=== gray_stream_decoder_flat ===
Fig. 1: gray_stream_decoder_flat, sequential cells grouped by signal name
Scale bar: 10 µm. Other sequential cells in the stronger grey, the rest of the logic in the fainter grey.
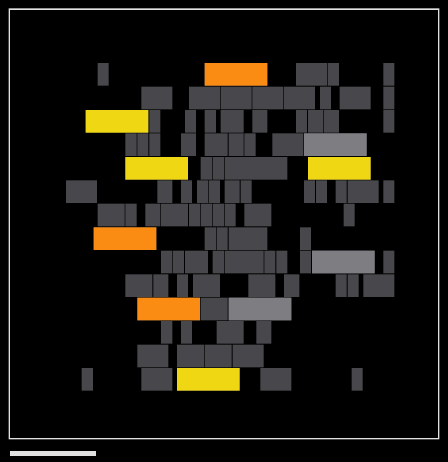
Fig. 2: gray_stream_decoder_flat, routed metal, one colour a layer
Two of the layers only.
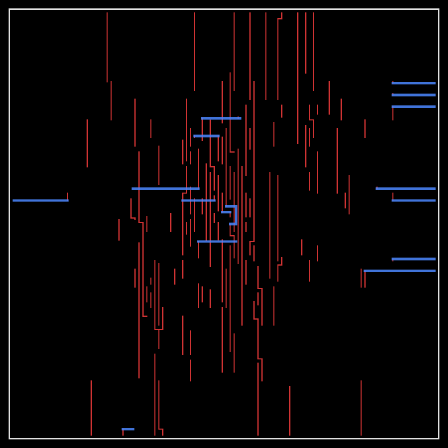
$ cat src/rtl/gray_pkg.sv
// Shared types and default sizes for the Gray-code stream decoder.
package gray_pkg;

  typedef enum logic {
    ST_UNLOCKED,
    ST_LOCKED
  } state_t;

  localparam int GRAY_WIDTH = 4;
  localparam int GRAY_CNT_W = 8;

endpackage

$ cat src/rtl/gray_stream_decoder_if.sv
// Stream bundle between a Gray-coded source, the decoder and its binary consumer.
// master = source/consumer side, slave = decoder side.
interface gray_stream_decoder_if
  import gray_pkg::*;
#(
  parameter int WIDTH = GRAY_WIDTH,
  parameter int CNT_W = GRAY_CNT_W
);

  logic             in_valid;
  logic [WIDTH-1:0] in_gray;
  logic             in_ready;
  logic             resync;
  logic             out_valid;
  logic             out_ready;
  logic [WIDTH-1:0] out_bin;
  logic             out_err;
  logic [CNT_W-1:0] err_count;

  modport master (
    output in_valid, in_gray, resync, out_ready,
    input  in_ready, out_valid, out_bin, out_err, err_count
  );

  modport slave (
    input  in_valid, in_gray, resync, out_ready,
    output in_ready, out_valid, out_bin, out_err, err_count
  );

endinterface

$ cat src/rtl/gray_to_bin_comb.sv
// Purely combinational Gray-to-binary conversion.
module gray_to_bin_comb #(
  parameter int WIDTH = 4
) (
  input  logic [WIDTH-1:0] gray,
  output logic [WIDTH-1:0] bin
);

  // Each binary bit is the parity of all Gray bits at or above it.
  always_comb begin
    bin = '0;
    for (int i = 0; i < WIDTH; i++) begin
      bin[i] = ^(gray >> i);
    end
  end

endmodule

$ cat src/rtl/gray_stream_decoder.sv
// Gray-code stream decoder with single-bit adjacency checking and a one-deep output register.
// Define GRAY_ERR_CNT_EN to build the saturating error counter; otherwise err_count reads 0.
module gray_stream_decoder
  import gray_pkg::*;
#(
  parameter int WIDTH = GRAY_WIDTH,
  parameter int CNT_W = GRAY_CNT_W
) (
  input  logic                 clk,
  input  logic                 rst,
  gray_stream_decoder_if.slave bus
);

  localparam int PW = $clog2(WIDTH + 1);

  state_t           state;
  logic [WIDTH-1:0] prev_gray;
  logic [WIDTH-1:0] conv_bin;
  logic [WIDTH-1:0] diff;
  logic [WIDTH-1:0] out_bin_q;
  logic             out_valid_q;
  logic             out_err_q;
  logic             in_ready;
  logic             accept;
  logic             step_err;
  logic [PW-1:0]    pop;

  gray_to_bin_comb #(.WIDTH(WIDTH)) u_conv (
    .gray (bus.in_gray),
    .bin  (conv_bin)
  );

  assign in_ready      = !out_valid_q || bus.out_ready;
  assign accept        = bus.in_valid && in_ready;
  assign diff          = bus.in_gray ^ prev_gray;

  assign bus.in_ready  = in_ready;
  assign bus.out_valid = out_valid_q;
  assign bus.out_bin   = out_bin_q;
  assign bus.out_err   = out_err_q;

  // A resync arriving with a sample makes that sample the unchecked first one.
  always_comb begin
    pop = '0;
    for (int i = 0; i < WIDTH; i++) begin
      pop = pop + PW'(diff[i]);
    end
    step_err = (state == ST_LOCKED) && !bus.resync && (pop != PW'(1));
  end

  always_ff @(posedge clk) begin
    if (rst) begin
      state       <= ST_UNLOCKED;
      prev_gray   <= '0;
      out_bin_q   <= '0;
      out_err_q   <= 1'b0;
      out_valid_q <= 1'b0;
    end else if (accept) begin
      state       <= ST_LOCKED;
      prev_gray   <= bus.in_gray;
      out_bin_q   <= conv_bin;
      out_err_q   <= step_err;
      out_valid_q <= 1'b1;
    end else begin
      if (bus.out_ready) begin
        out_valid_q <= 1'b0;
      end
      if (bus.resync) begin
        state <= ST_UNLOCKED;
      end
    end
  end

`ifdef GRAY_ERR_CNT_EN
  logic [CNT_W-1:0] err_cnt_q;

  always_ff @(posedge clk) begin
    if (rst) begin
      err_cnt_q <= '0;
    end else if (accept && step_err && (err_cnt_q != '1)) begin
      err_cnt_q <= err_cnt_q + CNT_W'(1);
    end
  end

  assign bus.err_count = err_cnt_q;
`else
  assign bus.err_count = '0;
`endif

endmodule
$ cat src/flat_wrapper.sv
// flat-port wrapper written by rule: the top's interface ports become plain ports
module gray_stream_decoder_flat import gray_pkg::*;
#(
  parameter int WIDTH = GRAY_WIDTH,
  parameter int CNT_W = GRAY_CNT_W
)
  (clk, rst, bus_in_valid, bus_in_gray, bus_resync, bus_out_ready, bus_in_ready, bus_out_valid, bus_out_bin, bus_out_err, bus_err_count);
  gray_stream_decoder_if #(.WIDTH(WIDTH), .CNT_W(CNT_W)) bus_i ();
  input  logic clk;
  input  logic rst;
  input wire logic [$bits(bus_i.in_valid)-1:0] bus_in_valid;
  input wire logic [$bits(bus_i.in_gray)-1:0] bus_in_gray;
  input wire logic [$bits(bus_i.resync)-1:0] bus_resync;
  input wire logic [$bits(bus_i.out_ready)-1:0] bus_out_ready;
  output wire logic [$bits(bus_i.in_ready)-1:0] bus_in_ready;
  output wire logic [$bits(bus_i.out_valid)-1:0] bus_out_valid;
  output wire logic [$bits(bus_i.out_bin)-1:0] bus_out_bin;
  output wire logic [$bits(bus_i.out_err)-1:0] bus_out_err;
  output wire logic [$bits(bus_i.err_count)-1:0] bus_err_count;
  assign bus_i.in_valid = bus_in_valid;
  assign bus_i.in_gray = bus_in_gray;
  assign bus_i.resync = bus_resync;
  assign bus_i.out_ready = bus_out_ready;
  assign bus_in_ready = bus_i.in_ready;
  assign bus_out_valid = bus_i.out_valid;
  assign bus_out_bin = bus_i.out_bin;
  assign bus_out_err = bus_i.out_err;
  assign bus_err_count = bus_i.err_count;
  gray_stream_decoder #(.WIDTH(WIDTH), .CNT_W(CNT_W)) u_core (.clk(clk), .rst(rst), .bus(bus_i));
endmodule
$ cat config.mk
export PLATFORM = sky130hd
export DESIGN_NAME = gray_stream_decoder_flat
export DESIGN_NICKNAME = d
export VERILOG_FILES = /design/src/rtl/gray_pkg.sv /design/src/rtl/gray_stream_decoder_if.sv /design/src/rtl/gray_to_bin_comb.sv /design/src/rtl/gray_stream_decoder.sv /design/src/flat_wrapper.sv
export SDC_FILE = /design/constraint.sdc
export NUM_CORES = 1
export LEC_CHECK = 0
export ABC_AREA = 1
export CORE_MARGIN = 5
export CORE_UTILIZATION = 40
export CTS_BUF_LIST = sky130_fd_sc_hd__clkbuf_4 sky130_fd_sc_hd__clkbuf_8 sky130_fd_sc_hd__clkbuf_16
export DETAILED_ROUTE_END_ITERATION = 10
export GPL_TIMING_DRIVEN = 1
export PLACE_DENSITY_LB_ADDON = 0.3
export RECOVER_POWER = 50
export SYNTH_ARGS = -nofsm -noshare
export SYNTH_HDL_FRONTEND = slang
export SYNTH_SLANG_ARGS = --single-unit
$ cat constraint.sdc
create_clock -name clk -period 3 [get_ports clk]
set_input_delay 0.45 -clock clk [delete_from_list [all_inputs] [get_ports clk]]
set_output_delay 0.45 -clock clk [all_outputs]
set_load 0.02 [all_outputs]
==> results.tsv <==
metric	value	unit
fin_cells	115	
flop-count	10	
cts_tree	yes	
chipWidth	49.6	µm
p_per_area	455	mW/mm²
clockNetworkAreaShare	2.98	%
cts_buffer_depth	2	
buffers	15	
p_comb_share	29.6	%
n_all_inverters	12	
netlist_area	628	µm²
startpoint	bus_in_gray[1]	
ys_sh_aoi	15.1	%
top_cell_area_share	31.9	%
critPathCaptureType	flop	
warnings	26	
place.gp.congestion	0.710	
crit_type	in2reg	
post-cts-setup-buffers	0	
power.switching	0.112	mW
cts_buffers	3	
place_ws	418	ps
vias	534	
setup_tns	0	ps
status	finished clean	
ant_nets	0	
highest_layer	met4	
max_freq	0.424	GHz
cts_resized	0	
die_area	0.00246	mm²
cts.sinks	10	
slew_viol_final	0	
grt_overflow	0	
hold_path.class	reg2reg	
powerClk	0.0946	mW
Notes on Fig. 1 above:
| colour | signal | placed flops |
|---|---|---|
| orange | u_core.prev_gray | 3 |
| yellow | u_core.bus.out_bin | 4 |
not coloured: 3

Notes on Fig. 2 above:
| colour | layer | wire length |
|---|---|---|
| red | met2 | 588 µm |
| blue | met3 | 73.6 µm |

worst reg2reg max path, stage by stage, from the launching register on:
cell,delay (ps)
dfxtp_1,320
xor2_1,160
ha_1,320
fa_1,410
ha_1,280
o21ai_0,220
a21oi_2,80
Yosys cell counts:
cell and instances:
dfxtp_1 10, nor2_1 8, buf_6 1, conb_1 1
xnor2_1 1, a21oi_4 1, inv_1 11, o21ai_0 1
nand3_1 3, o21ai_2 1, a21oi_2 4, inv_2 1
a21oi_1 3, buf_4 9, nand2_1 19, fa_1 1
o21ai_1 3, xor2_1 4, ha_1 2

=== coherence_bus_ctrl ===
Fig. 3: coherence_bus_ctrl, sequential cells grouped by signal name
Scale bar: 100 µm. Other sequential cells in the stronger grey, the rest of the logic in the fainter grey.
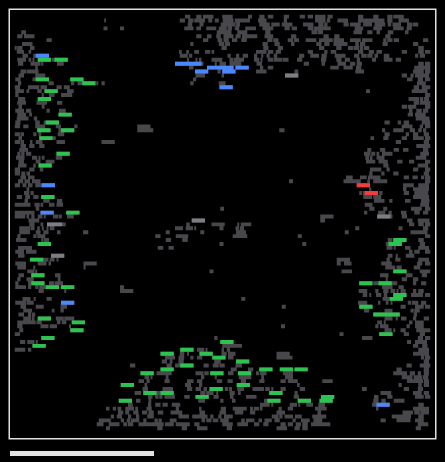
File: config.mk
export PLATFORM = sky130hd
export DESIGN_NAME = coherence_bus_ctrl
export DESIGN_NICKNAME = d
export VERILOG_FILES = /design/src/rtl/coherence_bus_ctrl_pkg.sv /design/src/rtl/coherence_bus_ctrl_rr_arb2.sv /design/src/rtl/coherence_bus_ctrl.sv
export SDC_FILE = /design/constraint.sdc
export NUM_CORES = 1
export LEC_CHECK = 0
export CAP_MARGIN = 20
export CORE_AREA = 3 3 292 294
export CTS_CLUSTER_SIZE = 10
export DETAILED_ROUTE_END_ITERATION = 7
export DIE_AREA = 0 0 295 297
export PLACE_DENSITY = 0.41
export SLEW_MARGIN = 20
export SYNTH_ARGS = -nofsm -noshare
export SYNTH_HDL_FRONTEND = slang
export SYNTH_SLANG_ARGS = --single-unit
File: constraint.sdc
create_clock -name clk -period 5.15 [get_ports clk]
set_input_delay 1.2875 -clock clk [delete_from_list [all_inputs] [get_ports clk]]
set_output_delay 1.2875 -clock clk [all_outputs]
set_load 0.05 [all_outputs]
File: src/rtl/coherence_bus_ctrl_pkg.sv
// Shared types and constants for the two-CPU snooping bus controller.
package coherence_bus_ctrl_pkg;

  // cpu_datasel encodings: where the requesting cache takes its fill line from.
  localparam logic [1:0] SOURCE_DMEM       = 2'b00;
  localparam logic [1:0] SOURCE_OTHER_PROC = 2'b01;

  typedef enum logic [1:0] {
    StIdle,
    StGrant,
    StMem,
    StInval
  } bus_state_e;

  // Cache block state, shared with the cache controllers.
  typedef enum logic [1:0] {
    BlkInvalid,
    BlkShared,
    BlkModified
  } blk_state_t;

  // Saturating 16-bit increment for the optional statistics counters.
  function automatic logic [15:0] sat_inc16(input logic [15:0] v);
    return (v == 16'hFFFF) ? v : v + 16'd1;
  endfunction

endpackage

File: src/rtl/coherence_bus_ctrl_rr_arb2.sv
// Two-way round-robin arbiter: one-hot grant, pointer moves past the finished owner.
module rr_arb2 (
  input  logic       clk,
  input  logic       rst_n,
  input  logic [1:0] req,
  input  logic       done,
  input  logic       done_id,
  output logic [1:0] gnt
);

  logic rr_ptr_q;

  // Preferred CPU wins if requesting, otherwise the other one.
  always_comb begin
    gnt = 2'b00;
    if (rr_ptr_q == 1'b0) begin
      if (req[0])      gnt = 2'b01;
      else if (req[1]) gnt = 2'b10;
    end else begin
      if (req[1])      gnt = 2'b10;
      else if (req[0]) gnt = 2'b01;
    end
  end

  // Pointer flips to the CPU that did not just finish.
  always_ff @(posedge clk or negedge rst_n) begin
    if (!rst_n)    rr_ptr_q <= 1'b0;
    else if (done) rr_ptr_q <= ~done_id;
  end

endmodule

File: src/rtl/coherence_bus_ctrl.sv
// Snooping bus controller between two cache controllers and unified memory.
// Optional statistics counters are enabled by defining BUS_STATS_EN.
module coherence_bus_ctrl
  import coherence_bus_ctrl_pkg::*;
#(
  parameter int unsigned ADDR_W  = 13,
  parameter int unsigned UADDR_W = 11,
  parameter int unsigned LINE_W  = 64
) (
  input  logic                         clk,
  input  logic                         rst_n,
  input  logic [1:0]                   read_miss,
  input  logic [1:0]                   write_miss,
  input  logic [1:0]                   invalidate,
  input  logic [1:0][ADDR_W-1:0]       BICO,
  input  logic [1:0]                   u_re,
  input  logic [1:0]                   u_we,
  input  logic [1:0][UADDR_W-1:0]      u_addr,
  input  logic [1:0][LINE_W-1:0]       d_line,
  input  logic [1:0]                   cpu_search_found,
  input  logic [1:0][LINE_W-1:0]       send_other_proc_data,
  input  logic                         mem_rdy,
  input  logic [LINE_W-1:0]            mem_rd_data,
  output logic [1:0]                   grant,
  output logic [1:0][1:0]              cpu_datasel,
  output logic [1:0]                   cpu_search,
  output logic [1:0][ADDR_W-1:0]       BOCI,
  output logic [1:0]                   invalidate_from_other_cpu,
  output logic [1:0][LINE_W-1:0]       other_proc_data,
  output logic [1:0]                   u_rdy,
  output logic [1:0][LINE_W-1:0]       u_rd_data,
  output logic [UADDR_W-1:0]           mem_addr,
  output logic                         mem_re,
  output logic                         mem_we,
  output logic [LINE_W-1:0]            mem_wr_data
`ifdef BUS_STATS_EN
  ,
  output logic [15:0]                  snoop_hits,
  output logic [15:0]                  mem_txns,
  output logic [15:0]                  invals
`endif
);

  bus_state_e          state_q, state_d;
  logic                owner_q, found_q, wr_q, rdy_seen_q;
  logic [LINE_W-1:0]   line_q;
  logic [ADDR_W-1:0]   addr_q;
  logic [1:0]          miss_pulse, mem_lvl, arb_req, arb_gnt;
  logic                win_id, done;

  assign miss_pulse = read_miss | write_miss;
  assign mem_lvl    = u_re | u_we;
  assign win_id     = arb_gnt[1];
  assign u_rd_data  = {mem_rd_data, mem_rd_data};

  // Arbitrate only the highest-priority request class: miss > invalidate > memory level.
  always_comb begin
    if (|miss_pulse)      arb_req = miss_pulse;
    else if (|invalidate) arb_req = invalidate;
    else                  arb_req = mem_lvl;
  end

  rr_arb2 u_arb (
    .clk     (clk),
    .rst_n   (rst_n),
    .req     (arb_req),
    .done    (done),
    .done_id (owner_q),
    .gnt     (arb_gnt)
  );

  // Next-state and all bus outputs.
  always_comb begin
    state_d                   = state_q;
    done                      = 1'b0;
    grant                     = '0;
    cpu_datasel               = '0;
    cpu_search                = '0;
    BOCI                      = '0;
    invalidate_from_other_cpu = '0;
    other_proc_data           = '0;
    u_rdy                     = '0;
    mem_addr                  = '0;
    mem_re                    = 1'b0;
    mem_we                    = 1'b0;
    mem_wr_data               = '0;
    unique case (state_q)
      StIdle: begin
        if (|miss_pulse) begin
          // Snoop the other cache in the same cycle as the miss.
          cpu_search[~win_id] = 1'b1;
          BOCI[~win_id]       = BICO[win_id];
          state_d             = StGrant;
        end else if (|invalidate) begin
          state_d = StInval;
        end else if (|mem_lvl) begin
          state_d = StMem;
        end
      end
      StGrant: begin
        grant[owner_q]           = 1'b1;
        cpu_datasel[owner_q]     = found_q ? SOURCE_OTHER_PROC : SOURCE_DMEM;
        other_proc_data[owner_q] = line_q;
        if (found_q) begin
          // Write miss served by the other cache: its copy must be dropped.
          if (wr_q) begin
            invalidate_from_other_cpu[~owner_q] = 1'b1;
            BOCI[~owner_q]                      = addr_q;
          end
          done    = 1'b1;
          state_d = StIdle;
        end else begin
          state_d = StMem;
        end
      end
      StMem: begin
        grant[owner_q] = 1'b1;
        u_rdy[owner_q] = mem_rdy;
        mem_addr       = u_addr[owner_q];
        mem_re         = u_re[owner_q];
        mem_we         = u_we[owner_q];
        mem_wr_data    = d_line[owner_q];
        // Staying while the level is up lets an eviction chain into its refill.
        if (rdy_seen_q && !mem_lvl[owner_q]) begin
          done    = 1'b1;
          state_d = StIdle;
        end
      end
      StInval: begin
        invalidate_from_other_cpu[~owner_q] = 1'b1;
        BOCI[~owner_q]                      = addr_q;
        done                                = 1'b1;
        state_d                             = StIdle;
      end
      default: state_d = StIdle;
    endcase
  end

  // State register plus the request context latched when leaving IDLE.
  always_ff @(posedge clk or negedge rst_n) begin
    if (!rst_n) begin
      state_q    <= StIdle;
      owner_q    <= 1'b0;
      found_q    <= 1'b0;
      wr_q       <= 1'b0;
      line_q     <= '0;
      addr_q     <= '0;
      rdy_seen_q <= 1'b0;
    end else begin
      state_q <= state_d;
      if (state_q == StIdle && state_d != StIdle) begin
        owner_q <= win_id;
        found_q <= cpu_search_found[~win_id];
        line_q  <= send_other_proc_data[~win_id];
        addr_q  <= BICO[win_id];
        wr_q    <= write_miss[win_id];
      end
      if (state_q != StMem) rdy_seen_q <= 1'b0;
      else if (mem_rdy)     rdy_seen_q <= 1'b1;
    end
  end

`ifdef BUS_STATS_EN
  logic [15:0] snoop_hits_q, mem_txns_q, invals_q;

  // Saturating event counters.
  always_ff @(posedge clk or negedge rst_n) begin
    if (!rst_n) begin
      snoop_hits_q <= '0;
      mem_txns_q   <= '0;
      invals_q     <= '0;
    end else begin
      if (state_q == StGrant && found_q)        snoop_hits_q <= sat_inc16(snoop_hits_q);
      if (state_q != StMem && state_d == StMem) mem_txns_q   <= sat_inc16(mem_txns_q);
      if (state_q == StIdle && state_d == StInval) invals_q  <= sat_inc16(invals_q);
    end
  end

  assign snoop_hits = snoop_hits_q;
  assign mem_txns   = mem_txns_q;
  assign invals     = invals_q;
`endif

endmodule

==> results.tsv <==
metric	value	unit
worst_slack	386	ps
finalHoldViolCount	0	
met2_usage	19.1	%
min_to	line_q[54]	
worstPathRequired	3860	ps
met1_length	20200	µm
ys_cells	996	
seq_area_share	14.5	%
holdBufCountCts	0	
status	finished clean	
yosys.area.top_type	dfrtp_1	
routed_wl	51000	µm
nNetsFinal	1761	
ys_sh_aoi	24.5	%
ir_worst_vdd	305	µV
crit_buf_inv	3	
tap_cells	1080	
r2r_setup_slack	2420	ps
flop-count	84	
ant_nets	0	
grt-busiest-layer	met2	
synth_xor_xnor_area_share	0	%
slew_viol_final	0	
logic_area	0.00464	mm²
fillCellCount	9248	
use_met3	2.88	%
nClkBuffers	11	
n_all_inverters	4	
power.switching	5.22	mW
syn_inst	996	
cts.sinks	84	
clkLatencyLatePin	390	ps
clockPowerShare	8.7	%
arrival	3480	ps
netlist_area	0.00810	mm²
cp_top_family	AND-OR/OR-AND gates	
drive_gt1_share	13.3	%
top_logic_kind	AND-OR/OR-AND gates	
ys_warn_count	0	
p_per_area	633	mW/mm²
synth_seq_share	26.0	%
antenna_found_initial	11	
buffers	592	
area_growth	78.8	%
cp_common_cell	buf_12	
grt_pass1_wl	69700	µm
final_cell_mix	clkdlybuf4s50_1 (518), nor2_1 (83), dfrtp_1 (83)	
largest_reg_flops	64	
endpoint	BOCI[21]	
dpl.cell_count	2443	
warnings	29	
timing.rr.start	state_q[1]	
p_total	9.16	mW
cts_buffers	9	
yosys-top-cells-count	buf_4 (130), dfrtp_1 (84), nor2_1 (83)	
grt_pass1_vias	9342	
final-nonclk-buf-share	41.6	%
h-tree-depth	3	
root_buffer	clkbuf_16	
highest_layer	met5	
n_antenna_cell	5	
wl_met3	4330	µm
lay_top_count	clkdlybuf4s50_1	
About Fig. 3:
| colour | signal | placed flops |
|---|---|---|
| green | line_q | 64 |
| red | state_q | 2 |
| blue | addr_q | 13 |
not coloured: 5

## logic make-up (layout without fill, tap and decap cells)
logic type	Yosys count	after routing
AND-OR/OR-AND	286	286
flip-flops	84	84
other	1	7
buffers and inverters	230	612
AND/OR/NAND/NOR	313	313
multiplexers	78	78
adder cells (fa/ha/maj)	4	4
## power by group through the flow
stage	logic [mW]	clock network, mW	registers (mW)
floorplan	4.82	0	1.18
global placement	6.98	0	1.51
detailed placement	7.01	0	1.52
CTS	7.02	0.864	1.51
global route	7.32	0.875	1.55
finish	6.89	0.797	1.47

=== ex_mem_pipe_reg ===
[src/rtl/ex_mem_pipe_reg.sv]
// EX/MEM stage register: 2-entry skid buffer with valid/ready on both sides and flush.
// Optional saturating stall counter enabled by defining EX_MEM_STALL_COUNT_EN.
module ex_mem_pipe_reg #(
  parameter int DATA_WIDTH      = 32,
  parameter int REG_ADDR_WIDTH  = 5,
  parameter int STALL_CNT_WIDTH = 16
) (
  input  logic                      Clock,
  input  logic                      ResetN,
  input  logic                      InValid,
  output logic                      InReady,
  input  logic                      RegWriteIn,
  input  logic [REG_ADDR_WIDTH-1:0] WriteRegisterIn,
  input  logic [DATA_WIDTH-1:0]     ALUResultIn,
  input  logic                      Flush,
  output logic                      OutValid,
  input  logic                      OutReady,
  output logic                      RegWriteOut,
  output logic [REG_ADDR_WIDTH-1:0] WriteRegisterOut,
  output logic [DATA_WIDTH-1:0]     ALUResultOut
`ifdef EX_MEM_STALL_COUNT_EN
  ,
  output logic [STALL_CNT_WIDTH-1:0] StallCount
`endif
);

  localparam logic [1:0] EMPTY = 2'd0;
  localparam logic [1:0] ONE   = 2'd1;
  localparam logic [1:0] TWO   = 2'd2;

  logic [1:0]                state_reg, state_next;
  logic                      head_rw_reg, skid_rw_reg;
  logic [REG_ADDR_WIDTH-1:0] head_wr_reg, skid_wr_reg;
  logic [DATA_WIDTH-1:0]     head_alu_reg, skid_alu_reg;

  logic push, pop;
  logic load_head_in, load_skid_in, move_skid;

  // Ready and valid come straight from the state register, so OutReady never reaches InReady.
  assign InReady  = (state_reg != TWO);
  assign OutValid = (state_reg != EMPTY);
  assign push     = InValid & InReady;
  assign pop      = OutValid & OutReady;

  assign RegWriteOut      = head_rw_reg & OutValid;
  assign WriteRegisterOut = head_wr_reg;
  assign ALUResultOut     = head_alu_reg;

  always_comb begin
    state_next   = state_reg;
    load_head_in = 1'b0;
    load_skid_in = 1'b0;
    move_skid    = 1'b0;
    if (Flush) begin
      // A same-cycle push is dropped; a same-cycle pop has already been consumed downstream.
      state_next = EMPTY;
    end else begin
      case (state_reg)
        EMPTY: begin
          if (push) begin
            state_next   = ONE;
            load_head_in = 1'b1;
          end
        end
        ONE: begin
          if (push && pop) begin
            load_head_in = 1'b1;
          end else if (push) begin
            state_next   = TWO;
            load_skid_in = 1'b1;
          end else if (pop) begin
            state_next = EMPTY;
          end
        end
        TWO: begin
          if (pop) begin
            state_next = ONE;
            move_skid  = 1'b1;
          end
        end
        default: state_next = EMPTY;
      endcase
    end
  end

  always_ff @(posedge Clock) begin
    if (!ResetN) begin
      state_reg    <= EMPTY;
      head_rw_reg  <= 1'b0;
      head_wr_reg  <= '0;
      head_alu_reg <= '0;
      skid_rw_reg  <= 1'b0;
      skid_wr_reg  <= '0;
      skid_alu_reg <= '0;
    end else begin
      state_reg <= state_next;
      if (load_head_in) begin
        head_rw_reg  <= RegWriteIn;
        head_wr_reg  <= WriteRegisterIn;
        head_alu_reg <= ALUResultIn;
      end else if (move_skid) begin
        head_rw_reg  <= skid_rw_reg;
        head_wr_reg  <= skid_wr_reg;
        head_alu_reg <= skid_alu_reg;
      end
      if (load_skid_in) begin
        skid_rw_reg  <= RegWriteIn;
        skid_wr_reg  <= WriteRegisterIn;
        skid_alu_reg <= ALUResultIn;
      end
    end
  end

`ifdef EX_MEM_STALL_COUNT_EN
  logic [STALL_CNT_WIDTH-1:0] stall_cnt_reg;

  // Flush deliberately leaves the counter alone; only reset clears it.
  always_ff @(posedge Clock) begin
    if (!ResetN) begin
      stall_cnt_reg <= '0;
    end else if (OutValid && !OutReady && !(&stall_cnt_reg)) begin
      stall_cnt_reg <= stall_cnt_reg + 1'b1;
    end
  end

  assign StallCount = stall_cnt_reg;
`else
  logic unused_stall_cfg;
  assign unused_stall_cfg = (STALL_CNT_WIDTH > 0);
`endif

endmodule

[config.mk]
export PLATFORM = sky130hd
export DESIGN_NAME = ex_mem_pipe_reg
export DESIGN_NICKNAME = d
export VERILOG_FILES = /design/src/rtl/ex_mem_pipe_reg.sv
export SDC_FILE = /design/constraint.sdc
export NUM_CORES = 1
export LEC_CHECK = 0
export CELL_PAD_IN_SITES_DETAIL_PLACEMENT = 1
export CELL_PAD_IN_SITES_GLOBAL_PLACEMENT = 1
export CORE_ASPECT_RATIO = 1.25
export CORE_MARGIN = 1
export CORE_UTILIZATION = 40
export DETAILED_ROUTE_END_ITERATION = 8
export HOLD_SLACK_MARGIN = 0.06
export PLACE_DENSITY = 0.88
export SKIP_LAST_GASP = 1
export SLEW_MARGIN = 30
export SYNTH_ARGS = -nofsm -noshare
export SYNTH_HDL_FRONTEND = slang
export SYNTH_SLANG_ARGS = --single-unit
[constraint.sdc]
create_clock -name Clock -period 3.8 [get_ports Clock]
set_clock_uncertainty 0.15 [all_clocks]
set_input_delay 1.14 -clock Clock [delete_from_list [all_inputs] [get_ports Clock]]
set_output_delay 1.14 -clock Clock [all_outputs]
set_load 0.02 [all_outputs]
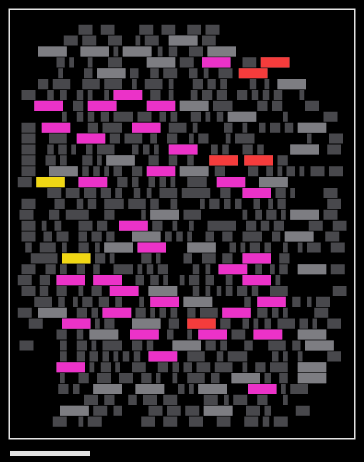
Fig. 4. Sequential cells grouped by signal name (ex_mem_pipe_reg).
Scale bar: 20 µm. Other sequential cells in the stronger grey, the rest of the logic in the fainter grey.
| colour | signal | placed flops |
|---|---|---|
| red | skid_wr_reg | 5 |
| magenta | skid_alu_reg | 32 |
| yellow | state_reg | 2 |

==> results.tsv <==
metric	value	unit
utilization	54.2	%
place_ws	588	ps
status	finished clean	
worst_pin_slew	983	ps
hold_depth	2	
stdcell_area	0.00454	mm²
synth_seq_share	44.3	%
use_met3	3.93	%
chipWidth	85.9	µm
synth_nets	451	
synthTopCellsByArea	dfxtp_1 (44%), nand2_1 (8.3%), o31ai_2 (7.1%)	
avgSynthCellArea	8.63	µm²
worstHoldStart	skid_alu_reg[26]	
track_usage	22.6	%
fa_ha_area_share	0	%
top_cell_area_share	44.3	%
vias	3382	
met1_length	4330	µm
clkLatencyLatePin	350	ps
drc	0	
hold_ws	316	ps
finalSetupViolations	0	
core	0.00838	mm²
antenna_found_initial	0	
final.period_utilization	82.9	%
p_leak	1.44	nW
portBuffers	82	
gr-usage-met1	27.8	%
worstPathRequired	2510	ps
finalHoldViolCount	0	
rr_endpoint	skid_alu_reg[1]	
post-cts-setup-buffers	0	
timing.rr.start	state_reg[1]	
final_cell_mix	clkdlybuf4s50_1 (81), dfxtp_1 (78), nand2_1 (78)	
cts_tree	yes	
routed_wl	10000	µm
clockPowerShare	33.0	%
arrival	1860	ps
cp_max_fo	9	
synth_xor_xnor_area_share	0	%
ir_worst_vdd	181	µV
yosysUniqueCellTypes	28	
p_total	1.71	mW
top_logic_kind	AND-OR/OR-AND gates	
crit_type	reg2out	
dr.pass1.iters	4	
hold_path.class	reg2reg	
cts_resized	0	
cts_buffers	9	
drive_gt1_share	11.7	%
drtIter0Drc	137	
reg2reg_depth	3	
yosys-top-cells-count	dfxtp_1 (78), nand2_1 (78), a31oi_1 (38), nand3_1 (38), o21ai_0 (38)	
synth-simple-area-share	16.7	%
cts.sinks	78	
io_pins	83	
ff_type	dfxtp_1	
root_buffer	clkbuf_8	
grt-busiest-layer	met2	
met2_usage	38.0	%
p_comb_share	16.3	%
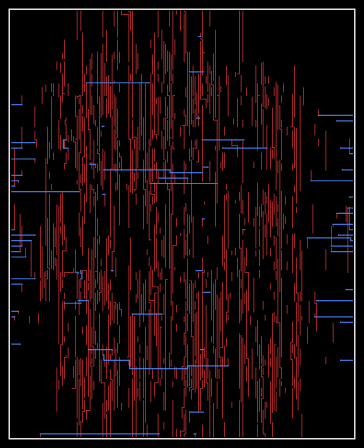
Fig. 5. Routed metal, one colour a layer (ex_mem_pipe_reg).
Two of the layers only.
| colour | layer | wire length |
|---|---|---|
| blue | met3 | 356 µm |
| red | met2 | 5,050 µm |

[worst max-delay path, stage by stage (launching register included)]
cell and delay, ps:
dfxtp_1 540, or2_2 220, and2_1 150, clkdlybuf4s50_1 600
[area by class of cell]
| cell class | count | area (µm²) |
|---|---|---|
| clock buffers | 11 | 141 |
| repair buffers | 93 | 923 |
| well taps | 117 | 146 |
| multi-input cells | 285 | 1730 |
| clock inverters | 5 | 35.0 |
| flip-flops and latches | 78 | 1560 |
| fillers | 992 | 3840 |

=== hazard_ctrl_flat ===
==> src/rtl/ecap5_dproc_pkg.sv <==
// Shared types and constants for the decode/execute hazard controller.
// FLUSH_DEPTH counts the discarded cycles including the cycle the branch is seen.
package ecap5_dproc_pkg;

  typedef enum logic [1:0] {
    IDLE       = 2'd0,
    FLUSH      = 2'd1,
    LOAD_STALL = 2'd2
  } hazard_state_t;

  localparam int unsigned FLUSH_DEPTH = 2;
  localparam int unsigned REM_W       = (FLUSH_DEPTH > 2) ? $clog2(FLUSH_DEPTH) : 1;
  localparam int unsigned CNT_W       = 16;
  localparam int unsigned REG_W       = 5;

  typedef logic [REM_W-1:0] flush_rem_t;

  localparam flush_rem_t FLUSH_RELOAD = flush_rem_t'(FLUSH_DEPTH - 1);

endpackage

==> src/rtl/hazard_ctrl_if.sv <==
// Pipeline-side signals of the hazard controller.
// master drives the pipeline status; slave is the controller itself.
interface hazard_ctrl_if;
  import ecap5_dproc_pkg::*;

  logic             branch_i;
  logic             advance_i;
  logic [REG_W-1:0] dec_rs1_addr_i;
  logic [REG_W-1:0] dec_rs2_addr_i;
  logic             dec_rs1_used_i;
  logic             dec_rs2_used_i;
  logic             ex_load_i;
  logic [REG_W-1:0] ex_reg_addr_i;
  logic             decode_discard_o;
  logic             execute_discard_o;
  logic             fetch_stall_o;
  logic             decode_stall_o;
  logic [CNT_W-1:0] flush_count_o;
  logic [CNT_W-1:0] stall_count_o;

  modport master (
    output branch_i, advance_i, dec_rs1_addr_i, dec_rs2_addr_i,
           dec_rs1_used_i, dec_rs2_used_i, ex_load_i, ex_reg_addr_i,
    input  decode_discard_o, execute_discard_o, fetch_stall_o, decode_stall_o,
           flush_count_o, stall_count_o
  );

  modport slave (
    input  branch_i, advance_i, dec_rs1_addr_i, dec_rs2_addr_i,
           dec_rs1_used_i, dec_rs2_used_i, ex_load_i, ex_reg_addr_i,
    output decode_discard_o, execute_discard_o, fetch_stall_o, decode_stall_o,
           flush_count_o, stall_count_o
  );

endinterface

==> src/rtl/hazard_ctrl_sat_counter.sv <==
// Event counter that sticks at all-ones instead of wrapping.
module sat_counter #(
  parameter int unsigned WIDTH = 16
) (
  input  logic             clk_i,
  input  logic             rst_i,
  input  logic             inc_i,
  output logic [WIDTH-1:0] count_o
);

  logic [WIDTH-1:0] cnt_q;

  always_ff @(posedge clk_i or negedge rst_i) begin
    if (!rst_i)
      cnt_q <= '0;
    else if (inc_i && (cnt_q != {WIDTH{1'b1}}))
      cnt_q <= cnt_q + 1'b1;
  end

  assign count_o = cnt_q;

endmodule

==> src/rtl/hazard_ctrl.sv <==
// Branch flush / load-use stall controller between decode and execute.
// All transitions are qualified by advance_i so a frozen pipeline freezes the FSM too.
module hazard_ctrl
  import ecap5_dproc_pkg::*;
(
  input  logic         clk_i,
  input  logic         rst_i,
  hazard_ctrl_if.slave hz
);

  hazard_state_t state_q, state_d;
  flush_rem_t    rem_q, rem_d;
  logic          flush_inc, stall_inc;
  logic          load_use, rs1_hit, rs2_hit;
  logic          idle_hazard;

  assign rs1_hit  = hz.dec_rs1_used_i && (hz.dec_rs1_addr_i == hz.ex_reg_addr_i);
  assign rs2_hit  = hz.dec_rs2_used_i && (hz.dec_rs2_addr_i == hz.ex_reg_addr_i);
  assign load_use = hz.ex_load_i && (hz.ex_reg_addr_i != '0) && (rs1_hit || rs2_hit);

  // A branch outranks the load-use bubble; reset masks everything but the branch discard.
  assign idle_hazard = rst_i && !hz.branch_i && (state_q == IDLE) && load_use;

  always_ff @(posedge clk_i or negedge rst_i) begin
    if (!rst_i) begin
      state_q <= IDLE;
      rem_q   <= '0;
    end else begin
      state_q <= state_d;
      rem_q   <= rem_d;
    end
  end

  always_comb begin
    state_d   = state_q;
    rem_d     = rem_q;
    flush_inc = 1'b0;
    stall_inc = 1'b0;
    if (hz.advance_i) begin
      if (hz.branch_i) begin
        state_d   = FLUSH;
        rem_d     = FLUSH_RELOAD;
        flush_inc = 1'b1;
      end else begin
        case (state_q)
          IDLE: begin
            if (load_use) begin
              state_d   = LOAD_STALL;
              stall_inc = 1'b1;
            end
          end
          FLUSH: begin
            if (rem_q == flush_rem_t'(1)) begin
              state_d = IDLE;
              rem_d   = '0;
            end else begin
              rem_d = flush_rem_t'(rem_q - 1'b1);
            end
          end
          LOAD_STALL: state_d = IDLE;
          default: begin
            state_d = IDLE;
            rem_d   = '0;
          end
        endcase
      end
    end
  end

  always_comb begin
    hz.decode_discard_o  = hz.branch_i || (rst_i && (state_q == FLUSH));
    hz.execute_discard_o = hz.branch_i || (rst_i && (state_q == FLUSH)) || idle_hazard;
    hz.fetch_stall_o     = idle_hazard ||
                           (rst_i && !hz.branch_i && (state_q == LOAD_STALL));
    hz.decode_stall_o    = hz.fetch_stall_o;
  end

  sat_counter #(.WIDTH(CNT_W)) u_flush_cnt (
    .clk_i   (clk_i),
    .rst_i   (rst_i),
    .inc_i   (flush_inc),
    .count_o (hz.flush_count_o)
  );

  sat_counter #(.WIDTH(CNT_W)) u_stall_cnt (
    .clk_i   (clk_i),
    .rst_i   (rst_i),
    .inc_i   (stall_inc),
    .count_o (hz.stall_count_o)
  );

endmodule

==> src/flat_wrapper.sv <==
// flat-port wrapper written by rule: the top's interface ports become plain ports
module hazard_ctrl_flat import ecap5_dproc_pkg::*;
  (clk_i, rst_i, hz_branch_i, hz_advance_i, hz_dec_rs1_addr_i, hz_dec_rs2_addr_i, hz_dec_rs1_used_i, hz_dec_rs2_used_i, hz_ex_load_i, hz_ex_reg_addr_i, hz_decode_discard_o, hz_execute_discard_o, hz_fetch_stall_o, hz_decode_stall_o, hz_flush_count_o, hz_stall_count_o);
  hazard_ctrl_if hz_i ();
  input  logic clk_i;
  input  logic rst_i;
  input wire logic [$bits(hz_i.branch_i)-1:0] hz_branch_i;
  input wire logic [$bits(hz_i.advance_i)-1:0] hz_advance_i;
  input wire logic [$bits(hz_i.dec_rs1_addr_i)-1:0] hz_dec_rs1_addr_i;
  input wire logic [$bits(hz_i.dec_rs2_addr_i)-1:0] hz_dec_rs2_addr_i;
  input wire logic [$bits(hz_i.dec_rs1_used_i)-1:0] hz_dec_rs1_used_i;
  input wire logic [$bits(hz_i.dec_rs2_used_i)-1:0] hz_dec_rs2_used_i;
  input wire logic [$bits(hz_i.ex_load_i)-1:0] hz_ex_load_i;
  input wire logic [$bits(hz_i.ex_reg_addr_i)-1:0] hz_ex_reg_addr_i;
  output wire logic [$bits(hz_i.decode_discard_o)-1:0] hz_decode_discard_o;
  output wire logic [$bits(hz_i.execute_discard_o)-1:0] hz_execute_discard_o;
  output wire logic [$bits(hz_i.fetch_stall_o)-1:0] hz_fetch_stall_o;
  output wire logic [$bits(hz_i.decode_stall_o)-1:0] hz_decode_stall_o;
  output wire logic [$bits(hz_i.flush_count_o)-1:0] hz_flush_count_o;
  output wire logic [$bits(hz_i.stall_count_o)-1:0] hz_stall_count_o;
  assign hz_i.branch_i = hz_branch_i;
  assign hz_i.advance_i = hz_advance_i;
  assign hz_i.dec_rs1_addr_i = hz_dec_rs1_addr_i;
  assign hz_i.dec_rs2_addr_i = hz_dec_rs2_addr_i;
  assign hz_i.dec_rs1_used_i = hz_dec_rs1_used_i;
  assign hz_i.dec_rs2_used_i = hz_dec_rs2_used_i;
  assign hz_i.ex_load_i = hz_ex_load_i;
  assign hz_i.ex_reg_addr_i = hz_ex_reg_addr_i;
  assign hz_decode_discard_o = hz_i.decode_discard_o;
  assign hz_execute_discard_o = hz_i.execute_discard_o;
  assign hz_fetch_stall_o = hz_i.fetch_stall_o;
  assign hz_decode_stall_o = hz_i.decode_stall_o;
  assign hz_flush_count_o = hz_i.flush_count_o;
  assign hz_stall_count_o = hz_i.stall_count_o;
  hazard_ctrl u_core (.clk_i(clk_i), .rst_i(rst_i), .hz(hz_i));
endmodule
==> config.mk <==
export PLATFORM = sky130hd
export DESIGN_NAME = hazard_ctrl_flat
export DESIGN_NICKNAME = d
export VERILOG_FILES = /design/src/rtl/ecap5_dproc_pkg.sv /design/src/rtl/hazard_ctrl_if.sv /design/src/rtl/hazard_ctrl_sat_counter.sv /design/src/rtl/hazard_ctrl.sv /design/src/flat_wrapper.sv
export SDC_FILE = /design/constraint.sdc
export NUM_CORES = 1
export LEC_CHECK = 0
export ABC_AREA = 1
export CORE_MARGIN = 2
export CORE_UTILIZATION = 35
export DETAILED_ROUTE_END_ITERATION = 16
export HOLD_SLACK_MARGIN = 0.15
export PLACE_DENSITY_LB_ADDON = 0.12
export SLEW_MARGIN = 10
export SYNTH_ARGS = -nofsm -noshare
export SYNTH_HDL_FRONTEND = slang
export SYNTH_HIERARCHICAL = 1
export SYNTH_SLANG_ARGS = --single-unit
==> constraint.sdc <==
create_clock -name clk_i -period 4.53 [get_ports clk_i]
set_clock_uncertainty 0.2 [all_clocks]
set_input_delay 1.359 -clock clk_i [delete_from_list [all_inputs] [get_ports clk_i]]
set_output_delay 1.359 -clock clk_i [all_outputs]
set_load 0.01 [all_outputs]
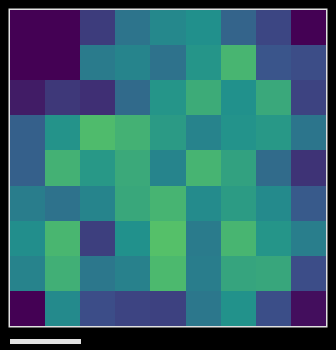
Fig. 6. Cell density map (hazard_ctrl_flat).
Scale bar: 20 µm. The die is cut into 9 by 9 equal tiles; dark purple is low, yellow is high, 0 to 100% covered.
mean over tiles: 40%
fullest tile: 71%
nearly empty tiles: 7.4%

==> results.tsv <==
metric	value	unit
h-tree-depth	2	
grt_pass1_vias	2302	
cts_resized	3	
grt_max_degree	31	
cell_internal_pwr	0.634	mW
ys_cells	390	
rr_endpoint	u_core/u_stall_cnt/count_o[9]	
grt-busiest-layer	met2	
fin_cells	553	
warnings	26	
status	finished clean	
lay_top_count	nand2_1	
dr.pass1.iters	4	
final_cell_mix	nand2_1 (166), clkdlybuf4s50_1 (52), inv_1 (43), nor2_1 (43), dfrtp_1 (35)	
antenna_found_initial	0	
chipWidth	89.5	µm
async_reset_ff_share	100	%
ys_sh_aoi	5.82	%
area_growth	30.6	%
floorplan.core_util	35.6	%
core.rowCount	31	
nNetsFinal	477	
via_per_inst	4.49	
slew_headroom	72.3	%
synth_xor_xnor_area_share	4.11	%
postPlaceCellArea	0.00322	mm²
vias	2483	
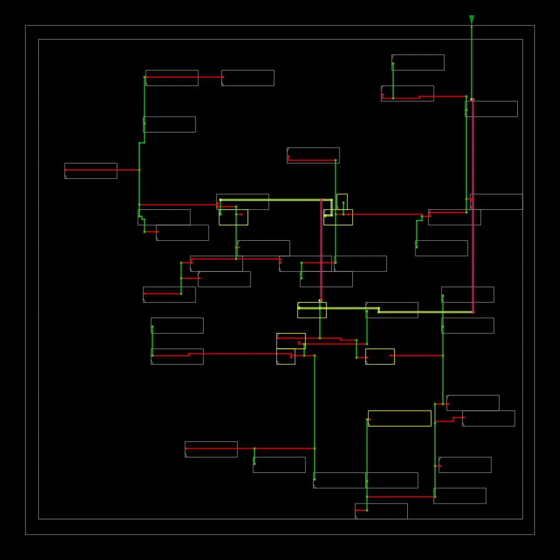
Fig. 7. The clock network (hazard_ctrl_flat).
Inserted Clock Buffers: 5
clock buffers: 5
Worst-Skew Late Latency: 290 ps
TritonCTS Sinks: 35
Clk. pwr: 0.290 mW

-- critical path, cell delays in order --
cell and delay, ps:
clkdlybuf4s50_1 530, inv_2 50, nand2_1 50, nand2_1 40
nor2_1 90, nand3_1 70, nand2_1 70, nand2_1 100
a21oi_2 160, dlygate4sd2_1 280
-- layout make-up --
type                    instances  area, µm²  area share [%]
flip-flops and latches         35        876            26.2
clock inverters                 3       43.8            1.31
inverters                      50        188            5.62
well taps                      99        124            3.71
clock buffers                   5       68.8            2.06
multi-input cells             300       1450            43.3
repair buffers                 61        596            17.8

=== y_mc_ctrl_flat ===
**src/rtl/y_mc_ctrl_if.sv**
```systemverilog
// y_mc_ctrl_if: memory handshake, datapath flags and control strobes for y_mc_ctrl
interface y_mc_ctrl_if #(
  parameter int XLEN  = 32,
  parameter int CNT_W = 16
);
  logic             imem_ack;
  logic [31:0]      ins;
  logic             dmem_ack;
  logic             zero;
  logic [XLEN-1:0]  branch_off;
  logic [XLEN-1:0]  jal_off;
  logic [XLEN-1:0]  pc;
  logic [31:0]      ir;
  logic             imem_req;
  logic             RegWrite;
  logic             ALUSrc;
  logic             MemRead;
  logic             MemWrite;
  logic             Mem2Reg;
  logic [2:0]       op;
  logic [CNT_W-1:0] retired;
  logic             halted;
  logic             illegal;
  modport master (
    output imem_ack, ins, dmem_ack, zero, branch_off, jal_off,
    input  pc, ir, imem_req, RegWrite, ALUSrc, MemRead, MemWrite, Mem2Reg, op, retired, halted, illegal
  );
  modport slave (
    input  imem_ack, ins, dmem_ack, zero, branch_off, jal_off,
    output pc, ir, imem_req, RegWrite, ALUSrc, MemRead, MemWrite, Mem2Reg, op, retired, halted, illegal
  );
endinterface

```
**src/rtl/y_mc_ctrl.sv**
```systemverilog
// y_mc_ctrl: multi-cycle FETCH/DECODE/EXEC/MEM/WB sequencer holding pc, ir and retired count
module y_mc_ctrl #(
  parameter int              XLEN     = 32,
  parameter logic [XLEN-1:0] PC_RESET = 'h28,
  parameter int              CNT_W    = 16
) (
  input logic        clk,
  input logic        rst,
  y_mc_ctrl_if.slave bus
);
  typedef enum logic [2:0] {FETCH, DECODE, EXEC, MEM, WB, HALT} state_t;
  localparam logic [6:0] OP_R = 7'h33, OP_I = 7'h13, OP_LW = 7'h03, OP_SW = 7'h23;
  localparam logic [6:0] OP_BEQ = 7'h63, OP_JAL = 7'h6f, OP_ECALL = 7'h73;
  state_t           state_q, state_d;
  logic [XLEN-1:0]  pc_q, pc_d, tgt;
  logic [31:0]      ir_q, ir_d;
  logic [CNT_W-1:0] retired_q, retired_d;
  logic             illegal_q, illegal_d, retire, legal;
  logic [9:0]       ctl_q, ctl_d;
  logic [6:0]       opc;
  logic [2:0]       f3;
  // ctl = {imem_req, RegWrite, ALUSrc, MemRead, MemWrite, Mem2Reg, op[2:0], halted}
  function automatic logic [9:0] ctl_of(input state_t s, input logic [31:0] i);
    logic [6:0] o;
    logic       ex;
    logic [2:0] alu;
    o   = i[6:0];
    ex  = s == EXEC || s == MEM;
    alu = o == OP_BEQ ? 3'b110 : o != OP_R ? 3'b010 :
          i[14:12] == 3'b110 ? 3'b001 : i[14:12] == 3'b111 ? 3'b000 :
          i[30] ? 3'b110 : 3'b010;
    return {s == FETCH, s == WB, ex && o != OP_R && o != OP_BEQ,
            s == MEM && o == OP_LW, s == MEM && o == OP_SW, s == WB && o == OP_LW,
            ex ? alu : 3'b000, s == HALT};
  endfunction
  assign opc   = ir_q[6:0];
  assign f3    = ir_q[14:12];
  assign legal = opc == OP_I || opc == OP_LW || opc == OP_SW || opc == OP_BEQ || opc == OP_JAL ||
                 (opc == OP_R && (f3 == 3'b000 || f3 == 3'b110 || f3 == 3'b111));
  always_comb begin
    state_d   = state_q;
    pc_d      = pc_q;
    ir_d      = ir_q;
    retired_d = retired_q;
    illegal_d = illegal_q;
    retire    = 1'b0;
    tgt       = pc_q + XLEN'(4);
    case (state_q)
      FETCH: if (ctl_q[9] && bus.imem_ack) begin
        ir_d    = bus.ins;
        state_d = DECODE;
      end
      DECODE: begin
        state_d   = legal ? EXEC : HALT;
        illegal_d = illegal_q | (!legal && opc != OP_ECALL);
      end
      EXEC: begin
        state_d = opc == OP_LW || opc == OP_SW ? MEM : WB;
        retire  = opc == OP_BEQ || opc == OP_JAL;
        tgt     = opc == OP_JAL ? pc_q + bus.jal_off : bus.zero ? pc_q + bus.branch_off : tgt;
      end
      MEM: if (bus.dmem_ack) begin
        state_d = WB;
        retire  = opc == OP_SW;
      end
      WB:      retire = 1'b1;
      default: ;
    endcase
    // Every retirement passes through here so a misaligned target never reaches pc
    if (retire) begin
      state_d   = tgt[1:0] != 2'b00 ? HALT : FETCH;
      illegal_d = illegal_q | (tgt[1:0] != 2'b00);
      pc_d      = tgt[1:0] != 2'b00 ? pc_q : tgt;
      retired_d = tgt[1:0] != 2'b00 ? retired_q : retired_q + CNT_W'(1);
    end
    ctl_d = ctl_of(state_d, ir_d);
  end
  always_ff @(posedge clk or posedge rst) begin
    if (rst) begin
      state_q   <= FETCH;
      pc_q      <= PC_RESET;
      ir_q      <= '0;
      retired_q <= '0;
      illegal_q <= 1'b0;
      ctl_q     <= '0;
    end else begin
      state_q   <= state_d;
      pc_q      <= pc_d;
      ir_q      <= ir_d;
      retired_q <= retired_d;
      illegal_q <= illegal_d;
      ctl_q     <= ctl_d;
    end
  end
  assign bus.pc       = pc_q;
  assign bus.ir       = ir_q;
  assign bus.retired  = retired_q;
  assign bus.illegal  = illegal_q;
  assign bus.imem_req = ctl_q[9];
  assign bus.RegWrite = ctl_q[8];
  assign bus.ALUSrc   = ctl_q[7];
  assign bus.MemRead  = ctl_q[6];
  assign bus.MemWrite = ctl_q[5];
  assign bus.Mem2Reg  = ctl_q[4];
  assign bus.op       = ctl_q[3:1];
  assign bus.halted   = ctl_q[0];
endmodule

```
**src/flat_wrapper.sv**
```systemverilog
// flat-port wrapper written by rule: the top's interface ports become plain ports
module y_mc_ctrl_flat 
#(
  parameter int              XLEN     = 32,
  parameter logic [XLEN-1:0] PC_RESET = 'h28,
  parameter int              CNT_W    = 16
)
  (clk, rst, bus_imem_ack, bus_ins, bus_dmem_ack, bus_zero, bus_branch_off, bus_jal_off, bus_pc, bus_ir, bus_imem_req, bus_RegWrite, bus_ALUSrc, bus_MemRead, bus_MemWrite, bus_Mem2Reg, bus_op, bus_retired, bus_halted, bus_illegal);
  y_mc_ctrl_if #(.XLEN(XLEN), .CNT_W(CNT_W)) bus_i ();
  input logic clk;
  input logic rst;
  input wire logic [$bits(bus_i.imem_ack)-1:0] bus_imem_ack;
  input wire logic [$bits(bus_i.ins)-1:0] bus_ins;
  input wire logic [$bits(bus_i.dmem_ack)-1:0] bus_dmem_ack;
  input wire logic [$bits(bus_i.zero)-1:0] bus_zero;
  input wire logic [$bits(bus_i.branch_off)-1:0] bus_branch_off;
  input wire logic [$bits(bus_i.jal_off)-1:0] bus_jal_off;
  output wire logic [$bits(bus_i.pc)-1:0] bus_pc;
  output wire logic [$bits(bus_i.ir)-1:0] bus_ir;
  output wire logic [$bits(bus_i.imem_req)-1:0] bus_imem_req;
  output wire logic [$bits(bus_i.RegWrite)-1:0] bus_RegWrite;
  output wire logic [$bits(bus_i.ALUSrc)-1:0] bus_ALUSrc;
  output wire logic [$bits(bus_i.MemRead)-1:0] bus_MemRead;
  output wire logic [$bits(bus_i.MemWrite)-1:0] bus_MemWrite;
  output wire logic [$bits(bus_i.Mem2Reg)-1:0] bus_Mem2Reg;
  output wire logic [$bits(bus_i.op)-1:0] bus_op;
  output wire logic [$bits(bus_i.retired)-1:0] bus_retired;
  output wire logic [$bits(bus_i.halted)-1:0] bus_halted;
  output wire logic [$bits(bus_i.illegal)-1:0] bus_illegal;
  assign bus_i.imem_ack = bus_imem_ack;
  assign bus_i.ins = bus_ins;
  assign bus_i.dmem_ack = bus_dmem_ack;
  assign bus_i.zero = bus_zero;
  assign bus_i.branch_off = bus_branch_off;
  assign bus_i.jal_off = bus_jal_off;
  assign bus_pc = bus_i.pc;
  assign bus_ir = bus_i.ir;
  assign bus_imem_req = bus_i.imem_req;
  assign bus_RegWrite = bus_i.RegWrite;
  assign bus_ALUSrc = bus_i.ALUSrc;
  assign bus_MemRead = bus_i.MemRead;
  assign bus_MemWrite = bus_i.MemWrite;
  assign bus_Mem2Reg = bus_i.Mem2Reg;
  assign bus_op = bus_i.op;
  assign bus_retired = bus_i.retired;
  assign bus_halted = bus_i.halted;
  assign bus_illegal = bus_i.illegal;
  y_mc_ctrl #(.XLEN(XLEN), .PC_RESET(PC_RESET), .CNT_W(CNT_W)) u_core (.clk(clk), .rst(rst), .bus(bus_i));
endmodule
```
**config.mk**
```make
export PLATFORM = sky130hd
export DESIGN_NAME = y_mc_ctrl_flat
export DESIGN_NICKNAME = d
export VERILOG_FILES = /design/src/rtl/y_mc_ctrl_if.sv /design/src/rtl/y_mc_ctrl.sv /design/src/flat_wrapper.sv
export SDC_FILE = /design/constraint.sdc
export NUM_CORES = 1
export LEC_CHECK = 0
export ABC_CLOCK_PERIOD_IN_PS = 4300
export CORE_MARGIN = 3
export CORE_UTILIZATION = 57
export CTS_BUF_LIST = sky130_fd_sc_hd__clkbuf_8
export DETAILED_ROUTE_END_ITERATION = 16
export GPL_ROUTABILITY_DRIVEN = 0
export GPL_TIMING_DRIVEN = 0
export HOLD_SLACK_MARGIN = 0.12
export PLACE_DENSITY_LB_ADDON = 0.08
export SYNTH_ARGS = -nofsm -noshare
export SYNTH_HDL_FRONTEND = slang
export SYNTH_SLANG_ARGS = --single-unit
```
**constraint.sdc**
```tcl
create_clock -name clk -period 4.3 [get_ports clk]
set_input_delay 0.645 -clock clk [delete_from_list [all_inputs] [get_ports clk]]
set_output_delay 0.645 -clock clk [all_outputs]
set_load 0.005 [all_outputs]
```
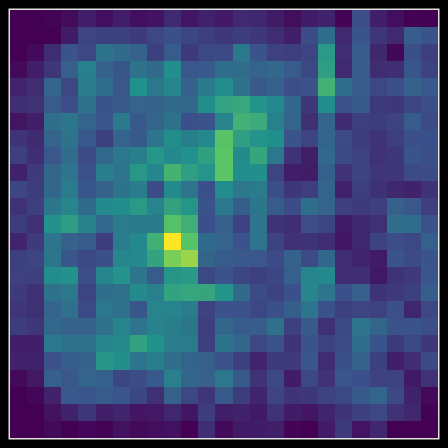
Fig. 8. Wiring heat map (y_mc_ctrl_flat).
The die is cut into 25 by 25 equal tiles; dark purple is low, yellow is high, scaled to the fullest tile. Values are wire area over tile area, all layers added.
fullest tile: 0.98
nearly empty tiles: 4.2%
densest ninth of the die: centre
mean over tiles: 0.26

==> results.tsv <==
metric	value	unit
synthTopCellsByArea	dfrtp_1 (28%), ha_1 (9.9%), a21oi_1 (5.0%)	
synth_seq_share	29.0	%
p_comb_share	15.9	%
met2_length	11500	µm
hpwl	19000	µm
grt-busiest-layer	met2	
arrival	3800	ps
yosysChipArea	0.00813	mm²
min_to	u_core.bus.illegal	
r2r_setup_slack	970	ps
cp_cell_sequence	clkdlybuf4s50_1 > ha_1 > inv_1 > fa_1 > inv_1 > o21ai_0 > a21oi_2 > a221oi_2 > nand2_1 > nor2_2 > o211ai_1 > o311a_1 > o21ai_1	
status	finished clean	
ys_warn_count	0	
worst_pin_slew	715	ps
track_usage	30.5	%
slew_viol_final	0	
power.switching	0.467	mW
slew_headroom	52.3	%
swShare	26.4	%
comb_area_share	52.8	%
nClkBuffers	9	
post-cts-setup-buffers	0	
crit_cells	13	
## worst register-to-register path: stages, from the launching register on
cell,delay [ps]
dfrtp_1,500
ha_1,410
a21oi_1,290
o211ai_1,250
a31oi_1,360
a31oi_2,260
a41oi_2,380
o21ai_0,170
xnor2_1,290
a21oi_1,120
o31ai_1,210
## through the flow
step                      setup WS (ps)  total power, mW  area, µm²
final                               795             1.77      10500
after global routing                607             1.83      10500
after CTS                           818             1.77      10500
after detailed placement            464             1.18      10300
after global placement             -254             1.17      10300
after floorplan                    1210             1.04       8130

=== okfifo64x8_ctrl ===
`src/rtl/okfifo64x8_ctrl.sv`:
```
// 64x8 single-clock FIFO around a dual-port distributed RAM. Write: 1 cycle to empty deassert.
// Read: registered dout/valid one cycle after an accepted rd_en. No backpressure: refused requests pulse overflow/underflow.

module okDRAM64X8D (
    input  logic       wclk,
    input  logic       we,
    input  logic [5:0] addra,
    input  logic [5:0] addrb,
    input  logic [7:0] din,
    output logic [7:0] douta,
    output logic [7:0] doutb
);
    logic [7:0] mem [64];

    always_ff @(posedge wclk) begin
        if (we) begin
            mem[addra] <= din;
        end
    end

    // Asynchronous read on both ports, as in distributed RAM.
    assign douta = mem[addra];
    assign doutb = mem[addrb];
endmodule

module okfifo64x8_ctrl #(
    parameter int ALMOST_FULL_THRESH  = 56,
    parameter int ALMOST_EMPTY_THRESH = 8
) (
    input  logic       clk,
    input  logic       reset,
    input  logic       wr_en,
    input  logic [7:0] din,
    output logic       full,
    output logic       almost_full,
    output logic       overflow,
    input  logic       rd_en,
    output logic [7:0] dout,
    output logic       valid,
    output logic       empty,
    output logic       almost_empty,
    output logic       underflow,
    output logic [6:0] count
);
    logic [5:0] wptr;
    logic [5:0] rptr;
    logic       wr_acc;
    logic       rd_acc;
    logic [7:0] ram_doutb;
    logic [7:0] ram_douta_unused;

    // Acceptance is judged on the registered flags only, so a read and a
    // write in the same cycle never see each other's effect.
    assign wr_acc = wr_en & ~full;
    assign rd_acc = rd_en & ~empty;

    okDRAM64X8D u_ram (
        .wclk  (clk),
        .we    (wr_acc),
        .addra (wptr),
        .addrb (rptr),
        .din   (din),
        .douta (ram_douta_unused),
        .doutb (ram_doutb)
    );

    always_ff @(posedge clk) begin
        if (reset) begin
            wptr      <= 6'd0;
            rptr      <= 6'd0;
            count     <= 7'd0;
            dout      <= 8'h00;
            valid     <= 1'b0;
            overflow  <= 1'b0;
            underflow <= 1'b0;
        end else begin
            if (wr_acc) begin
                wptr <= wptr + 6'd1;
            end
            if (rd_acc) begin
                rptr <= rptr + 6'd1;
                dout <= ram_doutb;
            end
            valid     <= rd_acc;
            overflow  <= wr_en & full;
            underflow <= rd_en & empty;
            count     <= count + 7'(wr_acc) - 7'(rd_acc);
        end
    end

    // Flags decode the occupancy count, never pointer equality.
    assign full         = (count == 7'd64);
    assign empty        = (count == 7'd0);
    assign almost_full  = (count >= 7'(ALMOST_FULL_THRESH));
    assign almost_empty = (count <= 7'(ALMOST_EMPTY_THRESH));
endmodule

```
`config.mk`:
```
export PLATFORM = sky130hd
export DESIGN_NAME = okfifo64x8_ctrl
export DESIGN_NICKNAME = d
export VERILOG_FILES = /design/src/rtl/okfifo64x8_ctrl.sv
export SDC_FILE = /design/constraint.sdc
export NUM_CORES = 1
export LEC_CHECK = 0
export CAP_MARGIN = 20
export CORE_UTILIZATION = 65
export CTS_BUF_LIST = sky130_fd_sc_hd__clkbuf_8 sky130_fd_sc_hd__clkbuf_16
export DETAILED_ROUTE_END_ITERATION = 7
export PLACE_DENSITY = 0.84
export SETUP_SLACK_MARGIN = 0.3
export SYNTH_ARGS = -nofsm -noshare
export SYNTH_HDL_FRONTEND = slang
export SYNTH_SLANG_ARGS = --single-unit
```
`constraint.sdc`:
```
create_clock -name clk -period 6.1 [get_ports clk]
set_input_delay 0.915 -clock clk [delete_from_list [all_inputs] [get_ports clk]]
set_output_delay 0.915 -clock clk [all_outputs]
set_load 0.02 [all_outputs]
```
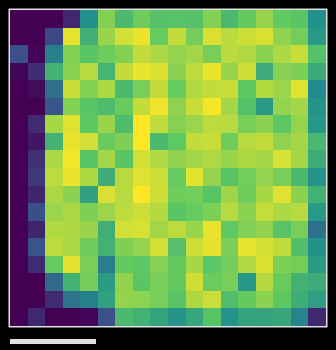
Fig. 9. Cell density map (okfifo64x8_ctrl).
Scale bar: 50 µm. The die is cut into 18 by 18 equal tiles; dark purple is low, yellow is high, 0 to 100% covered.
mean over tiles: 69%
tiles over 75% full: 60%
nearly empty tiles: 8.3%

==> results.tsv <==
metric	value	unit
lay_top_count	edfxtp_1	
worst_pin_slew	1140	ps
seq_area_share	67.4	%
dr.pass1.iters	7	
ff_type	edfxtp_1	
via_per_inst	6.85	
yosysChipArea	0.0214	mm²
setup_tns	0	ps
ys_warn_count	0	
synth.area.mux_share	12.8	%
cp_slowest_stage_delay	540	ps
highest_layer	met5	
seqPwrFrac	49.0	%
core	0.0325	mm²
dpl.cell_count	1575	
wl_met3	5440	µm
path_clk_slew	60	ps
grt-busiest-layer	met2	
cp_cell_sequence	inv_1 > ha_1 > nand4bb_1 > o21ai_1 > inv_2 > ha_1 > inv_1 > ha_1 > fa_1 > a21oi_1 > o21ba_2 > o21bai_1 > a21oi_1 > mux2_2	
slew_viol_final	0	
worstPathRequired	6550	ps
hpwl	27700	µm
clkLatencyLatePin	580	ps
final.period_utilization	61.7	%
clock_skew	20.1	ps
timing.rr.start	count[3]	
holdBufCountCts	0	
routed_wl	49000	µm
regArea	0.0160	mm²
ys_ff	542	
max_cap_violations	0	
crit_type	reg2reg	
largest_class	sequential cells	
min_to	dout[2]	
cts_buffer_depth	3	
grt_pass1_wl	72400	µm
max_freq	0.266	GHz
hold_ws	465	ps
n_all_inverters	13	
post-cts-setup-buffers	0	
io_pins	34	
ant_nets	0	
grt_max_degree	68	
dieHeight	184	µm
synth_xor_xnor_area_share	0.450	%
status	finished clean	
tightest hold or removal path: stages (launching register included):
cell	delay, ps
dfxtp_1	330
nand2_1	50
o311ai_1	60
state kept, by name (all words and copies together), names as in the netlist:
| register | flops |
|---|---|
| wptr | 6 |
| rptr | 6 |
| u_ram.mem | 512 |
| underflow | 1 |
| overflow | 1 |
| valid | 1 |
| count | 7 |
| dout | 8 |

=== lcd_text_driver ===
## config.mk

```make
export PLATFORM = sky130hd
export DESIGN_NAME = lcd_text_driver
export DESIGN_NICKNAME = d
export VERILOG_FILES = /design/src/rtl/lcd_text_driver.sv
export SDC_FILE = /design/constraint.sdc
export NUM_CORES = 1
export LEC_CHECK = 0
export CAP_MARGIN = 20
export CORE_UTILIZATION = 35
export DETAILED_ROUTE_END_ITERATION = 8
export GPL_TIMING_DRIVEN = 0
export PLACE_DENSITY = 0.56
export SKIP_CTS_REPAIR_TIMING = 1
export SYNTH_ARGS = -nofsm -noshare
export SYNTH_HDL_FRONTEND = slang
export SYNTH_SLANG_ARGS = --single-unit
```

## constraint.sdc

```tcl
create_clock -name clk -period 5.2 [get_ports clk]
set_input_delay 0.78 -clock clk [delete_from_list [all_inputs] [get_ports clk]]
set_output_delay 0.78 -clock clk [all_outputs]
set_load 0.02 [all_outputs]
```

## src/rtl/lcd_text_driver.sv

```systemverilog
// HD44780 8-bit parallel driver: power-up delay, four-command init, then 0x80 plus 16 characters of line 1.
// Optional macro LCD_REFRESH_ON_CHANGE_EN: idle after each frame and redraw only when an input byte changes.
module lcd_text_driver #(
    parameter int POWERUP_CYC    = 2000000,
    parameter int SETUP_CYC      = 4,
    parameter int EN_PULSE_CYC   = 12,
    parameter int CMD_WAIT_CYC   = 2500,
    parameter int CLEAR_WAIT_CYC = 100000
) (
    input  logic       clk,
    input  logic       rst,
    input  logic [7:0] d000,
    input  logic [7:0] d001,
    input  logic [7:0] d002,
    input  logic [7:0] d003,
    input  logic [7:0] d004,
    input  logic [7:0] d005,
    input  logic [7:0] d006,
    input  logic [7:0] d007,
    input  logic [7:0] d008,
    input  logic [7:0] d009,
    input  logic [7:0] d010,
    input  logic [7:0] d011,
    input  logic [7:0] d012,
    input  logic [7:0] d013,
    input  logic [7:0] d014,
    input  logic [7:0] d015,
    output logic [7:0] lcd_data,
    output logic       lcd_rs,
    output logic       lcd_rw,
    output logic       lcd_e,
    output logic       init_done,
    output logic       frame_done
);

    localparam int MAX_A   = (POWERUP_CYC > SETUP_CYC) ? POWERUP_CYC : SETUP_CYC;
    localparam int MAX_B   = (MAX_A > EN_PULSE_CYC) ? MAX_A : EN_PULSE_CYC;
    localparam int MAX_C   = (MAX_B > CMD_WAIT_CYC) ? MAX_B : CMD_WAIT_CYC;
    localparam int MAX_CYC = (MAX_C > CLEAR_WAIT_CYC) ? MAX_C : CLEAR_WAIT_CYC;
    localparam int CNT_W   = $clog2(MAX_CYC + 1);

    localparam logic [CNT_W-1:0] PWR_LAST   = CNT_W'(POWERUP_CYC - 1);
    localparam logic [CNT_W-1:0] SETUP_LAST = CNT_W'(SETUP_CYC - 1);
    localparam logic [CNT_W-1:0] PULSE_LAST = CNT_W'(EN_PULSE_CYC - 1);
    localparam logic [CNT_W-1:0] CMD_LAST   = CNT_W'(CMD_WAIT_CYC - 1);
    localparam logic [CNT_W-1:0] CLR_LAST   = CNT_W'(CLEAR_WAIT_CYC - 1);

    // Steps 0..3 are the init commands, 4 is the DDRAM address, 5..20 are the characters.
    localparam logic [4:0] STEP_CLEAR      = 5'd3;
    localparam logic [4:0] STEP_ADDR       = 5'd4;
    localparam logic [4:0] STEP_FIRST_CHAR = 5'd5;
    localparam logic [4:0] STEP_LAST       = 5'd20;

    typedef enum logic [2:0] {
        ST_POWERUP,
        ST_SETUP,
        ST_PULSE,
        ST_WAIT,
        ST_DONE,
        ST_IDLE
    } state_t;

    state_t           state;
    state_t           state_nx;
    logic [CNT_W-1:0] cnt;
    logic [CNT_W-1:0] cnt_nx;
    logic [CNT_W-1:0] wait_last;
    logic [4:0]       idx;
    logic [4:0]       idx_nx;
    logic [127:0]     din;
    logic [127:0]     snap;
    logic [3:0]       char_sel;
    logic [7:0]       data_nx;
    logic             rs_nx;
    logic             start_xfer;
    logic             clear_end;

    assign din = {d015, d014, d013, d012, d011, d010, d009, d008,
                  d007, d006, d005, d004, d003, d002, d001, d000};

    assign lcd_rw     = 1'b0;
    assign wait_last  = (idx == STEP_CLEAR) ? CLR_LAST : CMD_LAST;
    assign start_xfer = (state_nx == ST_SETUP) && (state != ST_SETUP);
    assign clear_end  = (state == ST_WAIT) && (state_nx != ST_WAIT) && (idx == STEP_CLEAR);

    always_comb begin
        state_nx = state;
        cnt_nx   = cnt + 1'b1;
        idx_nx   = idx;
        case (state)
            ST_POWERUP: begin
                if (cnt == PWR_LAST) begin
                    state_nx = ST_SETUP;
                    cnt_nx   = '0;
                    idx_nx   = 5'd0;
                end
            end
            ST_SETUP: begin
                if (cnt == SETUP_LAST) begin
                    state_nx = ST_PULSE;
                    cnt_nx   = '0;
                end
            end
            ST_PULSE: begin
                if (cnt == PULSE_LAST) begin
                    state_nx = ST_WAIT;
                    cnt_nx   = '0;
                end
            end
            ST_WAIT: begin
                if (cnt == wait_last) begin
                    cnt_nx = '0;
                    if (idx == STEP_LAST) begin
                        state_nx = ST_DONE;
                    end else begin
                        state_nx = ST_SETUP;
                        idx_nx   = idx + 5'd1;
                    end
                end
            end
            // frame_done is high for exactly this one cycle
            ST_DONE: begin
                cnt_nx = '0;
`ifdef LCD_REFRESH_ON_CHANGE_EN
                state_nx = ST_IDLE;
`else
                state_nx = ST_SETUP;
                idx_nx   = STEP_ADDR;
`endif
            end
            ST_IDLE: begin
                cnt_nx = '0;
                if (din != snap) begin
                    state_nx = ST_SETUP;
                    idx_nx   = STEP_ADDR;
                end
            end
            default: begin
                state_nx = ST_POWERUP;
                cnt_nx   = '0;
                idx_nx   = 5'd0;
            end
        endcase
    end

    // Byte and register-select for the transfer about to begin; characters come only from the snapshot.
    always_comb begin
        char_sel = 4'(idx_nx - STEP_FIRST_CHAR);
        rs_nx    = (idx_nx >= STEP_FIRST_CHAR);
        data_nx  = 8'h00;
        case (idx_nx)
            5'd0:    data_nx = 8'h38;
            5'd1:    data_nx = 8'h0C;
            5'd2:    data_nx = 8'h06;
            5'd3:    data_nx = 8'h01;
            5'd4:    data_nx = 8'h80;
            default: data_nx = snap[{char_sel, 3'b000} +: 8];
        endcase
    end

    always_ff @(posedge clk or posedge rst) begin
        if (rst) begin
            state      <= ST_POWERUP;
            cnt        <= '0;
            idx        <= 5'd0;
            snap       <= '0;
            lcd_data   <= 8'h00;
            lcd_rs     <= 1'b0;
            lcd_e      <= 1'b0;
            init_done  <= 1'b0;
            frame_done <= 1'b0;
        end else begin
            state      <= state_nx;
            cnt        <= cnt_nx;
            idx        <= idx_nx;
            lcd_e      <= (state_nx == ST_PULSE);
            frame_done <= (state_nx == ST_DONE);
            if (start_xfer) begin
                lcd_data <= data_nx;
                lcd_rs   <= rs_nx;
            end
            // The address transfer's first cycle freezes the frame contents
            if (start_xfer && (idx_nx == STEP_ADDR)) begin
                snap <= din;
            end
            if (clear_end) begin
                init_done <= 1'b1;
            end
        end
    end

endmodule

```

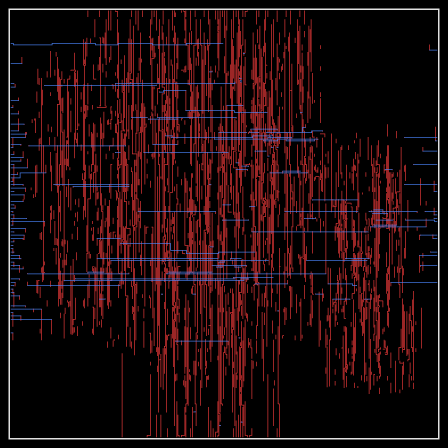
Fig. 10. Routed metal, one colour a layer (lcd_text_driver).
Two of the layers only.
| colour | layer | wire length |
|---|---|---|
| blue | met3 | 1,790 µm |
| red | met2 | 14,400 µm |

==> results.tsv <==
metric	value	unit
ff_type	dfrtp_1	
ys_warn_count	0	
buffers	178	
ys_cells	773	
gr-usage-met1	29.0	%
drive_gt1_share	27.4	%
crit_type	in2reg	
highest_layer	met4	
io_pins	143	
drtIter0Drc	533	
hpwl	23700	µm
comb_area_share	44.3	%
path_clk_slew	70	ps
floorplan.core_util	35.6	%
clockPowerShare	46.7	%
min_to	init_done	
cts.sinks	169	
startpoint	d012[6]	
n_all_inverters	7	
core	0.0287	mm²
synthTopCellsByArea	dfrtp_1 (41%), mux2_4 (16%), xor2_1 (12%)	
max_freq	0.193	GHz
cts_buffers	17	
p_leak	5.90	nW
setup_tns	0	ps
worstPathRequired	5490	ps
finalHoldViolCount	0	
nClkBuffers	18	
nNetsFinal	1075	
clock_skew	16.8	ps
place.gp.congestion	0.840	
ant_nets	0	
rr_endpoint	lcd_data[6]	
warnings	31	
p_comb_share	7.7	%
powerSeq	1.31	mW
postPlaceCellArea	0.0122	mm²
drc	0	
met2_usage	33.7	%
async_reset_ff_share	100	%
status	finished clean	
stdcell_area	0.0129	mm²
hold_path.class	reg2reg	
wl_met3	1790	µm
largest_class	logic gates	
state kept, by name, indices dropped and copies added (netlist names):
signal      cells
lcd_data        8
state           3
init_done       1
frame_done      1
snap          128
cnt            21
idx             5
lcd_rs          1
lcd_e           1
logic make-up (layout without fill, tap and decap cells):
logic type,Yosys count,count (layout),share of synthesized area [%]
simple gates,170,170,10.0
flops,169,169,41.4
other cells,1,2,0.0367
buf+inv,40,217,3.12
fa+ha+maj,8,8,0.979
mux,177,177,26.8
xor+xnor,149,149,12.8
compound gates,59,59,4.79

=== vga_timing_flat ===
$ cat config.mk
export PLATFORM = sky130hd
export DESIGN_NAME = vga_timing_flat
export DESIGN_NICKNAME = d
export VERILOG_FILES = /design/src/rtl/vga_timing_if.sv /design/src/rtl/vga_timing.sv /design/src/flat_wrapper.sv
export SDC_FILE = /design/constraint.sdc
export NUM_CORES = 1
export LEC_CHECK = 0
export ABC_AREA = 1
export CAP_MARGIN = 20
export CORE_AREA = 3 3 103 105
export CTS_CLUSTER_SIZE = 12
export DETAILED_ROUTE_END_ITERATION = 7
export DIE_AREA = 0 0 106 108
export PLACE_DENSITY = 0.75
export SKIP_CTS_REPAIR_TIMING = 1
export SLEW_MARGIN = 25
export SYNTH_ARGS = -nofsm -noshare
export SYNTH_HDL_FRONTEND = slang
export SYNTH_SLANG_ARGS = --single-unit
$ cat constraint.sdc
create_clock -name vgaclk -period 2.04 [get_ports vgaclk]
set_clock_uncertainty 0.05 [all_clocks]
set_input_delay 0.306 -clock vgaclk [delete_from_list [all_inputs] [get_ports vgaclk]]
set_output_delay 0.306 -clock vgaclk [all_outputs]
set_load 0.02 [all_outputs]
$ cat src/rtl/vga_timing_if.sv
// Update handshake between game logic and the VGA timing block.
// Game logic posts a grid/state pair and holds it until the acknowledge comes back.
interface vga_timing_if;
    logic [3:0] grid_in [0:15];
    logic [1:0] state_in;
    logic       upd_req;
    logic       upd_ack;

    modport master (
        output grid_in,
        output state_in,
        output upd_req,
        input  upd_ack
    );

    modport slave (
        input  grid_in,
        input  state_in,
        input  upd_req,
        output upd_ack
    );
endinterface

$ cat src/rtl/vga_timing.sv
// VGA raster timing, with a delayed sync/enable and a vblank-synchronised grid/state double buffer.
// Build option VGA_FRAME_CNT_EN adds the completed-frame counter; without it, frame_cnt is tied to 0.
module vga_timing #(
    parameter int H_VISIBLE  = 640,
    parameter int H_FRONT    = 16,
    parameter int H_SYNC     = 96,
    parameter int H_BACK     = 48,
    parameter int V_VISIBLE  = 480,
    parameter int V_FRONT    = 10,
    parameter int V_SYNC     = 2,
    parameter int V_BACK     = 33,
    parameter int SYNC_DELAY = 1
) (
    input  logic          vgaclk,
    input  logic          rst,
    vga_timing_if.slave   upd,
    output logic [3:0]    grid_out [0:15],
    output logic [1:0]    state_out,
    output logic [9:0]    hc,
    output logic [9:0]    vc,
    output logic          hsync,
    output logic          vsync,
    output logic          de,
    output logic          vblank,
    output logic [7:0]    frame_cnt
);

    localparam int H_TOTAL = H_VISIBLE + H_FRONT + H_SYNC + H_BACK;
    localparam int V_TOTAL = V_VISIBLE + V_FRONT + V_SYNC + V_BACK;

    localparam logic [9:0] H_LAST   = 10'(H_TOTAL - 1);
    localparam logic [9:0] V_LAST   = 10'(V_TOTAL - 1);
    localparam logic [9:0] H_VIS    = 10'(H_VISIBLE);
    localparam logic [9:0] V_VIS    = 10'(V_VISIBLE);
    localparam logic [9:0] HS_START = 10'(H_VISIBLE + H_FRONT);
    localparam logic [9:0] HS_END   = 10'(H_VISIBLE + H_FRONT + H_SYNC);
    localparam logic [9:0] VS_START = 10'(V_VISIBLE + V_FRONT);
    localparam logic [9:0] VS_END   = 10'(V_VISIBLE + V_FRONT + V_SYNC);
    localparam logic [9:0] VB_PREV  = 10'(V_VISIBLE - 1);

    logic       hc_wrap;
    logic       vblank_next;
    logic [2:0] sync_raw;

    assign hc_wrap     = (hc == H_LAST);
    assign vblank_next = hc_wrap && (vc == VB_PREV);

    always_ff @(posedge vgaclk or negedge rst) begin
        if (!rst) begin
            hc <= '0;
            vc <= '0;
        end else if (hc_wrap) begin
            hc <= '0;
            vc <= (vc == V_LAST) ? '0 : vc + 10'd1;
        end else begin
            hc <= hc + 10'd1;
        end
    end

    always_comb begin
        sync_raw    = 3'b110;
        sync_raw[2] = !((hc >= HS_START) && (hc < HS_END));
        sync_raw[1] = !((vc >= VS_START) && (vc < VS_END));
        sync_raw[0] = (hc < H_VIS) && (vc < V_VIS);
    end

    // Sync and enable are delayed to line up with the renderer's registered pixel output.
    generate
        if (SYNC_DELAY == 0) begin : g_nodelay
            assign {hsync, vsync, de} = sync_raw;
        end else begin : g_delay
            logic [2:0] pipe [SYNC_DELAY];

            always_ff @(posedge vgaclk or negedge rst) begin
                if (!rst) begin
                    for (int i = 0; i < SYNC_DELAY; i++) begin
                        pipe[i] <= 3'b110;
                    end
                end else begin
                    pipe[0] <= sync_raw;
                    for (int i = 1; i < SYNC_DELAY; i++) begin
                        pipe[i] <= pipe[i-1];
                    end
                end
            end

            assign {hsync, vsync, de} = pipe[SYNC_DELAY-1];
        end
    endgenerate

    always_ff @(posedge vgaclk or negedge rst) begin
        if (!rst) begin
            vblank <= 1'b0;
        end else begin
            vblank <= vblank_next;
        end
    end

    // The whole board is swapped on one edge at the start of blanking so no frame shows a partial update.
    always_ff @(posedge vgaclk or negedge rst) begin
        if (!rst) begin
            for (int i = 0; i < 16; i++) begin
                grid_out[i] <= 4'h0;
            end
            state_out   <= 2'b00;
            upd.upd_ack <= 1'b0;
        end else begin
            upd.upd_ack <= vblank && upd.upd_req;
            if (vblank && upd.upd_req) begin
                for (int i = 0; i < 16; i++) begin
                    grid_out[i] <= upd.grid_in[i];
                end
                state_out <= upd.state_in;
            end
        end
    end

`ifdef VGA_FRAME_CNT_EN
    always_ff @(posedge vgaclk or negedge rst) begin
        if (!rst) begin
            frame_cnt <= 8'd0;
        end else if (vblank) begin
            frame_cnt <= frame_cnt + 8'd1;
        end
    end
`else
    assign frame_cnt = 8'd0;
`endif

endmodule

$ cat src/flat_wrapper.sv
// flat-port wrapper written by rule: the top's interface ports become plain ports
module vga_timing_flat 
#(
    parameter int H_VISIBLE  = 640,
    parameter int H_FRONT    = 16,
    parameter int H_SYNC     = 96,
    parameter int H_BACK     = 48,
    parameter int V_VISIBLE  = 480,
    parameter int V_FRONT    = 10,
    parameter int V_SYNC     = 2,
    parameter int V_BACK     = 33,
    parameter int SYNC_DELAY = 1
)
  (vgaclk, rst, grid_out, state_out, hc, vc, hsync, vsync, de, vblank, frame_cnt, upd_grid_in, upd_state_in, upd_upd_req, upd_upd_ack);
  vga_timing_if upd_i ();
  input  logic vgaclk;
  input  logic rst;
  output logic [3:0] grid_out[0:15];
  output logic [1:0] state_out;
  output logic [9:0] hc;
  output logic [9:0] vc;
  output logic hsync;
  output logic vsync;
  output logic de;
  output logic vblank;
  output logic [7:0] frame_cnt;
  input wire logic [$bits(upd_i.grid_in)-1:0] upd_grid_in;
  input wire logic [$bits(upd_i.state_in)-1:0] upd_state_in;
  input wire logic [$bits(upd_i.upd_req)-1:0] upd_upd_req;
  output wire logic [$bits(upd_i.upd_ack)-1:0] upd_upd_ack;
  assign upd_i.grid_in = {>>{upd_grid_in}};
  assign upd_i.state_in = upd_state_in;
  assign upd_i.upd_req = upd_upd_req;
  assign upd_upd_ack = upd_i.upd_ack;
  vga_timing #(.H_VISIBLE(H_VISIBLE), .H_FRONT(H_FRONT), .H_SYNC(H_SYNC), .H_BACK(H_BACK), .V_VISIBLE(V_VISIBLE), .V_FRONT(V_FRONT), .V_SYNC(V_SYNC), .V_BACK(V_BACK), .SYNC_DELAY(SYNC_DELAY)) u_core (.vgaclk(vgaclk), .rst(rst), .upd(upd_i), .grid_out(grid_out), .state_out(state_out), .hc(hc), .vc(vc), .hsync(hsync), .vsync(vsync), .de(de), .vblank(vblank), .frame_cnt(frame_cnt));
endmodule
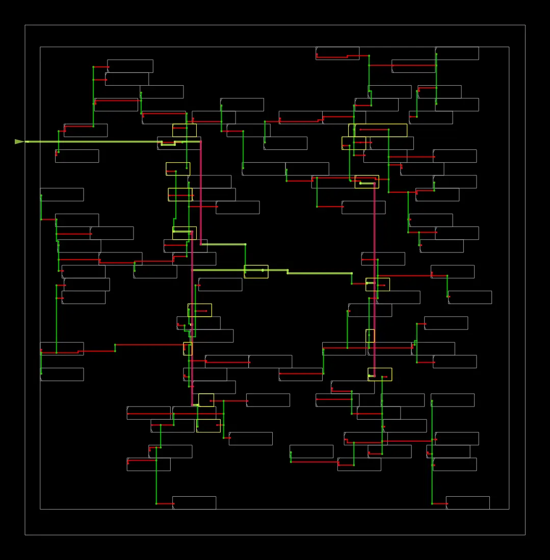
Fig. 11. The clock network (vga_timing_flat).
clock buffers: 12
Inserted Clock Buffers: 9
Worst-Skew Late Latency: 340 ps
TritonCTS Sinks: 91

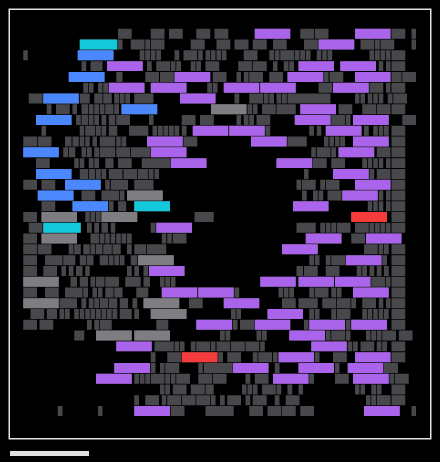
Fig. 12. Sequential cells grouped by signal name (vga_timing_flat).
Scale bar: 20 µm. Other sequential cells in the stronger grey, the rest of the logic in the fainter grey.
| colour | signal | placed flops |
|---|---|---|
| blue | u_core.hc | 10 |
| cyan | u_core.g_delay.pipe | 3 |
| red | u_core.state_out | 2 |
| purple | u_core.grid_out | 64 |
not coloured: 12

==> results.tsv <==
metric	value	unit
status	finished clean	
yosys-top-cells-count	nand2_1 (238), dfrtp_1 (89), inv_1 (23)	
via_per_inst	4.58	
vias	3447	
tap_cells	133	
regArea	0.00228	mm²
cp_slowest_stage_delay	660	ps
fa_ha_area_share	1.28	%
finalHoldViolCount	0	
chipWidth	106	µm
clockPowerShare	38.2	%
use_met3	5.13	%
cp_max_fo	7	
wl_met3	848	µm
cell_internal_pwr	2.55	mW
root_buffer	clkbuf_8	
hpwl	7500	µm
antenna_found_initial	0	
ys_warn_count	0	
swShare	20.7	%
floorplan.core_util	40.1	%
lay_top_count	nand2_1	
critPathCaptureType	primary output	
gr-usage-met1	23.9	%
ir_worst_vdd	350	µV
ys_cells	457	
dpl.cell_count	736	
ff_type	dfrtp_1	
cp_cell_sequence	clkdlybuf4s50_1	
edf_count	0	
fillCellCount	829	
p_per_area	553	mW/mm²
track_usage	18.0	%
worst_slack	200	ps
place_ws	486	ps
biggestRegsByFlops	u_core.grid_out x64, u_core.hc x10, u_core.vc x10	
max_freq	0.544	GHz
top_logic_kind	simple AND/OR/NAND/NOR gates	
[worst max path at each step]
stage | startpoint | endpoint | slack [ps] | cells past startpoint
final | u_core.vc[6] | vc[6] | 200 | 1
after global routing | u_core.vc[5] | vc[5] | 130 | 1
after CTS | u_core.vc[6] | vc[6] | 160 | 1
after detailed placement | u_core.hc[1] | u_core.vc[5] | 490 | 6
after global placement | u_core.hc[0] | u_core.vc[9] | 550 | 8
after floorplan | u_core.hc[1] | u_core.vc[0] | 570 | 8

=== bcd_stopwatch_ctrl ===
`src/rtl/bcd_stopwatch_ctrl.sv`:
```
// Four-digit BCD stopwatch (00.00-99.99) with run/pause/lap control.
// ROLLOVER selects wrap-to-zero or saturate-and-pause at 9999.
module bcd_stopwatch_ctrl #(
  parameter bit ROLLOVER = 1'b1
) (
  input  logic       clk,
  input  logic       rst_n,
  input  logic       tick,
  input  logic       start_stop,
  input  logic       lap,
  input  logic       clear,
  output logic [3:0] d3,
  output logic [3:0] d2,
  output logic [3:0] d1,
  output logic [3:0] d0,
  output logic [1:0] state,
  output logic       running,
  output logic       ovf
);

  typedef enum logic [1:0] {
    IDLE  = 2'b00,
    RUN   = 2'b01,
    PAUSE = 2'b10,
    LAP   = 2'b11
  } state_t;

  state_t          state_q, state_d;
  logic [3:0][3:0] cnt_q, cnt_d;
  logic [3:0][3:0] lap_q, lap_d;
  logic            ovf_q, ovf_d;

  logic [3:0][3:0] cnt_inc;
  logic            carry;
  logic            counting;
  logic            at_max;

  // Decimal ripple increment of the live count.
  always_comb begin
    cnt_inc = cnt_q;
    carry   = 1'b1;
    for (int i = 0; i < 4; i++) begin
      if (carry) begin
        if (cnt_q[i] == 4'd9) begin
          cnt_inc[i] = 4'd0;
        end else begin
          cnt_inc[i] = cnt_q[i] + 4'd1;
          carry      = 1'b0;
        end
      end
    end
  end

  assign counting = tick && ((state_q == RUN) || (state_q == LAP));
  assign at_max   = (cnt_q == 16'h9999);

  always_comb begin
    state_d = state_q;
    cnt_d   = cnt_q;
    lap_d   = lap_q;
    ovf_d   = ovf_q;

    if (clear) begin
      state_d = IDLE;
      cnt_d   = '0;
      lap_d   = '0;
      ovf_d   = 1'b0;
    end else begin
      case (state_q)
        IDLE: begin
          if (start_stop) state_d = RUN;
        end
        RUN: begin
          if (start_stop) begin
            state_d = PAUSE;
          end else if (lap) begin
            state_d = LAP;
            lap_d   = cnt_q;
          end
        end
        LAP: begin
          if (start_stop)  state_d = PAUSE;
          else if (lap)    state_d = RUN;
        end
        PAUSE: begin
          if (start_stop) state_d = RUN;
        end
        default: state_d = IDLE;
      endcase

      // Saturation forces PAUSE regardless of any command taken above.
      if (counting) begin
        if (at_max) begin
          ovf_d = 1'b1;
          if (ROLLOVER) begin
            cnt_d = '0;
          end else begin
            state_d = PAUSE;
          end
        end else begin
          cnt_d = cnt_inc;
        end
      end
    end
  end

  always_ff @(posedge clk or negedge rst_n) begin
    if (!rst_n) begin
      state_q <= IDLE;
      cnt_q   <= '0;
      lap_q   <= '0;
      ovf_q   <= 1'b0;
    end else begin
      state_q <= state_d;
      cnt_q   <= cnt_d;
      lap_q   <= lap_d;
      ovf_q   <= ovf_d;
    end
  end

  assign {d3, d2, d1, d0} = (state_q == LAP) ? lap_q : cnt_q;
  assign state            = state_q;
  assign running          = (state_q == RUN) || (state_q == LAP);
  assign ovf              = ovf_q;

endmodule

```
`config.mk`:
```
export PLATFORM = sky130hd
export DESIGN_NAME = bcd_stopwatch_ctrl
export DESIGN_NICKNAME = d
export VERILOG_FILES = /design/src/rtl/bcd_stopwatch_ctrl.sv
export SDC_FILE = /design/constraint.sdc
export NUM_CORES = 1
export LEC_CHECK = 0
export ABC_AREA = 1
export CORE_ASPECT_RATIO = 1.1
export CORE_MARGIN = 2
export CORE_UTILIZATION = 40
export DETAILED_ROUTE_END_ITERATION = 8
export PLACE_DENSITY = 0.67
export SYNTH_ARGS = -nofsm -noshare
export SYNTH_HDL_FRONTEND = slang
export SYNTH_SLANG_ARGS = --single-unit
```
`constraint.sdc`:
```
create_clock -name clk -period 4.4 [get_ports clk]
set_input_delay 1.32 -clock clk [delete_from_list [all_inputs] [get_ports clk]]
set_output_delay 1.32 -clock clk [all_outputs]
set_load 0.02 [all_outputs]
```
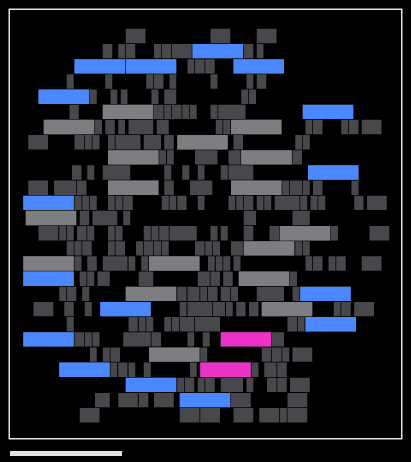
Fig. 13. Sequential cells grouped by signal name (bcd_stopwatch_ctrl).
Scale bar: 20 µm. Other sequential cells in the stronger grey, the rest of the logic in the fainter grey.
| colour | signal | placed flops |
|---|---|---|
| blue | lap_q | 16 |
| magenta | state | 2 |

[cell usage after synthesis (3+ instances only)]
cell type | n | share of area [%]
a21oi_1 | 19 | 4.9
nand4_1 | 7 | 2.3
clkbuf_1 | 3 | 0.59
buf_2 | 4 | 1.0
o21ai_0 | 10 | 2.6
ha_1 | 8 | 5.2
nand2_2 | 3 | 0.98
nand3_1 | 30 | 7.8
dfrtp_1 | 35 | 46
nor2_1 | 24 | 4.7
nand2_1 | 71 | 14
inv_1 | 24 | 4.7
[layer usage]
layer	GRT usage (%)	share of wire (%)
met5	0	0
met4	8.08	2.2
met3	2.76	2.2
met2	29.5	47
met1	22.2	49
==> results.tsv <==
metric	value	unit
cp_top_family	buffers and inverters	
slew_viol_final	0	
n_all_inverters	25	
status	finished clean	
startpoint	state[0]	
place_ws	1130	ps
setup_tns	0	ps
fa_ha_area_share	5.20	%
nNetsFinal	292	
slowest_stage	clkdlybuf4s50_1	
area_growth	19.0	%
endpoint	d2[3]	
h-tree-depth	2	
hold_path.class	reg2reg	
cp_max_fo	16	
yosysUniqueCellTypes	23	
drive_gt1_share	5.78	%
grt_overflow	0	
ir_worst_vdd	140	µV
floorplan.core_util	41.4	%
track_usage	17.6	%
postPlaceCellArea	0.00222	mm²
ys_warn_count	0	
final-nonclk-buf-share	11.6	%

=== mips_cpu_sequencer ===
`src/rtl/codes.sv`:
```
// rtl/codes.sv - state, instruction-field and register-select encodings shared by the MIPS CPU control path
package codes;

  typedef enum logic [2:0] {
    FETCH = 3'd0,
    IWAIT = 3'd1,
    EXEC1 = 3'd2,
    DWAIT = 3'd3,
    EXEC2 = 3'd4,
    HALT  = 3'd5
  } state_t;

  typedef enum logic [5:0] {
    OP_R_TYPE = 6'h00, OP_REGIMM = 6'h01, OP_J     = 6'h02, OP_JAL   = 6'h03,
    OP_BEQ    = 6'h04, OP_BNE    = 6'h05, OP_BLEZ  = 6'h06, OP_BGTZ  = 6'h07,
    OP_ADDI   = 6'h08, OP_ADDIU  = 6'h09, OP_SLTI  = 6'h0A, OP_SLTIU = 6'h0B,
    OP_ANDI   = 6'h0C, OP_ORI    = 6'h0D, OP_XORI  = 6'h0E, OP_LUI   = 6'h0F,
    OP_LB     = 6'h20, OP_LH     = 6'h21, OP_LW    = 6'h23, OP_LBU   = 6'h24,
    OP_LHU    = 6'h25, OP_SB     = 6'h28, OP_SH    = 6'h29, OP_SW    = 6'h2B
  } opcode_t;

  typedef enum logic [5:0] {
    F_SLL  = 6'h00, F_SRL   = 6'h02, F_SRA  = 6'h03, F_SLLV  = 6'h04,
    F_SRLV = 6'h06, F_SRAV  = 6'h07, F_JR   = 6'h08, F_JALR  = 6'h09,
    F_MFHI = 6'h10, F_MTHI  = 6'h11, F_MFLO = 6'h12, F_MTLO  = 6'h13,
    F_MULT = 6'h18, F_MULTU = 6'h19, F_DIV  = 6'h1A, F_DIVU  = 6'h1B,
    F_ADD  = 6'h20, F_ADDU  = 6'h21, F_SUB  = 6'h22, F_SUBU  = 6'h23,
    F_AND  = 6'h24, F_OR    = 6'h25, F_XOR  = 6'h26, F_NOR   = 6'h27,
    F_SLT  = 6'h2A, F_SLTU  = 6'h2B
  } func_t;

  typedef enum logic [4:0] {
    RI_BLTZ   = 5'h00,
    RI_BGEZ   = 5'h01,
    RI_BLTZAL = 5'h10,
    RI_BGEZAL = 5'h11
  } regimm_t;

  typedef enum logic [1:0] {
    RT    = 2'd0,
    RD    = 2'd1,
    GPR31 = 2'd2
  } regfile_addr_sel_t;

  function automatic logic [3:0] byte_en_for(input logic [5:0] opcode, input logic [1:0] offset);
    logic [3:0] be;
    case (opcode)
      OP_LW, OP_SW:         be = 4'b1111;
      OP_LH, OP_LHU, OP_SH: be = 4'b0011 << offset;
      OP_LB, OP_LBU, OP_SB: be = 4'b0001 << offset;
      default:              be = 4'b0000;
    endcase
    return be;
  endfunction

endpackage

```
`src/rtl/mips_cpu_read_latency_tracker.sv`:
```
// rtl/mips_cpu_read_latency_tracker.sv - counts down from an accepted read and flags the cycle readdata is valid
module mips_cpu_read_latency_tracker #(
  parameter int READ_LATENCY = 1
) (
  input  logic clk,
  input  logic reset,
  input  logic start_i,
  input  logic waiting_i,
  output logic done_o
);

  localparam int CW = 3;
  localparam logic [CW-1:0] LOAD_VAL = CW'(READ_LATENCY - 1);

  logic [CW-1:0] count_q, count_d;

  always_comb begin
    count_d = count_q;
    if (start_i) begin
      count_d = LOAD_VAL;
    end else if (waiting_i && (count_q != '0)) begin
      count_d = count_q - CW'(1);
    end
  end

  always_ff @(posedge clk) begin
    if (reset) begin
      count_q <= '0;
    end else begin
      count_q <= count_d;
    end
  end

  assign done_o = waiting_i && (count_q == '0);

endmodule

```
`src/rtl/mips_cpu_sequencer.sv`:
```
// rtl/mips_cpu_sequencer.sv - multi-cycle MIPS control sequencer with memory handshake, mult/div stalls and halt
// MIPS_CPU_SEQ_PERF_EN builds saturating cycle and retired-instruction counters.
module mips_cpu_sequencer
  import codes::*;
#(
  parameter int READ_LATENCY = 1
) (
  input  logic              clk,
  input  logic              reset,
  input  logic              waitrequest_i,
  input  logic [5:0]        opcode_i,
  input  logic [5:0]        function_i,
  input  logic [4:0]        regimm_i,
  input  logic              b_cond_met_i,
  input  logic [1:0]        byte_offset_i,
  input  logic              muldiv_busy_i,
  input  logic              pc_next_zero_i,
  output state_t            state_o,
  output logic              active_o,
  output logic              pc_write_en_o,
  output logic              ir_write_en_o,
  output logic              data_latch_en_o,
  output logic              ram_read_en_o,
  output logic              ram_write_en_o,
  output logic [3:0]        ram_byte_en_o,
  output logic              ram_addr_sel_o,
  output logic              src_b_sel_o,
  output logic              regfile_write_en_o,
  output regfile_addr_sel_t regfile_addr_3_sel_o,
  output logic [31:0]       cycle_count_o,
  output logic [31:0]       instr_count_o
);

  state_t            state_q, state_d;
  logic              is_load, is_store, is_muldiv, is_ialu, rf_wr;
  regfile_addr_sel_t rf_sel;
  logic              lat_start, lat_waiting, lat_done, exit_cycle;

  mips_cpu_read_latency_tracker #(
    .READ_LATENCY(READ_LATENCY)
  ) u_lat (
    .clk      (clk),
    .reset    (reset),
    .start_i  (lat_start),
    .waiting_i(lat_waiting),
    .done_o   (lat_done)
  );

  assign lat_waiting          = (state_q == IWAIT) || (state_q == DWAIT);
  assign state_o              = state_q;
  assign regfile_addr_3_sel_o = rf_sel;

  always_comb begin
    is_load   = 1'b0;
    is_store  = 1'b0;
    is_muldiv = 1'b0;
    is_ialu   = 1'b0;
    rf_wr     = 1'b0;
    rf_sel    = RT;
    case (opcode_i)
      OP_R_TYPE: begin
        case (function_i)
          F_SLL, F_SRL, F_SRA, F_SLLV, F_SRLV, F_SRAV, F_ADD, F_ADDU, F_SUB, F_SUBU,
          F_AND, F_OR, F_XOR, F_NOR, F_SLT, F_SLTU: begin
            rf_wr  = 1'b1;
            rf_sel = RD;
          end
          F_MFHI, F_MFLO: begin
            is_muldiv = 1'b1;
            rf_wr     = 1'b1;
            rf_sel    = RD;
          end
          F_MTHI, F_MTLO, F_MULT, F_MULTU, F_DIV, F_DIVU: is_muldiv = 1'b1;
          F_JALR: begin
            rf_wr  = b_cond_met_i;
            rf_sel = RD;
          end
          default: ;
        endcase
      end
      // Link variants write the return address whether or not the branch is taken.
      OP_REGIMM: begin
        if ((regimm_i == RI_BLTZAL) || (regimm_i == RI_BGEZAL)) begin
          rf_wr  = 1'b1;
          rf_sel = GPR31;
        end
      end
      OP_JAL: begin
        rf_wr  = b_cond_met_i;
        rf_sel = GPR31;
      end
      OP_ADDI, OP_ADDIU, OP_SLTI, OP_SLTIU, OP_ANDI, OP_ORI, OP_XORI, OP_LUI: begin
        is_ialu = 1'b1;
        rf_wr   = 1'b1;
      end
      OP_LB, OP_LH, OP_LW, OP_LBU, OP_LHU: begin
        is_load = 1'b1;
        rf_wr   = 1'b1;
      end
      OP_SB, OP_SH, OP_SW: is_store = 1'b1;
      default: ;
    endcase
  end

  always_comb begin
    state_d            = state_q;
    lat_start          = 1'b0;
    exit_cycle         = 1'b0;
    active_o           = (state_q != HALT);
    pc_write_en_o      = 1'b0;
    ir_write_en_o      = 1'b0;
    data_latch_en_o    = 1'b0;
    ram_read_en_o      = 1'b0;
    ram_write_en_o     = 1'b0;
    ram_byte_en_o      = 4'b0000;
    ram_addr_sel_o     = 1'b0;
    src_b_sel_o        = 1'b0;
    regfile_write_en_o = 1'b0;
    case (state_q)
      FETCH: begin
        ram_read_en_o = 1'b1;
        ram_byte_en_o = 4'b1111;
        if (!waitrequest_i) begin
          lat_start = 1'b1;
          state_d   = IWAIT;
        end
      end
      IWAIT: begin
        if (lat_done) begin
          ir_write_en_o = 1'b1;
          state_d       = EXEC1;
        end
      end
      EXEC1: begin
        if (is_load) begin
          ram_read_en_o  = 1'b1;
          ram_addr_sel_o = 1'b1;
          src_b_sel_o    = 1'b1;
          ram_byte_en_o  = byte_en_for(opcode_i, byte_offset_i);
          if (!waitrequest_i) begin
            lat_start = 1'b1;
            state_d   = DWAIT;
          end
        end else begin
          src_b_sel_o = is_ialu || is_store;
          state_d     = EXEC2;
        end
      end
      DWAIT: begin
        if (lat_done) begin
          data_latch_en_o = 1'b1;
          state_d         = EXEC2;
        end
      end
      EXEC2: begin
        if (is_store) begin
          ram_write_en_o = 1'b1;
          ram_addr_sel_o = 1'b1;
          src_b_sel_o    = 1'b1;
          ram_byte_en_o  = byte_en_for(opcode_i, byte_offset_i);
        end
        exit_cycle = !((is_store && waitrequest_i) || (is_muldiv && muldiv_busy_i));
        if (exit_cycle) begin
          pc_write_en_o      = 1'b1;
          regfile_write_en_o = rf_wr;
          state_d            = pc_next_zero_i ? HALT : FETCH;
        end
      end
      HALT: ;
      default: state_d = FETCH;
    endcase
    if (reset) begin
      state_d            = FETCH;
      lat_start          = 1'b0;
      exit_cycle         = 1'b0;
      active_o           = 1'b0;
      pc_write_en_o      = 1'b0;
      ir_write_en_o      = 1'b0;
      data_latch_en_o    = 1'b0;
      ram_read_en_o      = 1'b0;
      ram_write_en_o     = 1'b0;
      ram_byte_en_o      = 4'b0000;
      ram_addr_sel_o     = 1'b0;
      src_b_sel_o        = 1'b0;
      regfile_write_en_o = 1'b0;
    end
  end

  always_ff @(posedge clk) begin
    if (reset) begin
      state_q <= FETCH;
    end else begin
      state_q <= state_d;
    end
  end

`ifdef MIPS_CPU_SEQ_PERF_EN
  logic [31:0] cycle_count_q, cycle_count_d, instr_count_q, instr_count_d;

  always_comb begin
    cycle_count_d = cycle_count_q;
    instr_count_d = instr_count_q;
    if (active_o && (cycle_count_q != '1)) begin
      cycle_count_d = cycle_count_q + 32'd1;
    end
    if (exit_cycle && (instr_count_q != '1)) begin
      instr_count_d = instr_count_q + 32'd1;
    end
  end

  always_ff @(posedge clk) begin
    if (reset) begin
      cycle_count_q <= '0;
      instr_count_q <= '0;
    end else begin
      cycle_count_q <= cycle_count_d;
      instr_count_q <= instr_count_d;
    end
  end

  assign cycle_count_o = cycle_count_q;
  assign instr_count_o = instr_count_q;
`else
  assign cycle_count_o = '0;
  assign instr_count_o = '0;
`endif

endmodule

```
`config.mk`:
```
export PLATFORM = sky130hd
export DESIGN_NAME = mips_cpu_sequencer
export DESIGN_NICKNAME = d
export VERILOG_FILES = /design/src/rtl/codes.sv /design/src/rtl/mips_cpu_read_latency_tracker.sv /design/src/rtl/mips_cpu_sequencer.sv
export SDC_FILE = /design/constraint.sdc
export NUM_CORES = 1
export LEC_CHECK = 0
export ABC_CLOCK_PERIOD_IN_PS = 2600
export CAP_MARGIN = 25
export CORE_ASPECT_RATIO = 0.7
export CORE_MARGIN = 2
export CORE_UTILIZATION = 25
export CTS_CLUSTER_DIAMETER = 100
export DETAILED_ROUTE_END_ITERATION = 8
export GPL_ROUTABILITY_DRIVEN = 1
export PLACE_DENSITY_LB_ADDON = 0.2
export SETUP_SLACK_MARGIN = 0.4
export SLEW_MARGIN = 10
export SYNTH_ARGS = -nofsm -noshare
export SYNTH_HDL_FRONTEND = slang
export SYNTH_SLANG_ARGS = --single-unit
```
`constraint.sdc`:
```
create_clock -name clk -period 2.6 [get_ports clk]
set_clock_uncertainty 0.1 [all_clocks]
set_input_delay 0.39 -clock clk [delete_from_list [all_inputs] [get_ports clk]]
set_output_delay 0.39 -clock clk [all_outputs]
set_load 0.02 [all_outputs]
```
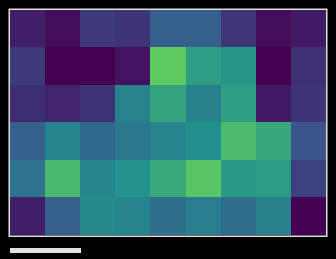
Fig. 14. Cell density map (mips_cpu_sequencer).
Scale bar: 20 µm. The die is cut into 9 by 6 equal tiles; dark purple is low, yellow is high, 0 to 100% covered.
densest ninth of the die: south
nearly empty tiles: 7.4%
fullest tile: 75%
mean over tiles: 33%
tiles over 75% full: 1.9%

==> results.tsv <==
metric	value	unit
min_to	u_lat.count_q[1]	
combinationalPower	0.354	mW
regArea	120	µm²
core	0.00483	mm²
powerSeq	0.104	mW
comb_area_share	52.7	%
swShare	42.8	%
final_cell_mix	conb_1 (64), buf_4 (36), clkdlybuf4s50_1 (14)	
cts_buffers	3	
synth_seq_share	9.45	%
top_cell_area_share	37.8	%
antenna_found_initial	0	
status	finished clean	
clkLatencyLatePin	220	ps
reg2reg_depth	8	
ys_ff	6	
h-tree-depth	1	
timing.rr.start	u_lat.count_q[0]	
synth_xor_xnor_area_share	1.38	%
grt_max_degree	12	
ys_warn_count	0	
r2r_setup_slack	980	ps
crit_type	in2out	
met2_length	1430	µm
cp_max_fo	2	
hold_path.class	reg2reg	
synthTopCellsByArea	buf_4 (38%), dfxtp_1 (9.4%), a21oi_1 (5.5%)	
cell_internal_pwr	0.341	mW
core.rowCount	21	
holdBufCountCts	0	
slew_viol_final	0	
dr.pass1.iters	4	
n_all_inverters	5	
floorplan.core_util	26.3	%
metrics by stage:
stage	TNS, ps	instances	setup slack (ps)	instance area, µm²	hold WS [ps]
final	0	322	146	1950	393
after global routing	0	322	112	1950	427
after CTS	0	320	87.1	1810	395
after detailed placement	-4830	314	-675	1740	387
after global placement	-4810	314	-657	1740	382
after floorplan	0	243	265	1520	359
state kept, by name, indices dropped and copies added (netlist names):
| register | count |
|---|---|
| state_o | 3 |
| u_lat.count_q | 3 |
per-layer routing:
layer	global-route usage [%]	up-vias
met5	0	-
met4	1.68	0
met3	2.23	4
met2	15.6	55
met1	15.9	563
li1	-	635

=== pwm_cfg_arbiter ===
Fig. 15: pwm_cfg_arbiter, wiring heat map
The die is cut into 23 by 23 equal tiles; dark purple is low, yellow is high, scaled to the fullest tile. Values are wire area over tile area, all layers added.
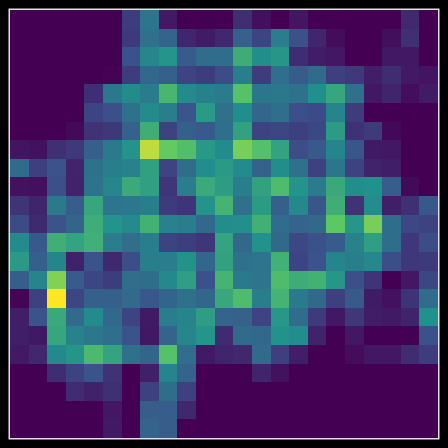
**src/rtl/pwm_cfg_arbiter.sv**
```systemverilog
// Round-robin register-write arbiter feeding a shadowed three-channel PWM.
// Writes land in shadow registers and are copied to the active set only at a counter wrap.
module pwm_cfg_arbiter #(
   parameter int CNT_W = 8,
   parameter int NCH   = 3
) (
   input  logic                 ram_clk,
   input  logic                 sys_rst_l,
   input  logic [NCH-1:0]       req_i,
   input  logic [2*NCH-1:0]     addr_i,
   input  logic [NCH*CNT_W-1:0] data_i,
   output logic [NCH-1:0]       gnt_o,
   output logic                 commit_o,
   output logic [CNT_W-1:0]     cnt_o,
   output logic [NCH-1:0]       pwm_o
);

   localparam int NREG = NCH + 1;

   typedef enum logic [1:0] {
      ST_IDLE = 2'd0,
      ST_GNT  = 2'd1,
      ST_DONE = 2'd2
   } state_t;

   state_t           state_q, state_d;
   logic [NCH-1:0]   gnt_q, gnt_d;
   logic [1:0]       win_q, win_d;
   logic [1:0]       last_q, last_d;
   logic [CNT_W-1:0] shadow_q [NREG];
   logic [CNT_W-1:0] shadow_d [NREG];
   logic [CNT_W-1:0] active_q [NREG];
   logic [CNT_W-1:0] active_d [NREG];
   logic             dirty_q, dirty_d;
   logic             commit_q, commit_d;
   logic [CNT_W-1:0] cnt_q, cnt_d;
   logic [NCH-1:0]   pwm_q, pwm_d;

   logic [1:0]       req_addr [NCH];
   logic [CNT_W-1:0] req_data [NCH];
   logic [1:0]       rr_cand  [NCH];
   logic             win_valid;
   logic [1:0]       win_idx;
   logic             wr_en;
   logic [1:0]       wr_addr;
   logic [CNT_W-1:0] wr_data;
   logic             wrap;
   logic             commit_now;

   // rr_cand[k] is the requester examined k-th, starting just after the last grant.
   generate
      for (genvar gi = 0; gi < NCH; gi++) begin : g_ch
         logic [2:0] rr_sum;
         assign req_addr[gi] = addr_i[2*gi +: 2];
         assign req_data[gi] = data_i[CNT_W*gi +: CNT_W];
         assign rr_sum       = {1'b0, last_q} + 3'(gi + 1);
         assign rr_cand[gi]  = (rr_sum >= 3'(NCH)) ? 2'(rr_sum - 3'(NCH)) : rr_sum[1:0];
         assign pwm_d[gi]    = (cnt_q < active_q[gi+1]);
      end
   endgenerate

   always_comb begin
      win_valid = 1'b0;
      win_idx   = 2'd0;
      for (int k = NCH-1; k >= 0; k--) begin
         if (req_i[rr_cand[k]]) begin
            win_valid = 1'b1;
            win_idx   = rr_cand[k];
         end
      end
   end

   always_comb begin
      state_d = state_q;
      gnt_d   = '0;
      win_d   = win_q;
      last_d  = last_q;
      case (state_q)
         ST_IDLE: begin
            if (win_valid) begin
               state_d        = ST_GNT;
               gnt_d[win_idx] = 1'b1;
               win_d          = win_idx;
               last_d         = win_idx;
            end
         end
         ST_GNT:  state_d = ST_DONE;
         ST_DONE: state_d = ST_IDLE;
         default: state_d = ST_IDLE;
      endcase
   end

   assign wr_en   = (state_q == ST_GNT);
   assign wr_addr = req_addr[win_q];
   assign wr_data = req_data[win_q];

   // The compare uses the active period, so a shrinking period can never skip the wrap.
   assign wrap       = (cnt_q == active_q[0]);
   assign commit_now = wrap & dirty_q;

   always_comb begin
      cnt_d    = wrap ? '0 : cnt_q + CNT_W'(1);
      shadow_d = shadow_q;
      active_d = active_q;
      // Active copies take the shadow values from before any same-cycle write.
      if (commit_now) begin
         active_d = shadow_q;
      end
      if (wr_en) begin
         shadow_d[wr_addr] = wr_data;
      end
      dirty_d = dirty_q;
      if (wr_en) begin
         dirty_d = 1'b1;
      end else if (commit_now) begin
         dirty_d = 1'b0;
      end
      commit_d = commit_now;
   end

   always_ff @(posedge ram_clk or negedge sys_rst_l) begin
      if (!sys_rst_l) begin
         state_q  <= ST_IDLE;
         gnt_q    <= '0;
         win_q    <= 2'd0;
         last_q   <= 2'd2;
         dirty_q  <= 1'b0;
         commit_q <= 1'b0;
         cnt_q    <= '0;
         pwm_q    <= '0;
         for (int r = 0; r < NREG; r++) begin
            shadow_q[r] <= '0;
            active_q[r] <= '0;
         end
      end else begin
         state_q  <= state_d;
         gnt_q    <= gnt_d;
         win_q    <= win_d;
         last_q   <= last_d;
         dirty_q  <= dirty_d;
         commit_q <= commit_d;
         cnt_q    <= cnt_d;
         pwm_q    <= pwm_d;
         shadow_q <= shadow_d;
         active_q <= active_d;
      end
   end

   assign gnt_o    = gnt_q;
   assign commit_o = commit_q;
   assign cnt_o    = cnt_q;
   assign pwm_o    = pwm_q;

endmodule

```
**config.mk**
```make
export PLATFORM = sky130hd
export DESIGN_NAME = pwm_cfg_arbiter
export DESIGN_NICKNAME = d
export VERILOG_FILES = /design/src/rtl/pwm_cfg_arbiter.sv
export SDC_FILE = /design/constraint.sdc
export NUM_CORES = 1
export LEC_CHECK = 0
export CORE_MARGIN = 3
export CORE_UTILIZATION = 35
export CTS_CLUSTER_SIZE = 30
export DETAILED_ROUTE_END_ITERATION = 10
export SLEW_MARGIN = 20
export SYNTH_ARGS = -nofsm -noshare
export SYNTH_HDL_FRONTEND = slang
export SYNTH_SLANG_ARGS = --single-unit
export TNS_END_PERCENT = 50
```
**constraint.sdc**
```tcl
create_clock -name ram_clk -period 3.2 [get_ports ram_clk]
set_input_delay 0.8 -clock ram_clk [delete_from_list [all_inputs] [get_ports ram_clk]]
set_output_delay 0.8 -clock ram_clk [all_outputs]
set_load 0.005 [all_outputs]
```
==> results.tsv <==
metric	value	unit
p_total	5.05	mW
h-tree-depth	3	
routed_wl	8780	µm
fin_cells	564	
nClkBuffers	12	
avgSynthCellArea	12.8	µm²
max_freq	0.404	GHz
clockNetworkAreaShare	5.29	%
rsz0062_at_grt	no	
critPathCaptureType	flop	
synth-simple-area-share	6.86	%
seq_area_share	40.4	%
reg2reg_depth	5	
seqPwrFrac	39.4	%
ys_ff	85	
io_pins	50	
logic_area	0.00201	mm²
holdBufCountCts	0	
stdcell_area	0.00527	mm²
postPlaceCellArea	0.00499	mm²
worst_pin_slew	812	ps
timing.rr.start	cnt_o[6]	
status	finished clean	
yosys.area.top_type	dfrtp_1	
tap_cells	168	
yosysUniqueCellTypes	43	
yosysChipArea	0.00434	mm²
regArea	0.00213	mm²
ys_sh_aoi	6.92	%
portBuffers	49	
die_area	0.0138	mm²
swShare	34.8	%
slew_headroom	45.8	%
comb_area_share	38.1	%
cp_slowest_stage_delay	520	ps
n_all_inverters	26	
cp_top_family	simple AND/OR/NAND/NOR gates	
synth.area.mux_share	22.4	%
crit_path_start_kind	flop	
finalCriticalPeriod	2480	ps
cts_buffers	9	
edf_count	0	
p_comb_share	41.4	%
finalSetupViolations	0	
finalHoldViolCount	0	
drc	0	
About Fig. 15:
fullest tile: 0.41
emptiest ninth of the die: south-east
tiles over half the peak: 13%
densest ninth of the die: centre
mean over tiles: 0.097

[power groups by stage]
stage / logic (mW) / clock network, mW / registers [mW]
global placement: 2.04 / 0 / 2.00
global route: 2.36 / 1.03 / 2.07
finish: 2.09 / 0.969 / 1.99
CTS: 2.13 / 0.994 / 2.00
floorplan: 1.59 / 0 / 1.86
detailed placement: 2.12 / 0 / 2.02
[metal layers]
layer / routed length, µm / vias up / GRT usage (%)
met5: 0 / - / 0
met4: 149 / 0 / 5.28
met3: 238 / 14 / 2.36
met2: 4170 / 37 / 21.8
met1: 4210 / 1375 / 18.0
li1: - / 1292 / -

=== ili9341_cmd_decoder ===
Fig. 16: ili9341_cmd_decoder, wiring heat map
The die is cut into 20 by 20 equal tiles; dark purple is low, yellow is high, scaled to the fullest tile. Values are wire area over tile area, all layers added.
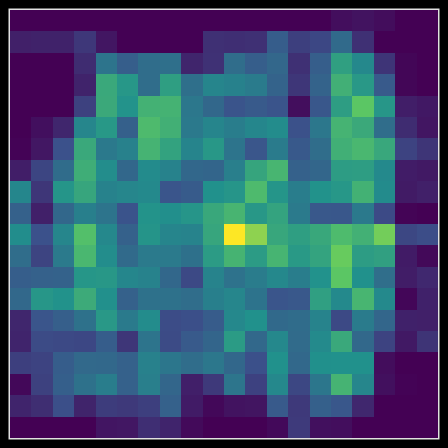
Fig. 17: ili9341_cmd_decoder, routed metal, one colour a layer
Two of the layers only.
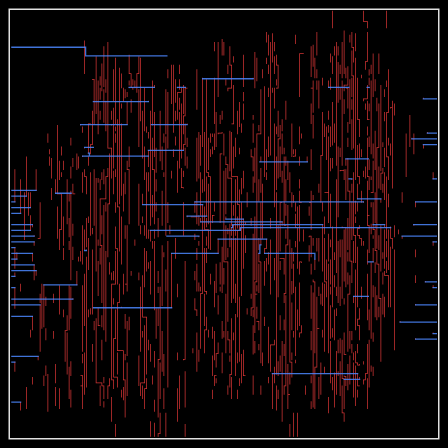
Fig. 18: ili9341_cmd_decoder, the clock network
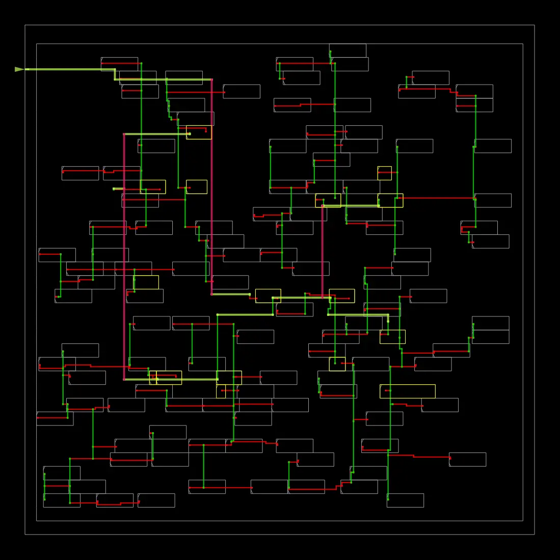
==> config.mk <==
export PLATFORM = sky130hd
export DESIGN_NAME = ili9341_cmd_decoder
export DESIGN_NICKNAME = d
export VERILOG_FILES = /design/src/rtl/ili9341_pkg.sv /design/src/rtl/ili9341_addr_gen.sv /design/src/rtl/ili9341_cmd_decoder.sv
export SDC_FILE = /design/constraint.sdc
export NUM_CORES = 1
export LEC_CHECK = 0
export CORE_MARGIN = 2
export CORE_UTILIZATION = 50
export DETAILED_ROUTE_END_ITERATION = 8
export PLACE_DENSITY = 0.72
export SLEW_MARGIN = 10
export SYNTH_ARGS = -nofsm -noshare
export SYNTH_HDL_FRONTEND = slang
export SYNTH_SLANG_ARGS = --single-unit
==> constraint.sdc <==
create_clock -name clk -period 2.8 [get_ports clk]
set_input_delay 0.7 -clock clk [delete_from_list [all_inputs] [get_ports clk]]
set_output_delay 0.7 -clock clk [all_outputs]
set_load 0.05 [all_outputs]
==> src/rtl/ili9341_pkg.sv <==
// Shared opcodes, FSM state type and default panel geometry for the ILI9341
// command decoder and its address generator.
package ili9341_pkg;

  localparam int DEF_WIDTH  = 240;
  localparam int DEF_HEIGHT = 320;

  localparam logic [7:0] CMD_NOP     = 8'h00;
  localparam logic [7:0] CMD_SWRESET = 8'h01;
  localparam logic [7:0] CMD_DISPOFF = 8'h28;
  localparam logic [7:0] CMD_DISPON  = 8'h29;
  localparam logic [7:0] CMD_CASET   = 8'h2A;
  localparam logic [7:0] CMD_PASET   = 8'h2B;
  localparam logic [7:0] CMD_RAMWR   = 8'h2C;

  typedef enum logic [1:0] {
    ST_IDLE = 2'd0,
    ST_WAIT = 2'd1,
    ST_EXEC = 2'd2
  } state_e;

  // Coordinates are 9-bit and wrap naturally at 512.
  function automatic logic [8:0] wrap_inc(input logic [8:0] v);
    return v + 9'd1;
  endfunction

endpackage

==> src/rtl/ili9341_addr_gen.sv <==
// Column/page window registers and the x/y write pointer that walks the
// window after each accepted pixel.
module ili9341_addr_gen
  import ili9341_pkg::*;
#(
  parameter int WIDTH  = DEF_WIDTH,
  parameter int HEIGHT = DEF_HEIGHT
) (
  input  logic       clk,
  input  logic       rst,
  input  logic       win_rst,
  input  logic       set_col,
  input  logic       set_row,
  input  logic [8:0] win_start,
  input  logic [8:0] win_end,
  input  logic       load,
  input  logic       advance,
  output logic [8:0] x,
  output logic [8:0] y
);

  logic [8:0] sc_q, sc_d, ec_q, ec_d, sp_q, sp_d, ep_q, ep_d;
  logic [8:0] x_q, x_d, y_q, y_d;

  always_comb begin
    sc_d = sc_q;
    ec_d = ec_q;
    sp_d = sp_q;
    ep_d = ep_q;
    x_d  = x_q;
    y_d  = y_q;
    if (win_rst) begin
      sc_d = 9'd0;
      ec_d = 9'(WIDTH - 1);
      sp_d = 9'd0;
      ep_d = 9'(HEIGHT - 1);
    end else begin
      if (set_col) begin
        sc_d = win_start;
        ec_d = win_end;
      end
      if (set_row) begin
        sp_d = win_start;
        ep_d = win_end;
      end
    end
    // An inverted window (start > end) simply counts up through 511 -> 0.
    if (load) begin
      x_d = sc_q;
      y_d = sp_q;
    end else if (advance) begin
      if (x_q == ec_q) begin
        x_d = sc_q;
        y_d = (y_q == ep_q) ? sp_q : wrap_inc(y_q);
      end else begin
        x_d = wrap_inc(x_q);
      end
    end
  end

  always_ff @(posedge clk) begin
    if (rst) begin
      sc_q <= 9'd0;
      ec_q <= 9'(WIDTH - 1);
      sp_q <= 9'd0;
      ep_q <= 9'(HEIGHT - 1);
      x_q  <= 9'd0;
      y_q  <= 9'd0;
    end else begin
      sc_q <= sc_d;
      ec_q <= ec_d;
      sp_q <= sp_d;
      ep_q <= ep_d;
      x_q  <= x_d;
      y_q  <= y_d;
    end
  end

  assign x = x_q;
  assign y = y_q;

endmodule

==> src/rtl/ili9341_cmd_decoder.sv <==
// ILI9341 command/data byte decoder: pops 9-bit FIFO entries, tracks the
// address window and emits RGB565 pixel writes. Define ILI_DISPCTL_EN to
// make DISPON/DISPOFF drive display_on (otherwise display_on is tied high).
module ili9341_cmd_decoder
  import ili9341_pkg::*;
#(
  parameter int WIDTH  = DEF_WIDTH,
  parameter int HEIGHT = DEF_HEIGHT
) (
  input  logic        clk,
  input  logic        rst,
  input  logic        fifo_empty,
  output logic        fifo_read_enable,
  input  logic [8:0]  fifo_read_data,
  output logic        pix_valid,
  input  logic        pix_ready,
  output logic [8:0]  pix_x,
  output logic [8:0]  pix_y,
  output logic [15:0] pix_data,
  output logic        display_on
);

  // pix_valid/pix_x/pix_y/pix_data form a valid/ready channel: once pix_valid
  // rises, all four hold until the cycle pix_ready is seen high.
  state_e      state_q, state_d;
  logic [8:0]  byte_q, byte_d;
  logic [7:0]  cmd_q, cmd_d;
  logic [2:0]  pidx_q, pidx_d;
  logic [8:0]  pstart_q, pstart_d;
  logic        pend_hi_q, pend_hi_d;
  logic        half_q, half_d;
  logic [7:0]  hbyte_q, hbyte_d;
  logic        pix_valid_q, pix_valid_d;
  logic [15:0] pix_data_q, pix_data_d;
  logic        win_rst, set_col, set_row, load, advance;
`ifdef ILI_DISPCTL_EN
  logic        disp_q, disp_d;
`endif

  assign fifo_read_enable = !rst && (state_q == ST_IDLE) && !fifo_empty && !pix_valid_q;

  always_comb begin
    state_d     = state_q;
    byte_d      = byte_q;
    cmd_d       = cmd_q;
    pidx_d      = pidx_q;
    pstart_d    = pstart_q;
    pend_hi_d   = pend_hi_q;
    half_d      = half_q;
    hbyte_d     = hbyte_q;
    pix_data_d  = pix_data_q;
    advance     = pix_valid_q && pix_ready;
    pix_valid_d = pix_valid_q && !pix_ready;
    win_rst     = 1'b0;
    set_col     = 1'b0;
    set_row     = 1'b0;
    load        = 1'b0;
`ifdef ILI_DISPCTL_EN
    disp_d      = disp_q;
`endif
    case (state_q)
      ST_IDLE: if (fifo_read_enable) state_d = ST_WAIT;
      ST_WAIT: begin
        byte_d  = fifo_read_data;
        state_d = ST_EXEC;
      end
      ST_EXEC: begin
        state_d = ST_IDLE;
        if (!byte_q[8]) begin
          cmd_d  = byte_q[7:0];
          pidx_d = 3'd0;
          half_d = 1'b0;
          case (byte_q[7:0])
            CMD_SWRESET: begin
              cmd_d   = CMD_NOP;
              win_rst = 1'b1;
`ifdef ILI_DISPCTL_EN
              disp_d  = 1'b0;
`endif
            end
            CMD_RAMWR:  load = 1'b1;
`ifdef ILI_DISPCTL_EN
            CMD_DISPON:  disp_d = 1'b1;
            CMD_DISPOFF: disp_d = 1'b0;
`endif
            default: ;
          endcase
        end else begin
          case (cmd_q)
            CMD_CASET, CMD_PASET: begin
              // Window bytes are staged; the registers change only on the 4th.
              if (pidx_q < 3'd4) begin
                pidx_d = pidx_q + 3'd1;
                case (pidx_q[1:0])
                  2'd0: pstart_d[8]   = byte_q[0];
                  2'd1: pstart_d[7:0] = byte_q[7:0];
                  2'd2: pend_hi_d     = byte_q[0];
                  default: begin
                    set_col = (cmd_q == CMD_CASET);
                    set_row = (cmd_q == CMD_PASET);
                  end
                endcase
              end
            end
            CMD_RAMWR: begin
              if (half_q) begin
                pix_data_d  = {hbyte_q, byte_q[7:0]};
                pix_valid_d = 1'b1;
                half_d      = 1'b0;
              end else begin
                hbyte_d = byte_q[7:0];
                half_d  = 1'b1;
              end
            end
            default: ;
          endcase
        end
      end
      default: state_d = ST_IDLE;
    endcase
  end

  always_ff @(posedge clk) begin
    if (rst) begin
      state_q     <= ST_IDLE;
      byte_q      <= 9'd0;
      cmd_q       <= CMD_NOP;
      pidx_q      <= 3'd0;
      pstart_q    <= 9'd0;
      pend_hi_q   <= 1'b0;
      half_q      <= 1'b0;
      hbyte_q     <= 8'd0;
      pix_valid_q <= 1'b0;
      pix_data_q  <= 16'd0;
`ifdef ILI_DISPCTL_EN
      disp_q      <= 1'b0;
`endif
    end else begin
      state_q     <= state_d;
      byte_q      <= byte_d;
      cmd_q       <= cmd_d;
      pidx_q      <= pidx_d;
      pstart_q    <= pstart_d;
      pend_hi_q   <= pend_hi_d;
      half_q      <= half_d;
      hbyte_q     <= hbyte_d;
      pix_valid_q <= pix_valid_d;
      pix_data_q  <= pix_data_d;
`ifdef ILI_DISPCTL_EN
      disp_q      <= disp_d;
`endif
    end
  end

  ili9341_addr_gen #(
    .WIDTH  (WIDTH),
    .HEIGHT (HEIGHT)
  ) u_addr_gen (
    .clk       (clk),
    .rst       (rst),
    .win_rst   (win_rst),
    .set_col   (set_col),
    .set_row   (set_row),
    .win_start (pstart_q),
    .win_end   ({pend_hi_q, byte_q[7:0]}),
    .load      (load),
    .advance   (advance),
    .x         (pix_x),
    .y         (pix_y)
  );

  assign pix_valid = pix_valid_q;
  assign pix_data  = pix_data_q;
`ifdef ILI_DISPCTL_EN
  assign display_on = disp_q;
`else
  assign display_on = 1'b1;
`endif

endmodule

==> results.tsv <==
metric	value	unit
floorplan.core_util	51.6	%
final_cell_mix	nand2_1 (127), dfxtp_1 (112), a21oi_1 (67)	
fa_ha_area_share	1.57	%
ant_nets	0	
drtIter0Drc	252	
yosys.area.top_type	dfxtp_1	
utilization	60.7	%
p_total	2.74	mW
ys_cells	575	
portBuffers	48	
dr.pass1.iters	4	
clockPowerShare	36.6	%
slew_headroom	18.8	%
cts.sinks	112	
max_freq	0.370	GHz
power.switching	0.643	mW
reg2reg_depth	5	
synth_xor_xnor_area_share	4.41	%
drive_gt1_share	6.62	%
final.period_utilization	96.5	%
arrival	2000	ps
p_leak	2.14	nW
async_reset_ff_share	0	%
ir_worst_vdd	304	µV
status	finished clean	
top_logic_kind	simple AND/OR/NAND/NOR gates	
swShare	23.5	%
worst_slack	96.9	ps
seqPwrFrac	58.8	%
min_to	u_addr_gen.sp_q[8]	
## Picture notes: Fig. 16
tiles over half the peak: 20%
emptiest ninth of the die: north-west
nearly empty tiles: 15%
fullest tile: 0.59

## Picture notes: Fig. 17
| colour | layer | wire length |
|---|---|---|
| red | met2 | 5,500 µm |
| blue | met3 | 563 µm |

## Picture notes: Fig. 18
Clk. pwr: 1.00 mW
Setup Skew: 11.9 ps
clock buffers: 11
flop count: 112

==> power groups by stage <==
stage               Combinational [mW]  Clock (mW)  Sequential, mW
floorplan                       0.0739           0            1.64
CTS                              0.126        1.02            1.61
finish                           0.126        1.00            1.61
detailed placement               0.125           0            1.64
global route                     0.137        1.09            1.61
global placement                 0.124           0            1.64
==> routing by layer <==
| metal | global-route usage (%) | wire length [µm] |
|---|---|---|
| met1 | 31.4 | 5430 |
| met2 | 39.9 | 5500 |
| met3 | 4.62 | 562 |
| met4 | 8.73 | 207 |
| met5 | 0 | 0 |


## Gallery

Sequential cells grouped by signal name.
picture 1
Scale bar: 50 µm. Other sequential cells in the stronger grey, the rest of the logic in the fainter grey.
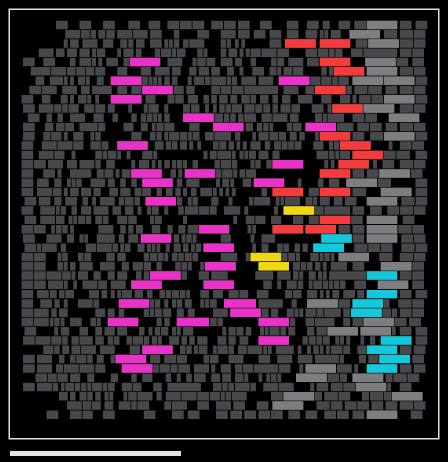
picture 2
Scale bar: 50 µm. Other sequential cells in the stronger grey, the rest of the logic in the fainter grey.
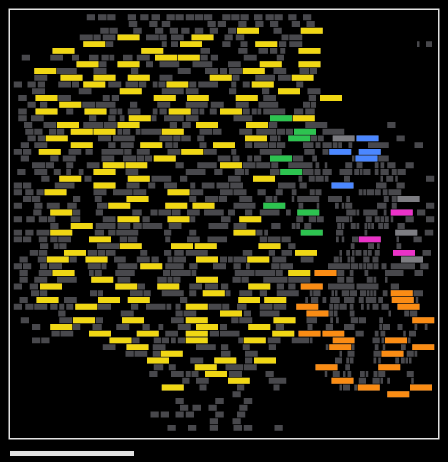
picture 3
Scale bar: 50 µm. Other sequential cells in the stronger grey, the rest of the logic in the fainter grey.
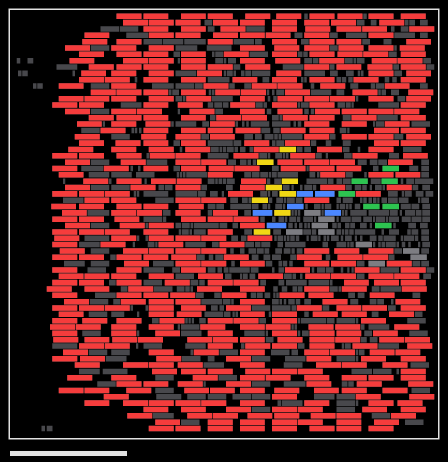
picture 4
Scale bar: 20 µm. Other sequential cells in the stronger grey, the rest of the logic in the fainter grey.
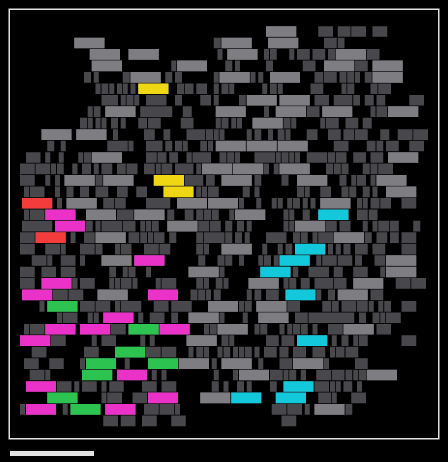
picture 5
Scale bar: 20 µm. Other sequential cells in the stronger grey, the rest of the logic in the fainter grey.
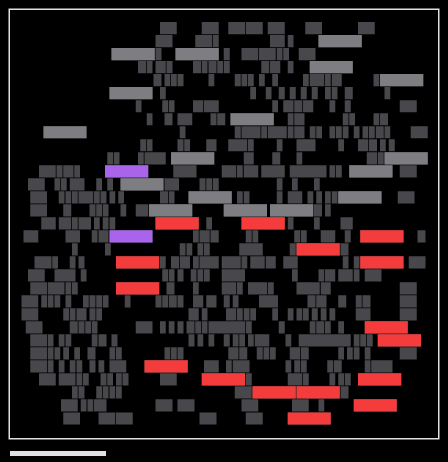
picture 6
Scale bar: 20 µm. Other sequential cells in the stronger grey, the rest of the logic in the fainter grey.
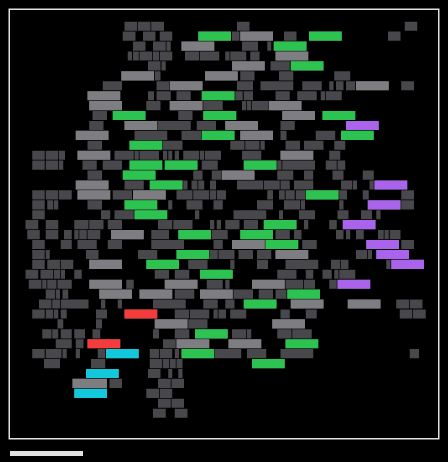
The one with the most cells is picture 3.
picture 5: hazard_ctrl_flat
picture 2: lcd_text_driver
picture 3: okfifo64x8_ctrl
picture 6: pwm_cfg_arbiter
picture 1: y_mc_ctrl_flat
picture 4: ili9341_cmd_decoder

Key to picture 4:
| colour | signal | placed flops |
|---|---|---|
| yellow | pidx_q | 3 |
| green | hbyte_q | 8 |
| cyan | u_addr_gen.sp_q | 9 |
| red | state_q | 2 |
| magenta | pix_data | 16 |


==> notes/layouts.md <==
Pictures saved along the way, in no particular order.

Wiring heat map.
image #1
The die is cut into 14 by 15 equal tiles; dark purple is low, yellow is high, scaled to the fullest tile. Values are wire area over tile area, all layers added.
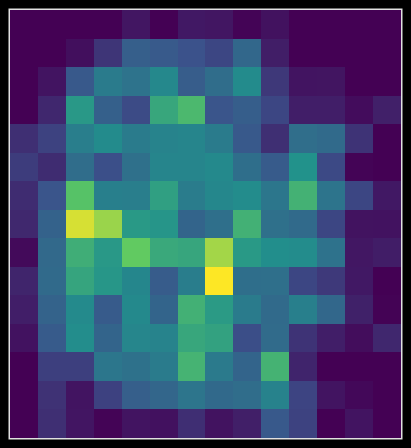
image #2
The die is cut into 18 by 13 equal tiles; dark purple is low, yellow is high, scaled to the fullest tile. Values are wire area over tile area, all layers added.
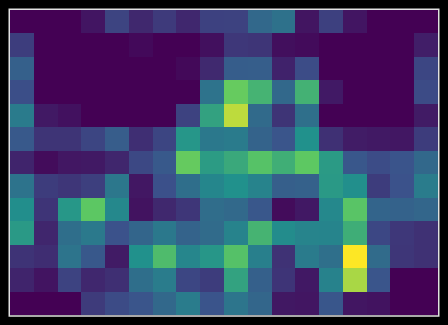
image #3
The die is cut into 30 by 30 equal tiles; dark purple is low, yellow is high, scaled to the fullest tile. Values are wire area over tile area, all layers added.
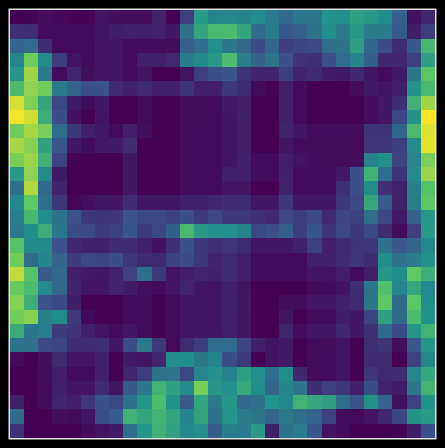
image #4
The die is cut into 17 by 21 equal tiles; dark purple is low, yellow is high, scaled to the fullest tile. Values are wire area over tile area, all layers added.
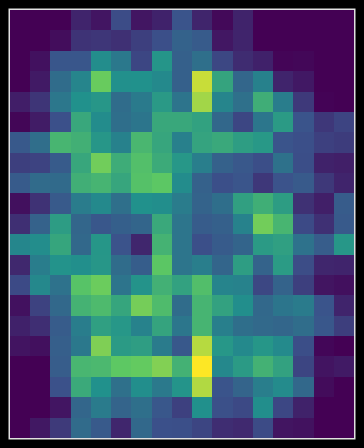
image #5
The die is cut into 21 by 22 equal tiles; dark purple is low, yellow is high, scaled to the fullest tile. Values are wire area over tile area, all layers added.
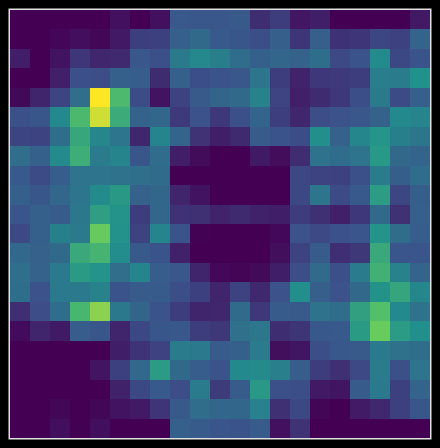
image #6
The die is cut into 35 by 35 equal tiles; dark purple is low, yellow is high, scaled to the fullest tile. Values are wire area over tile area, all layers added.
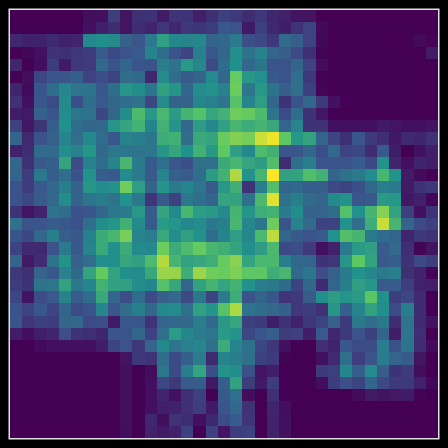
| picture | from |
|---|---|
| image #5 | vga_timing_flat |
| image #1 | bcd_stopwatch_ctrl |
| image #4 | ex_mem_pipe_reg |
| image #2 | mips_cpu_sequencer |
| image #6 | lcd_text_driver |
| image #3 | coherence_bus_ctrl |

No activity file was given, so power comes from the tool's default toggle rates.
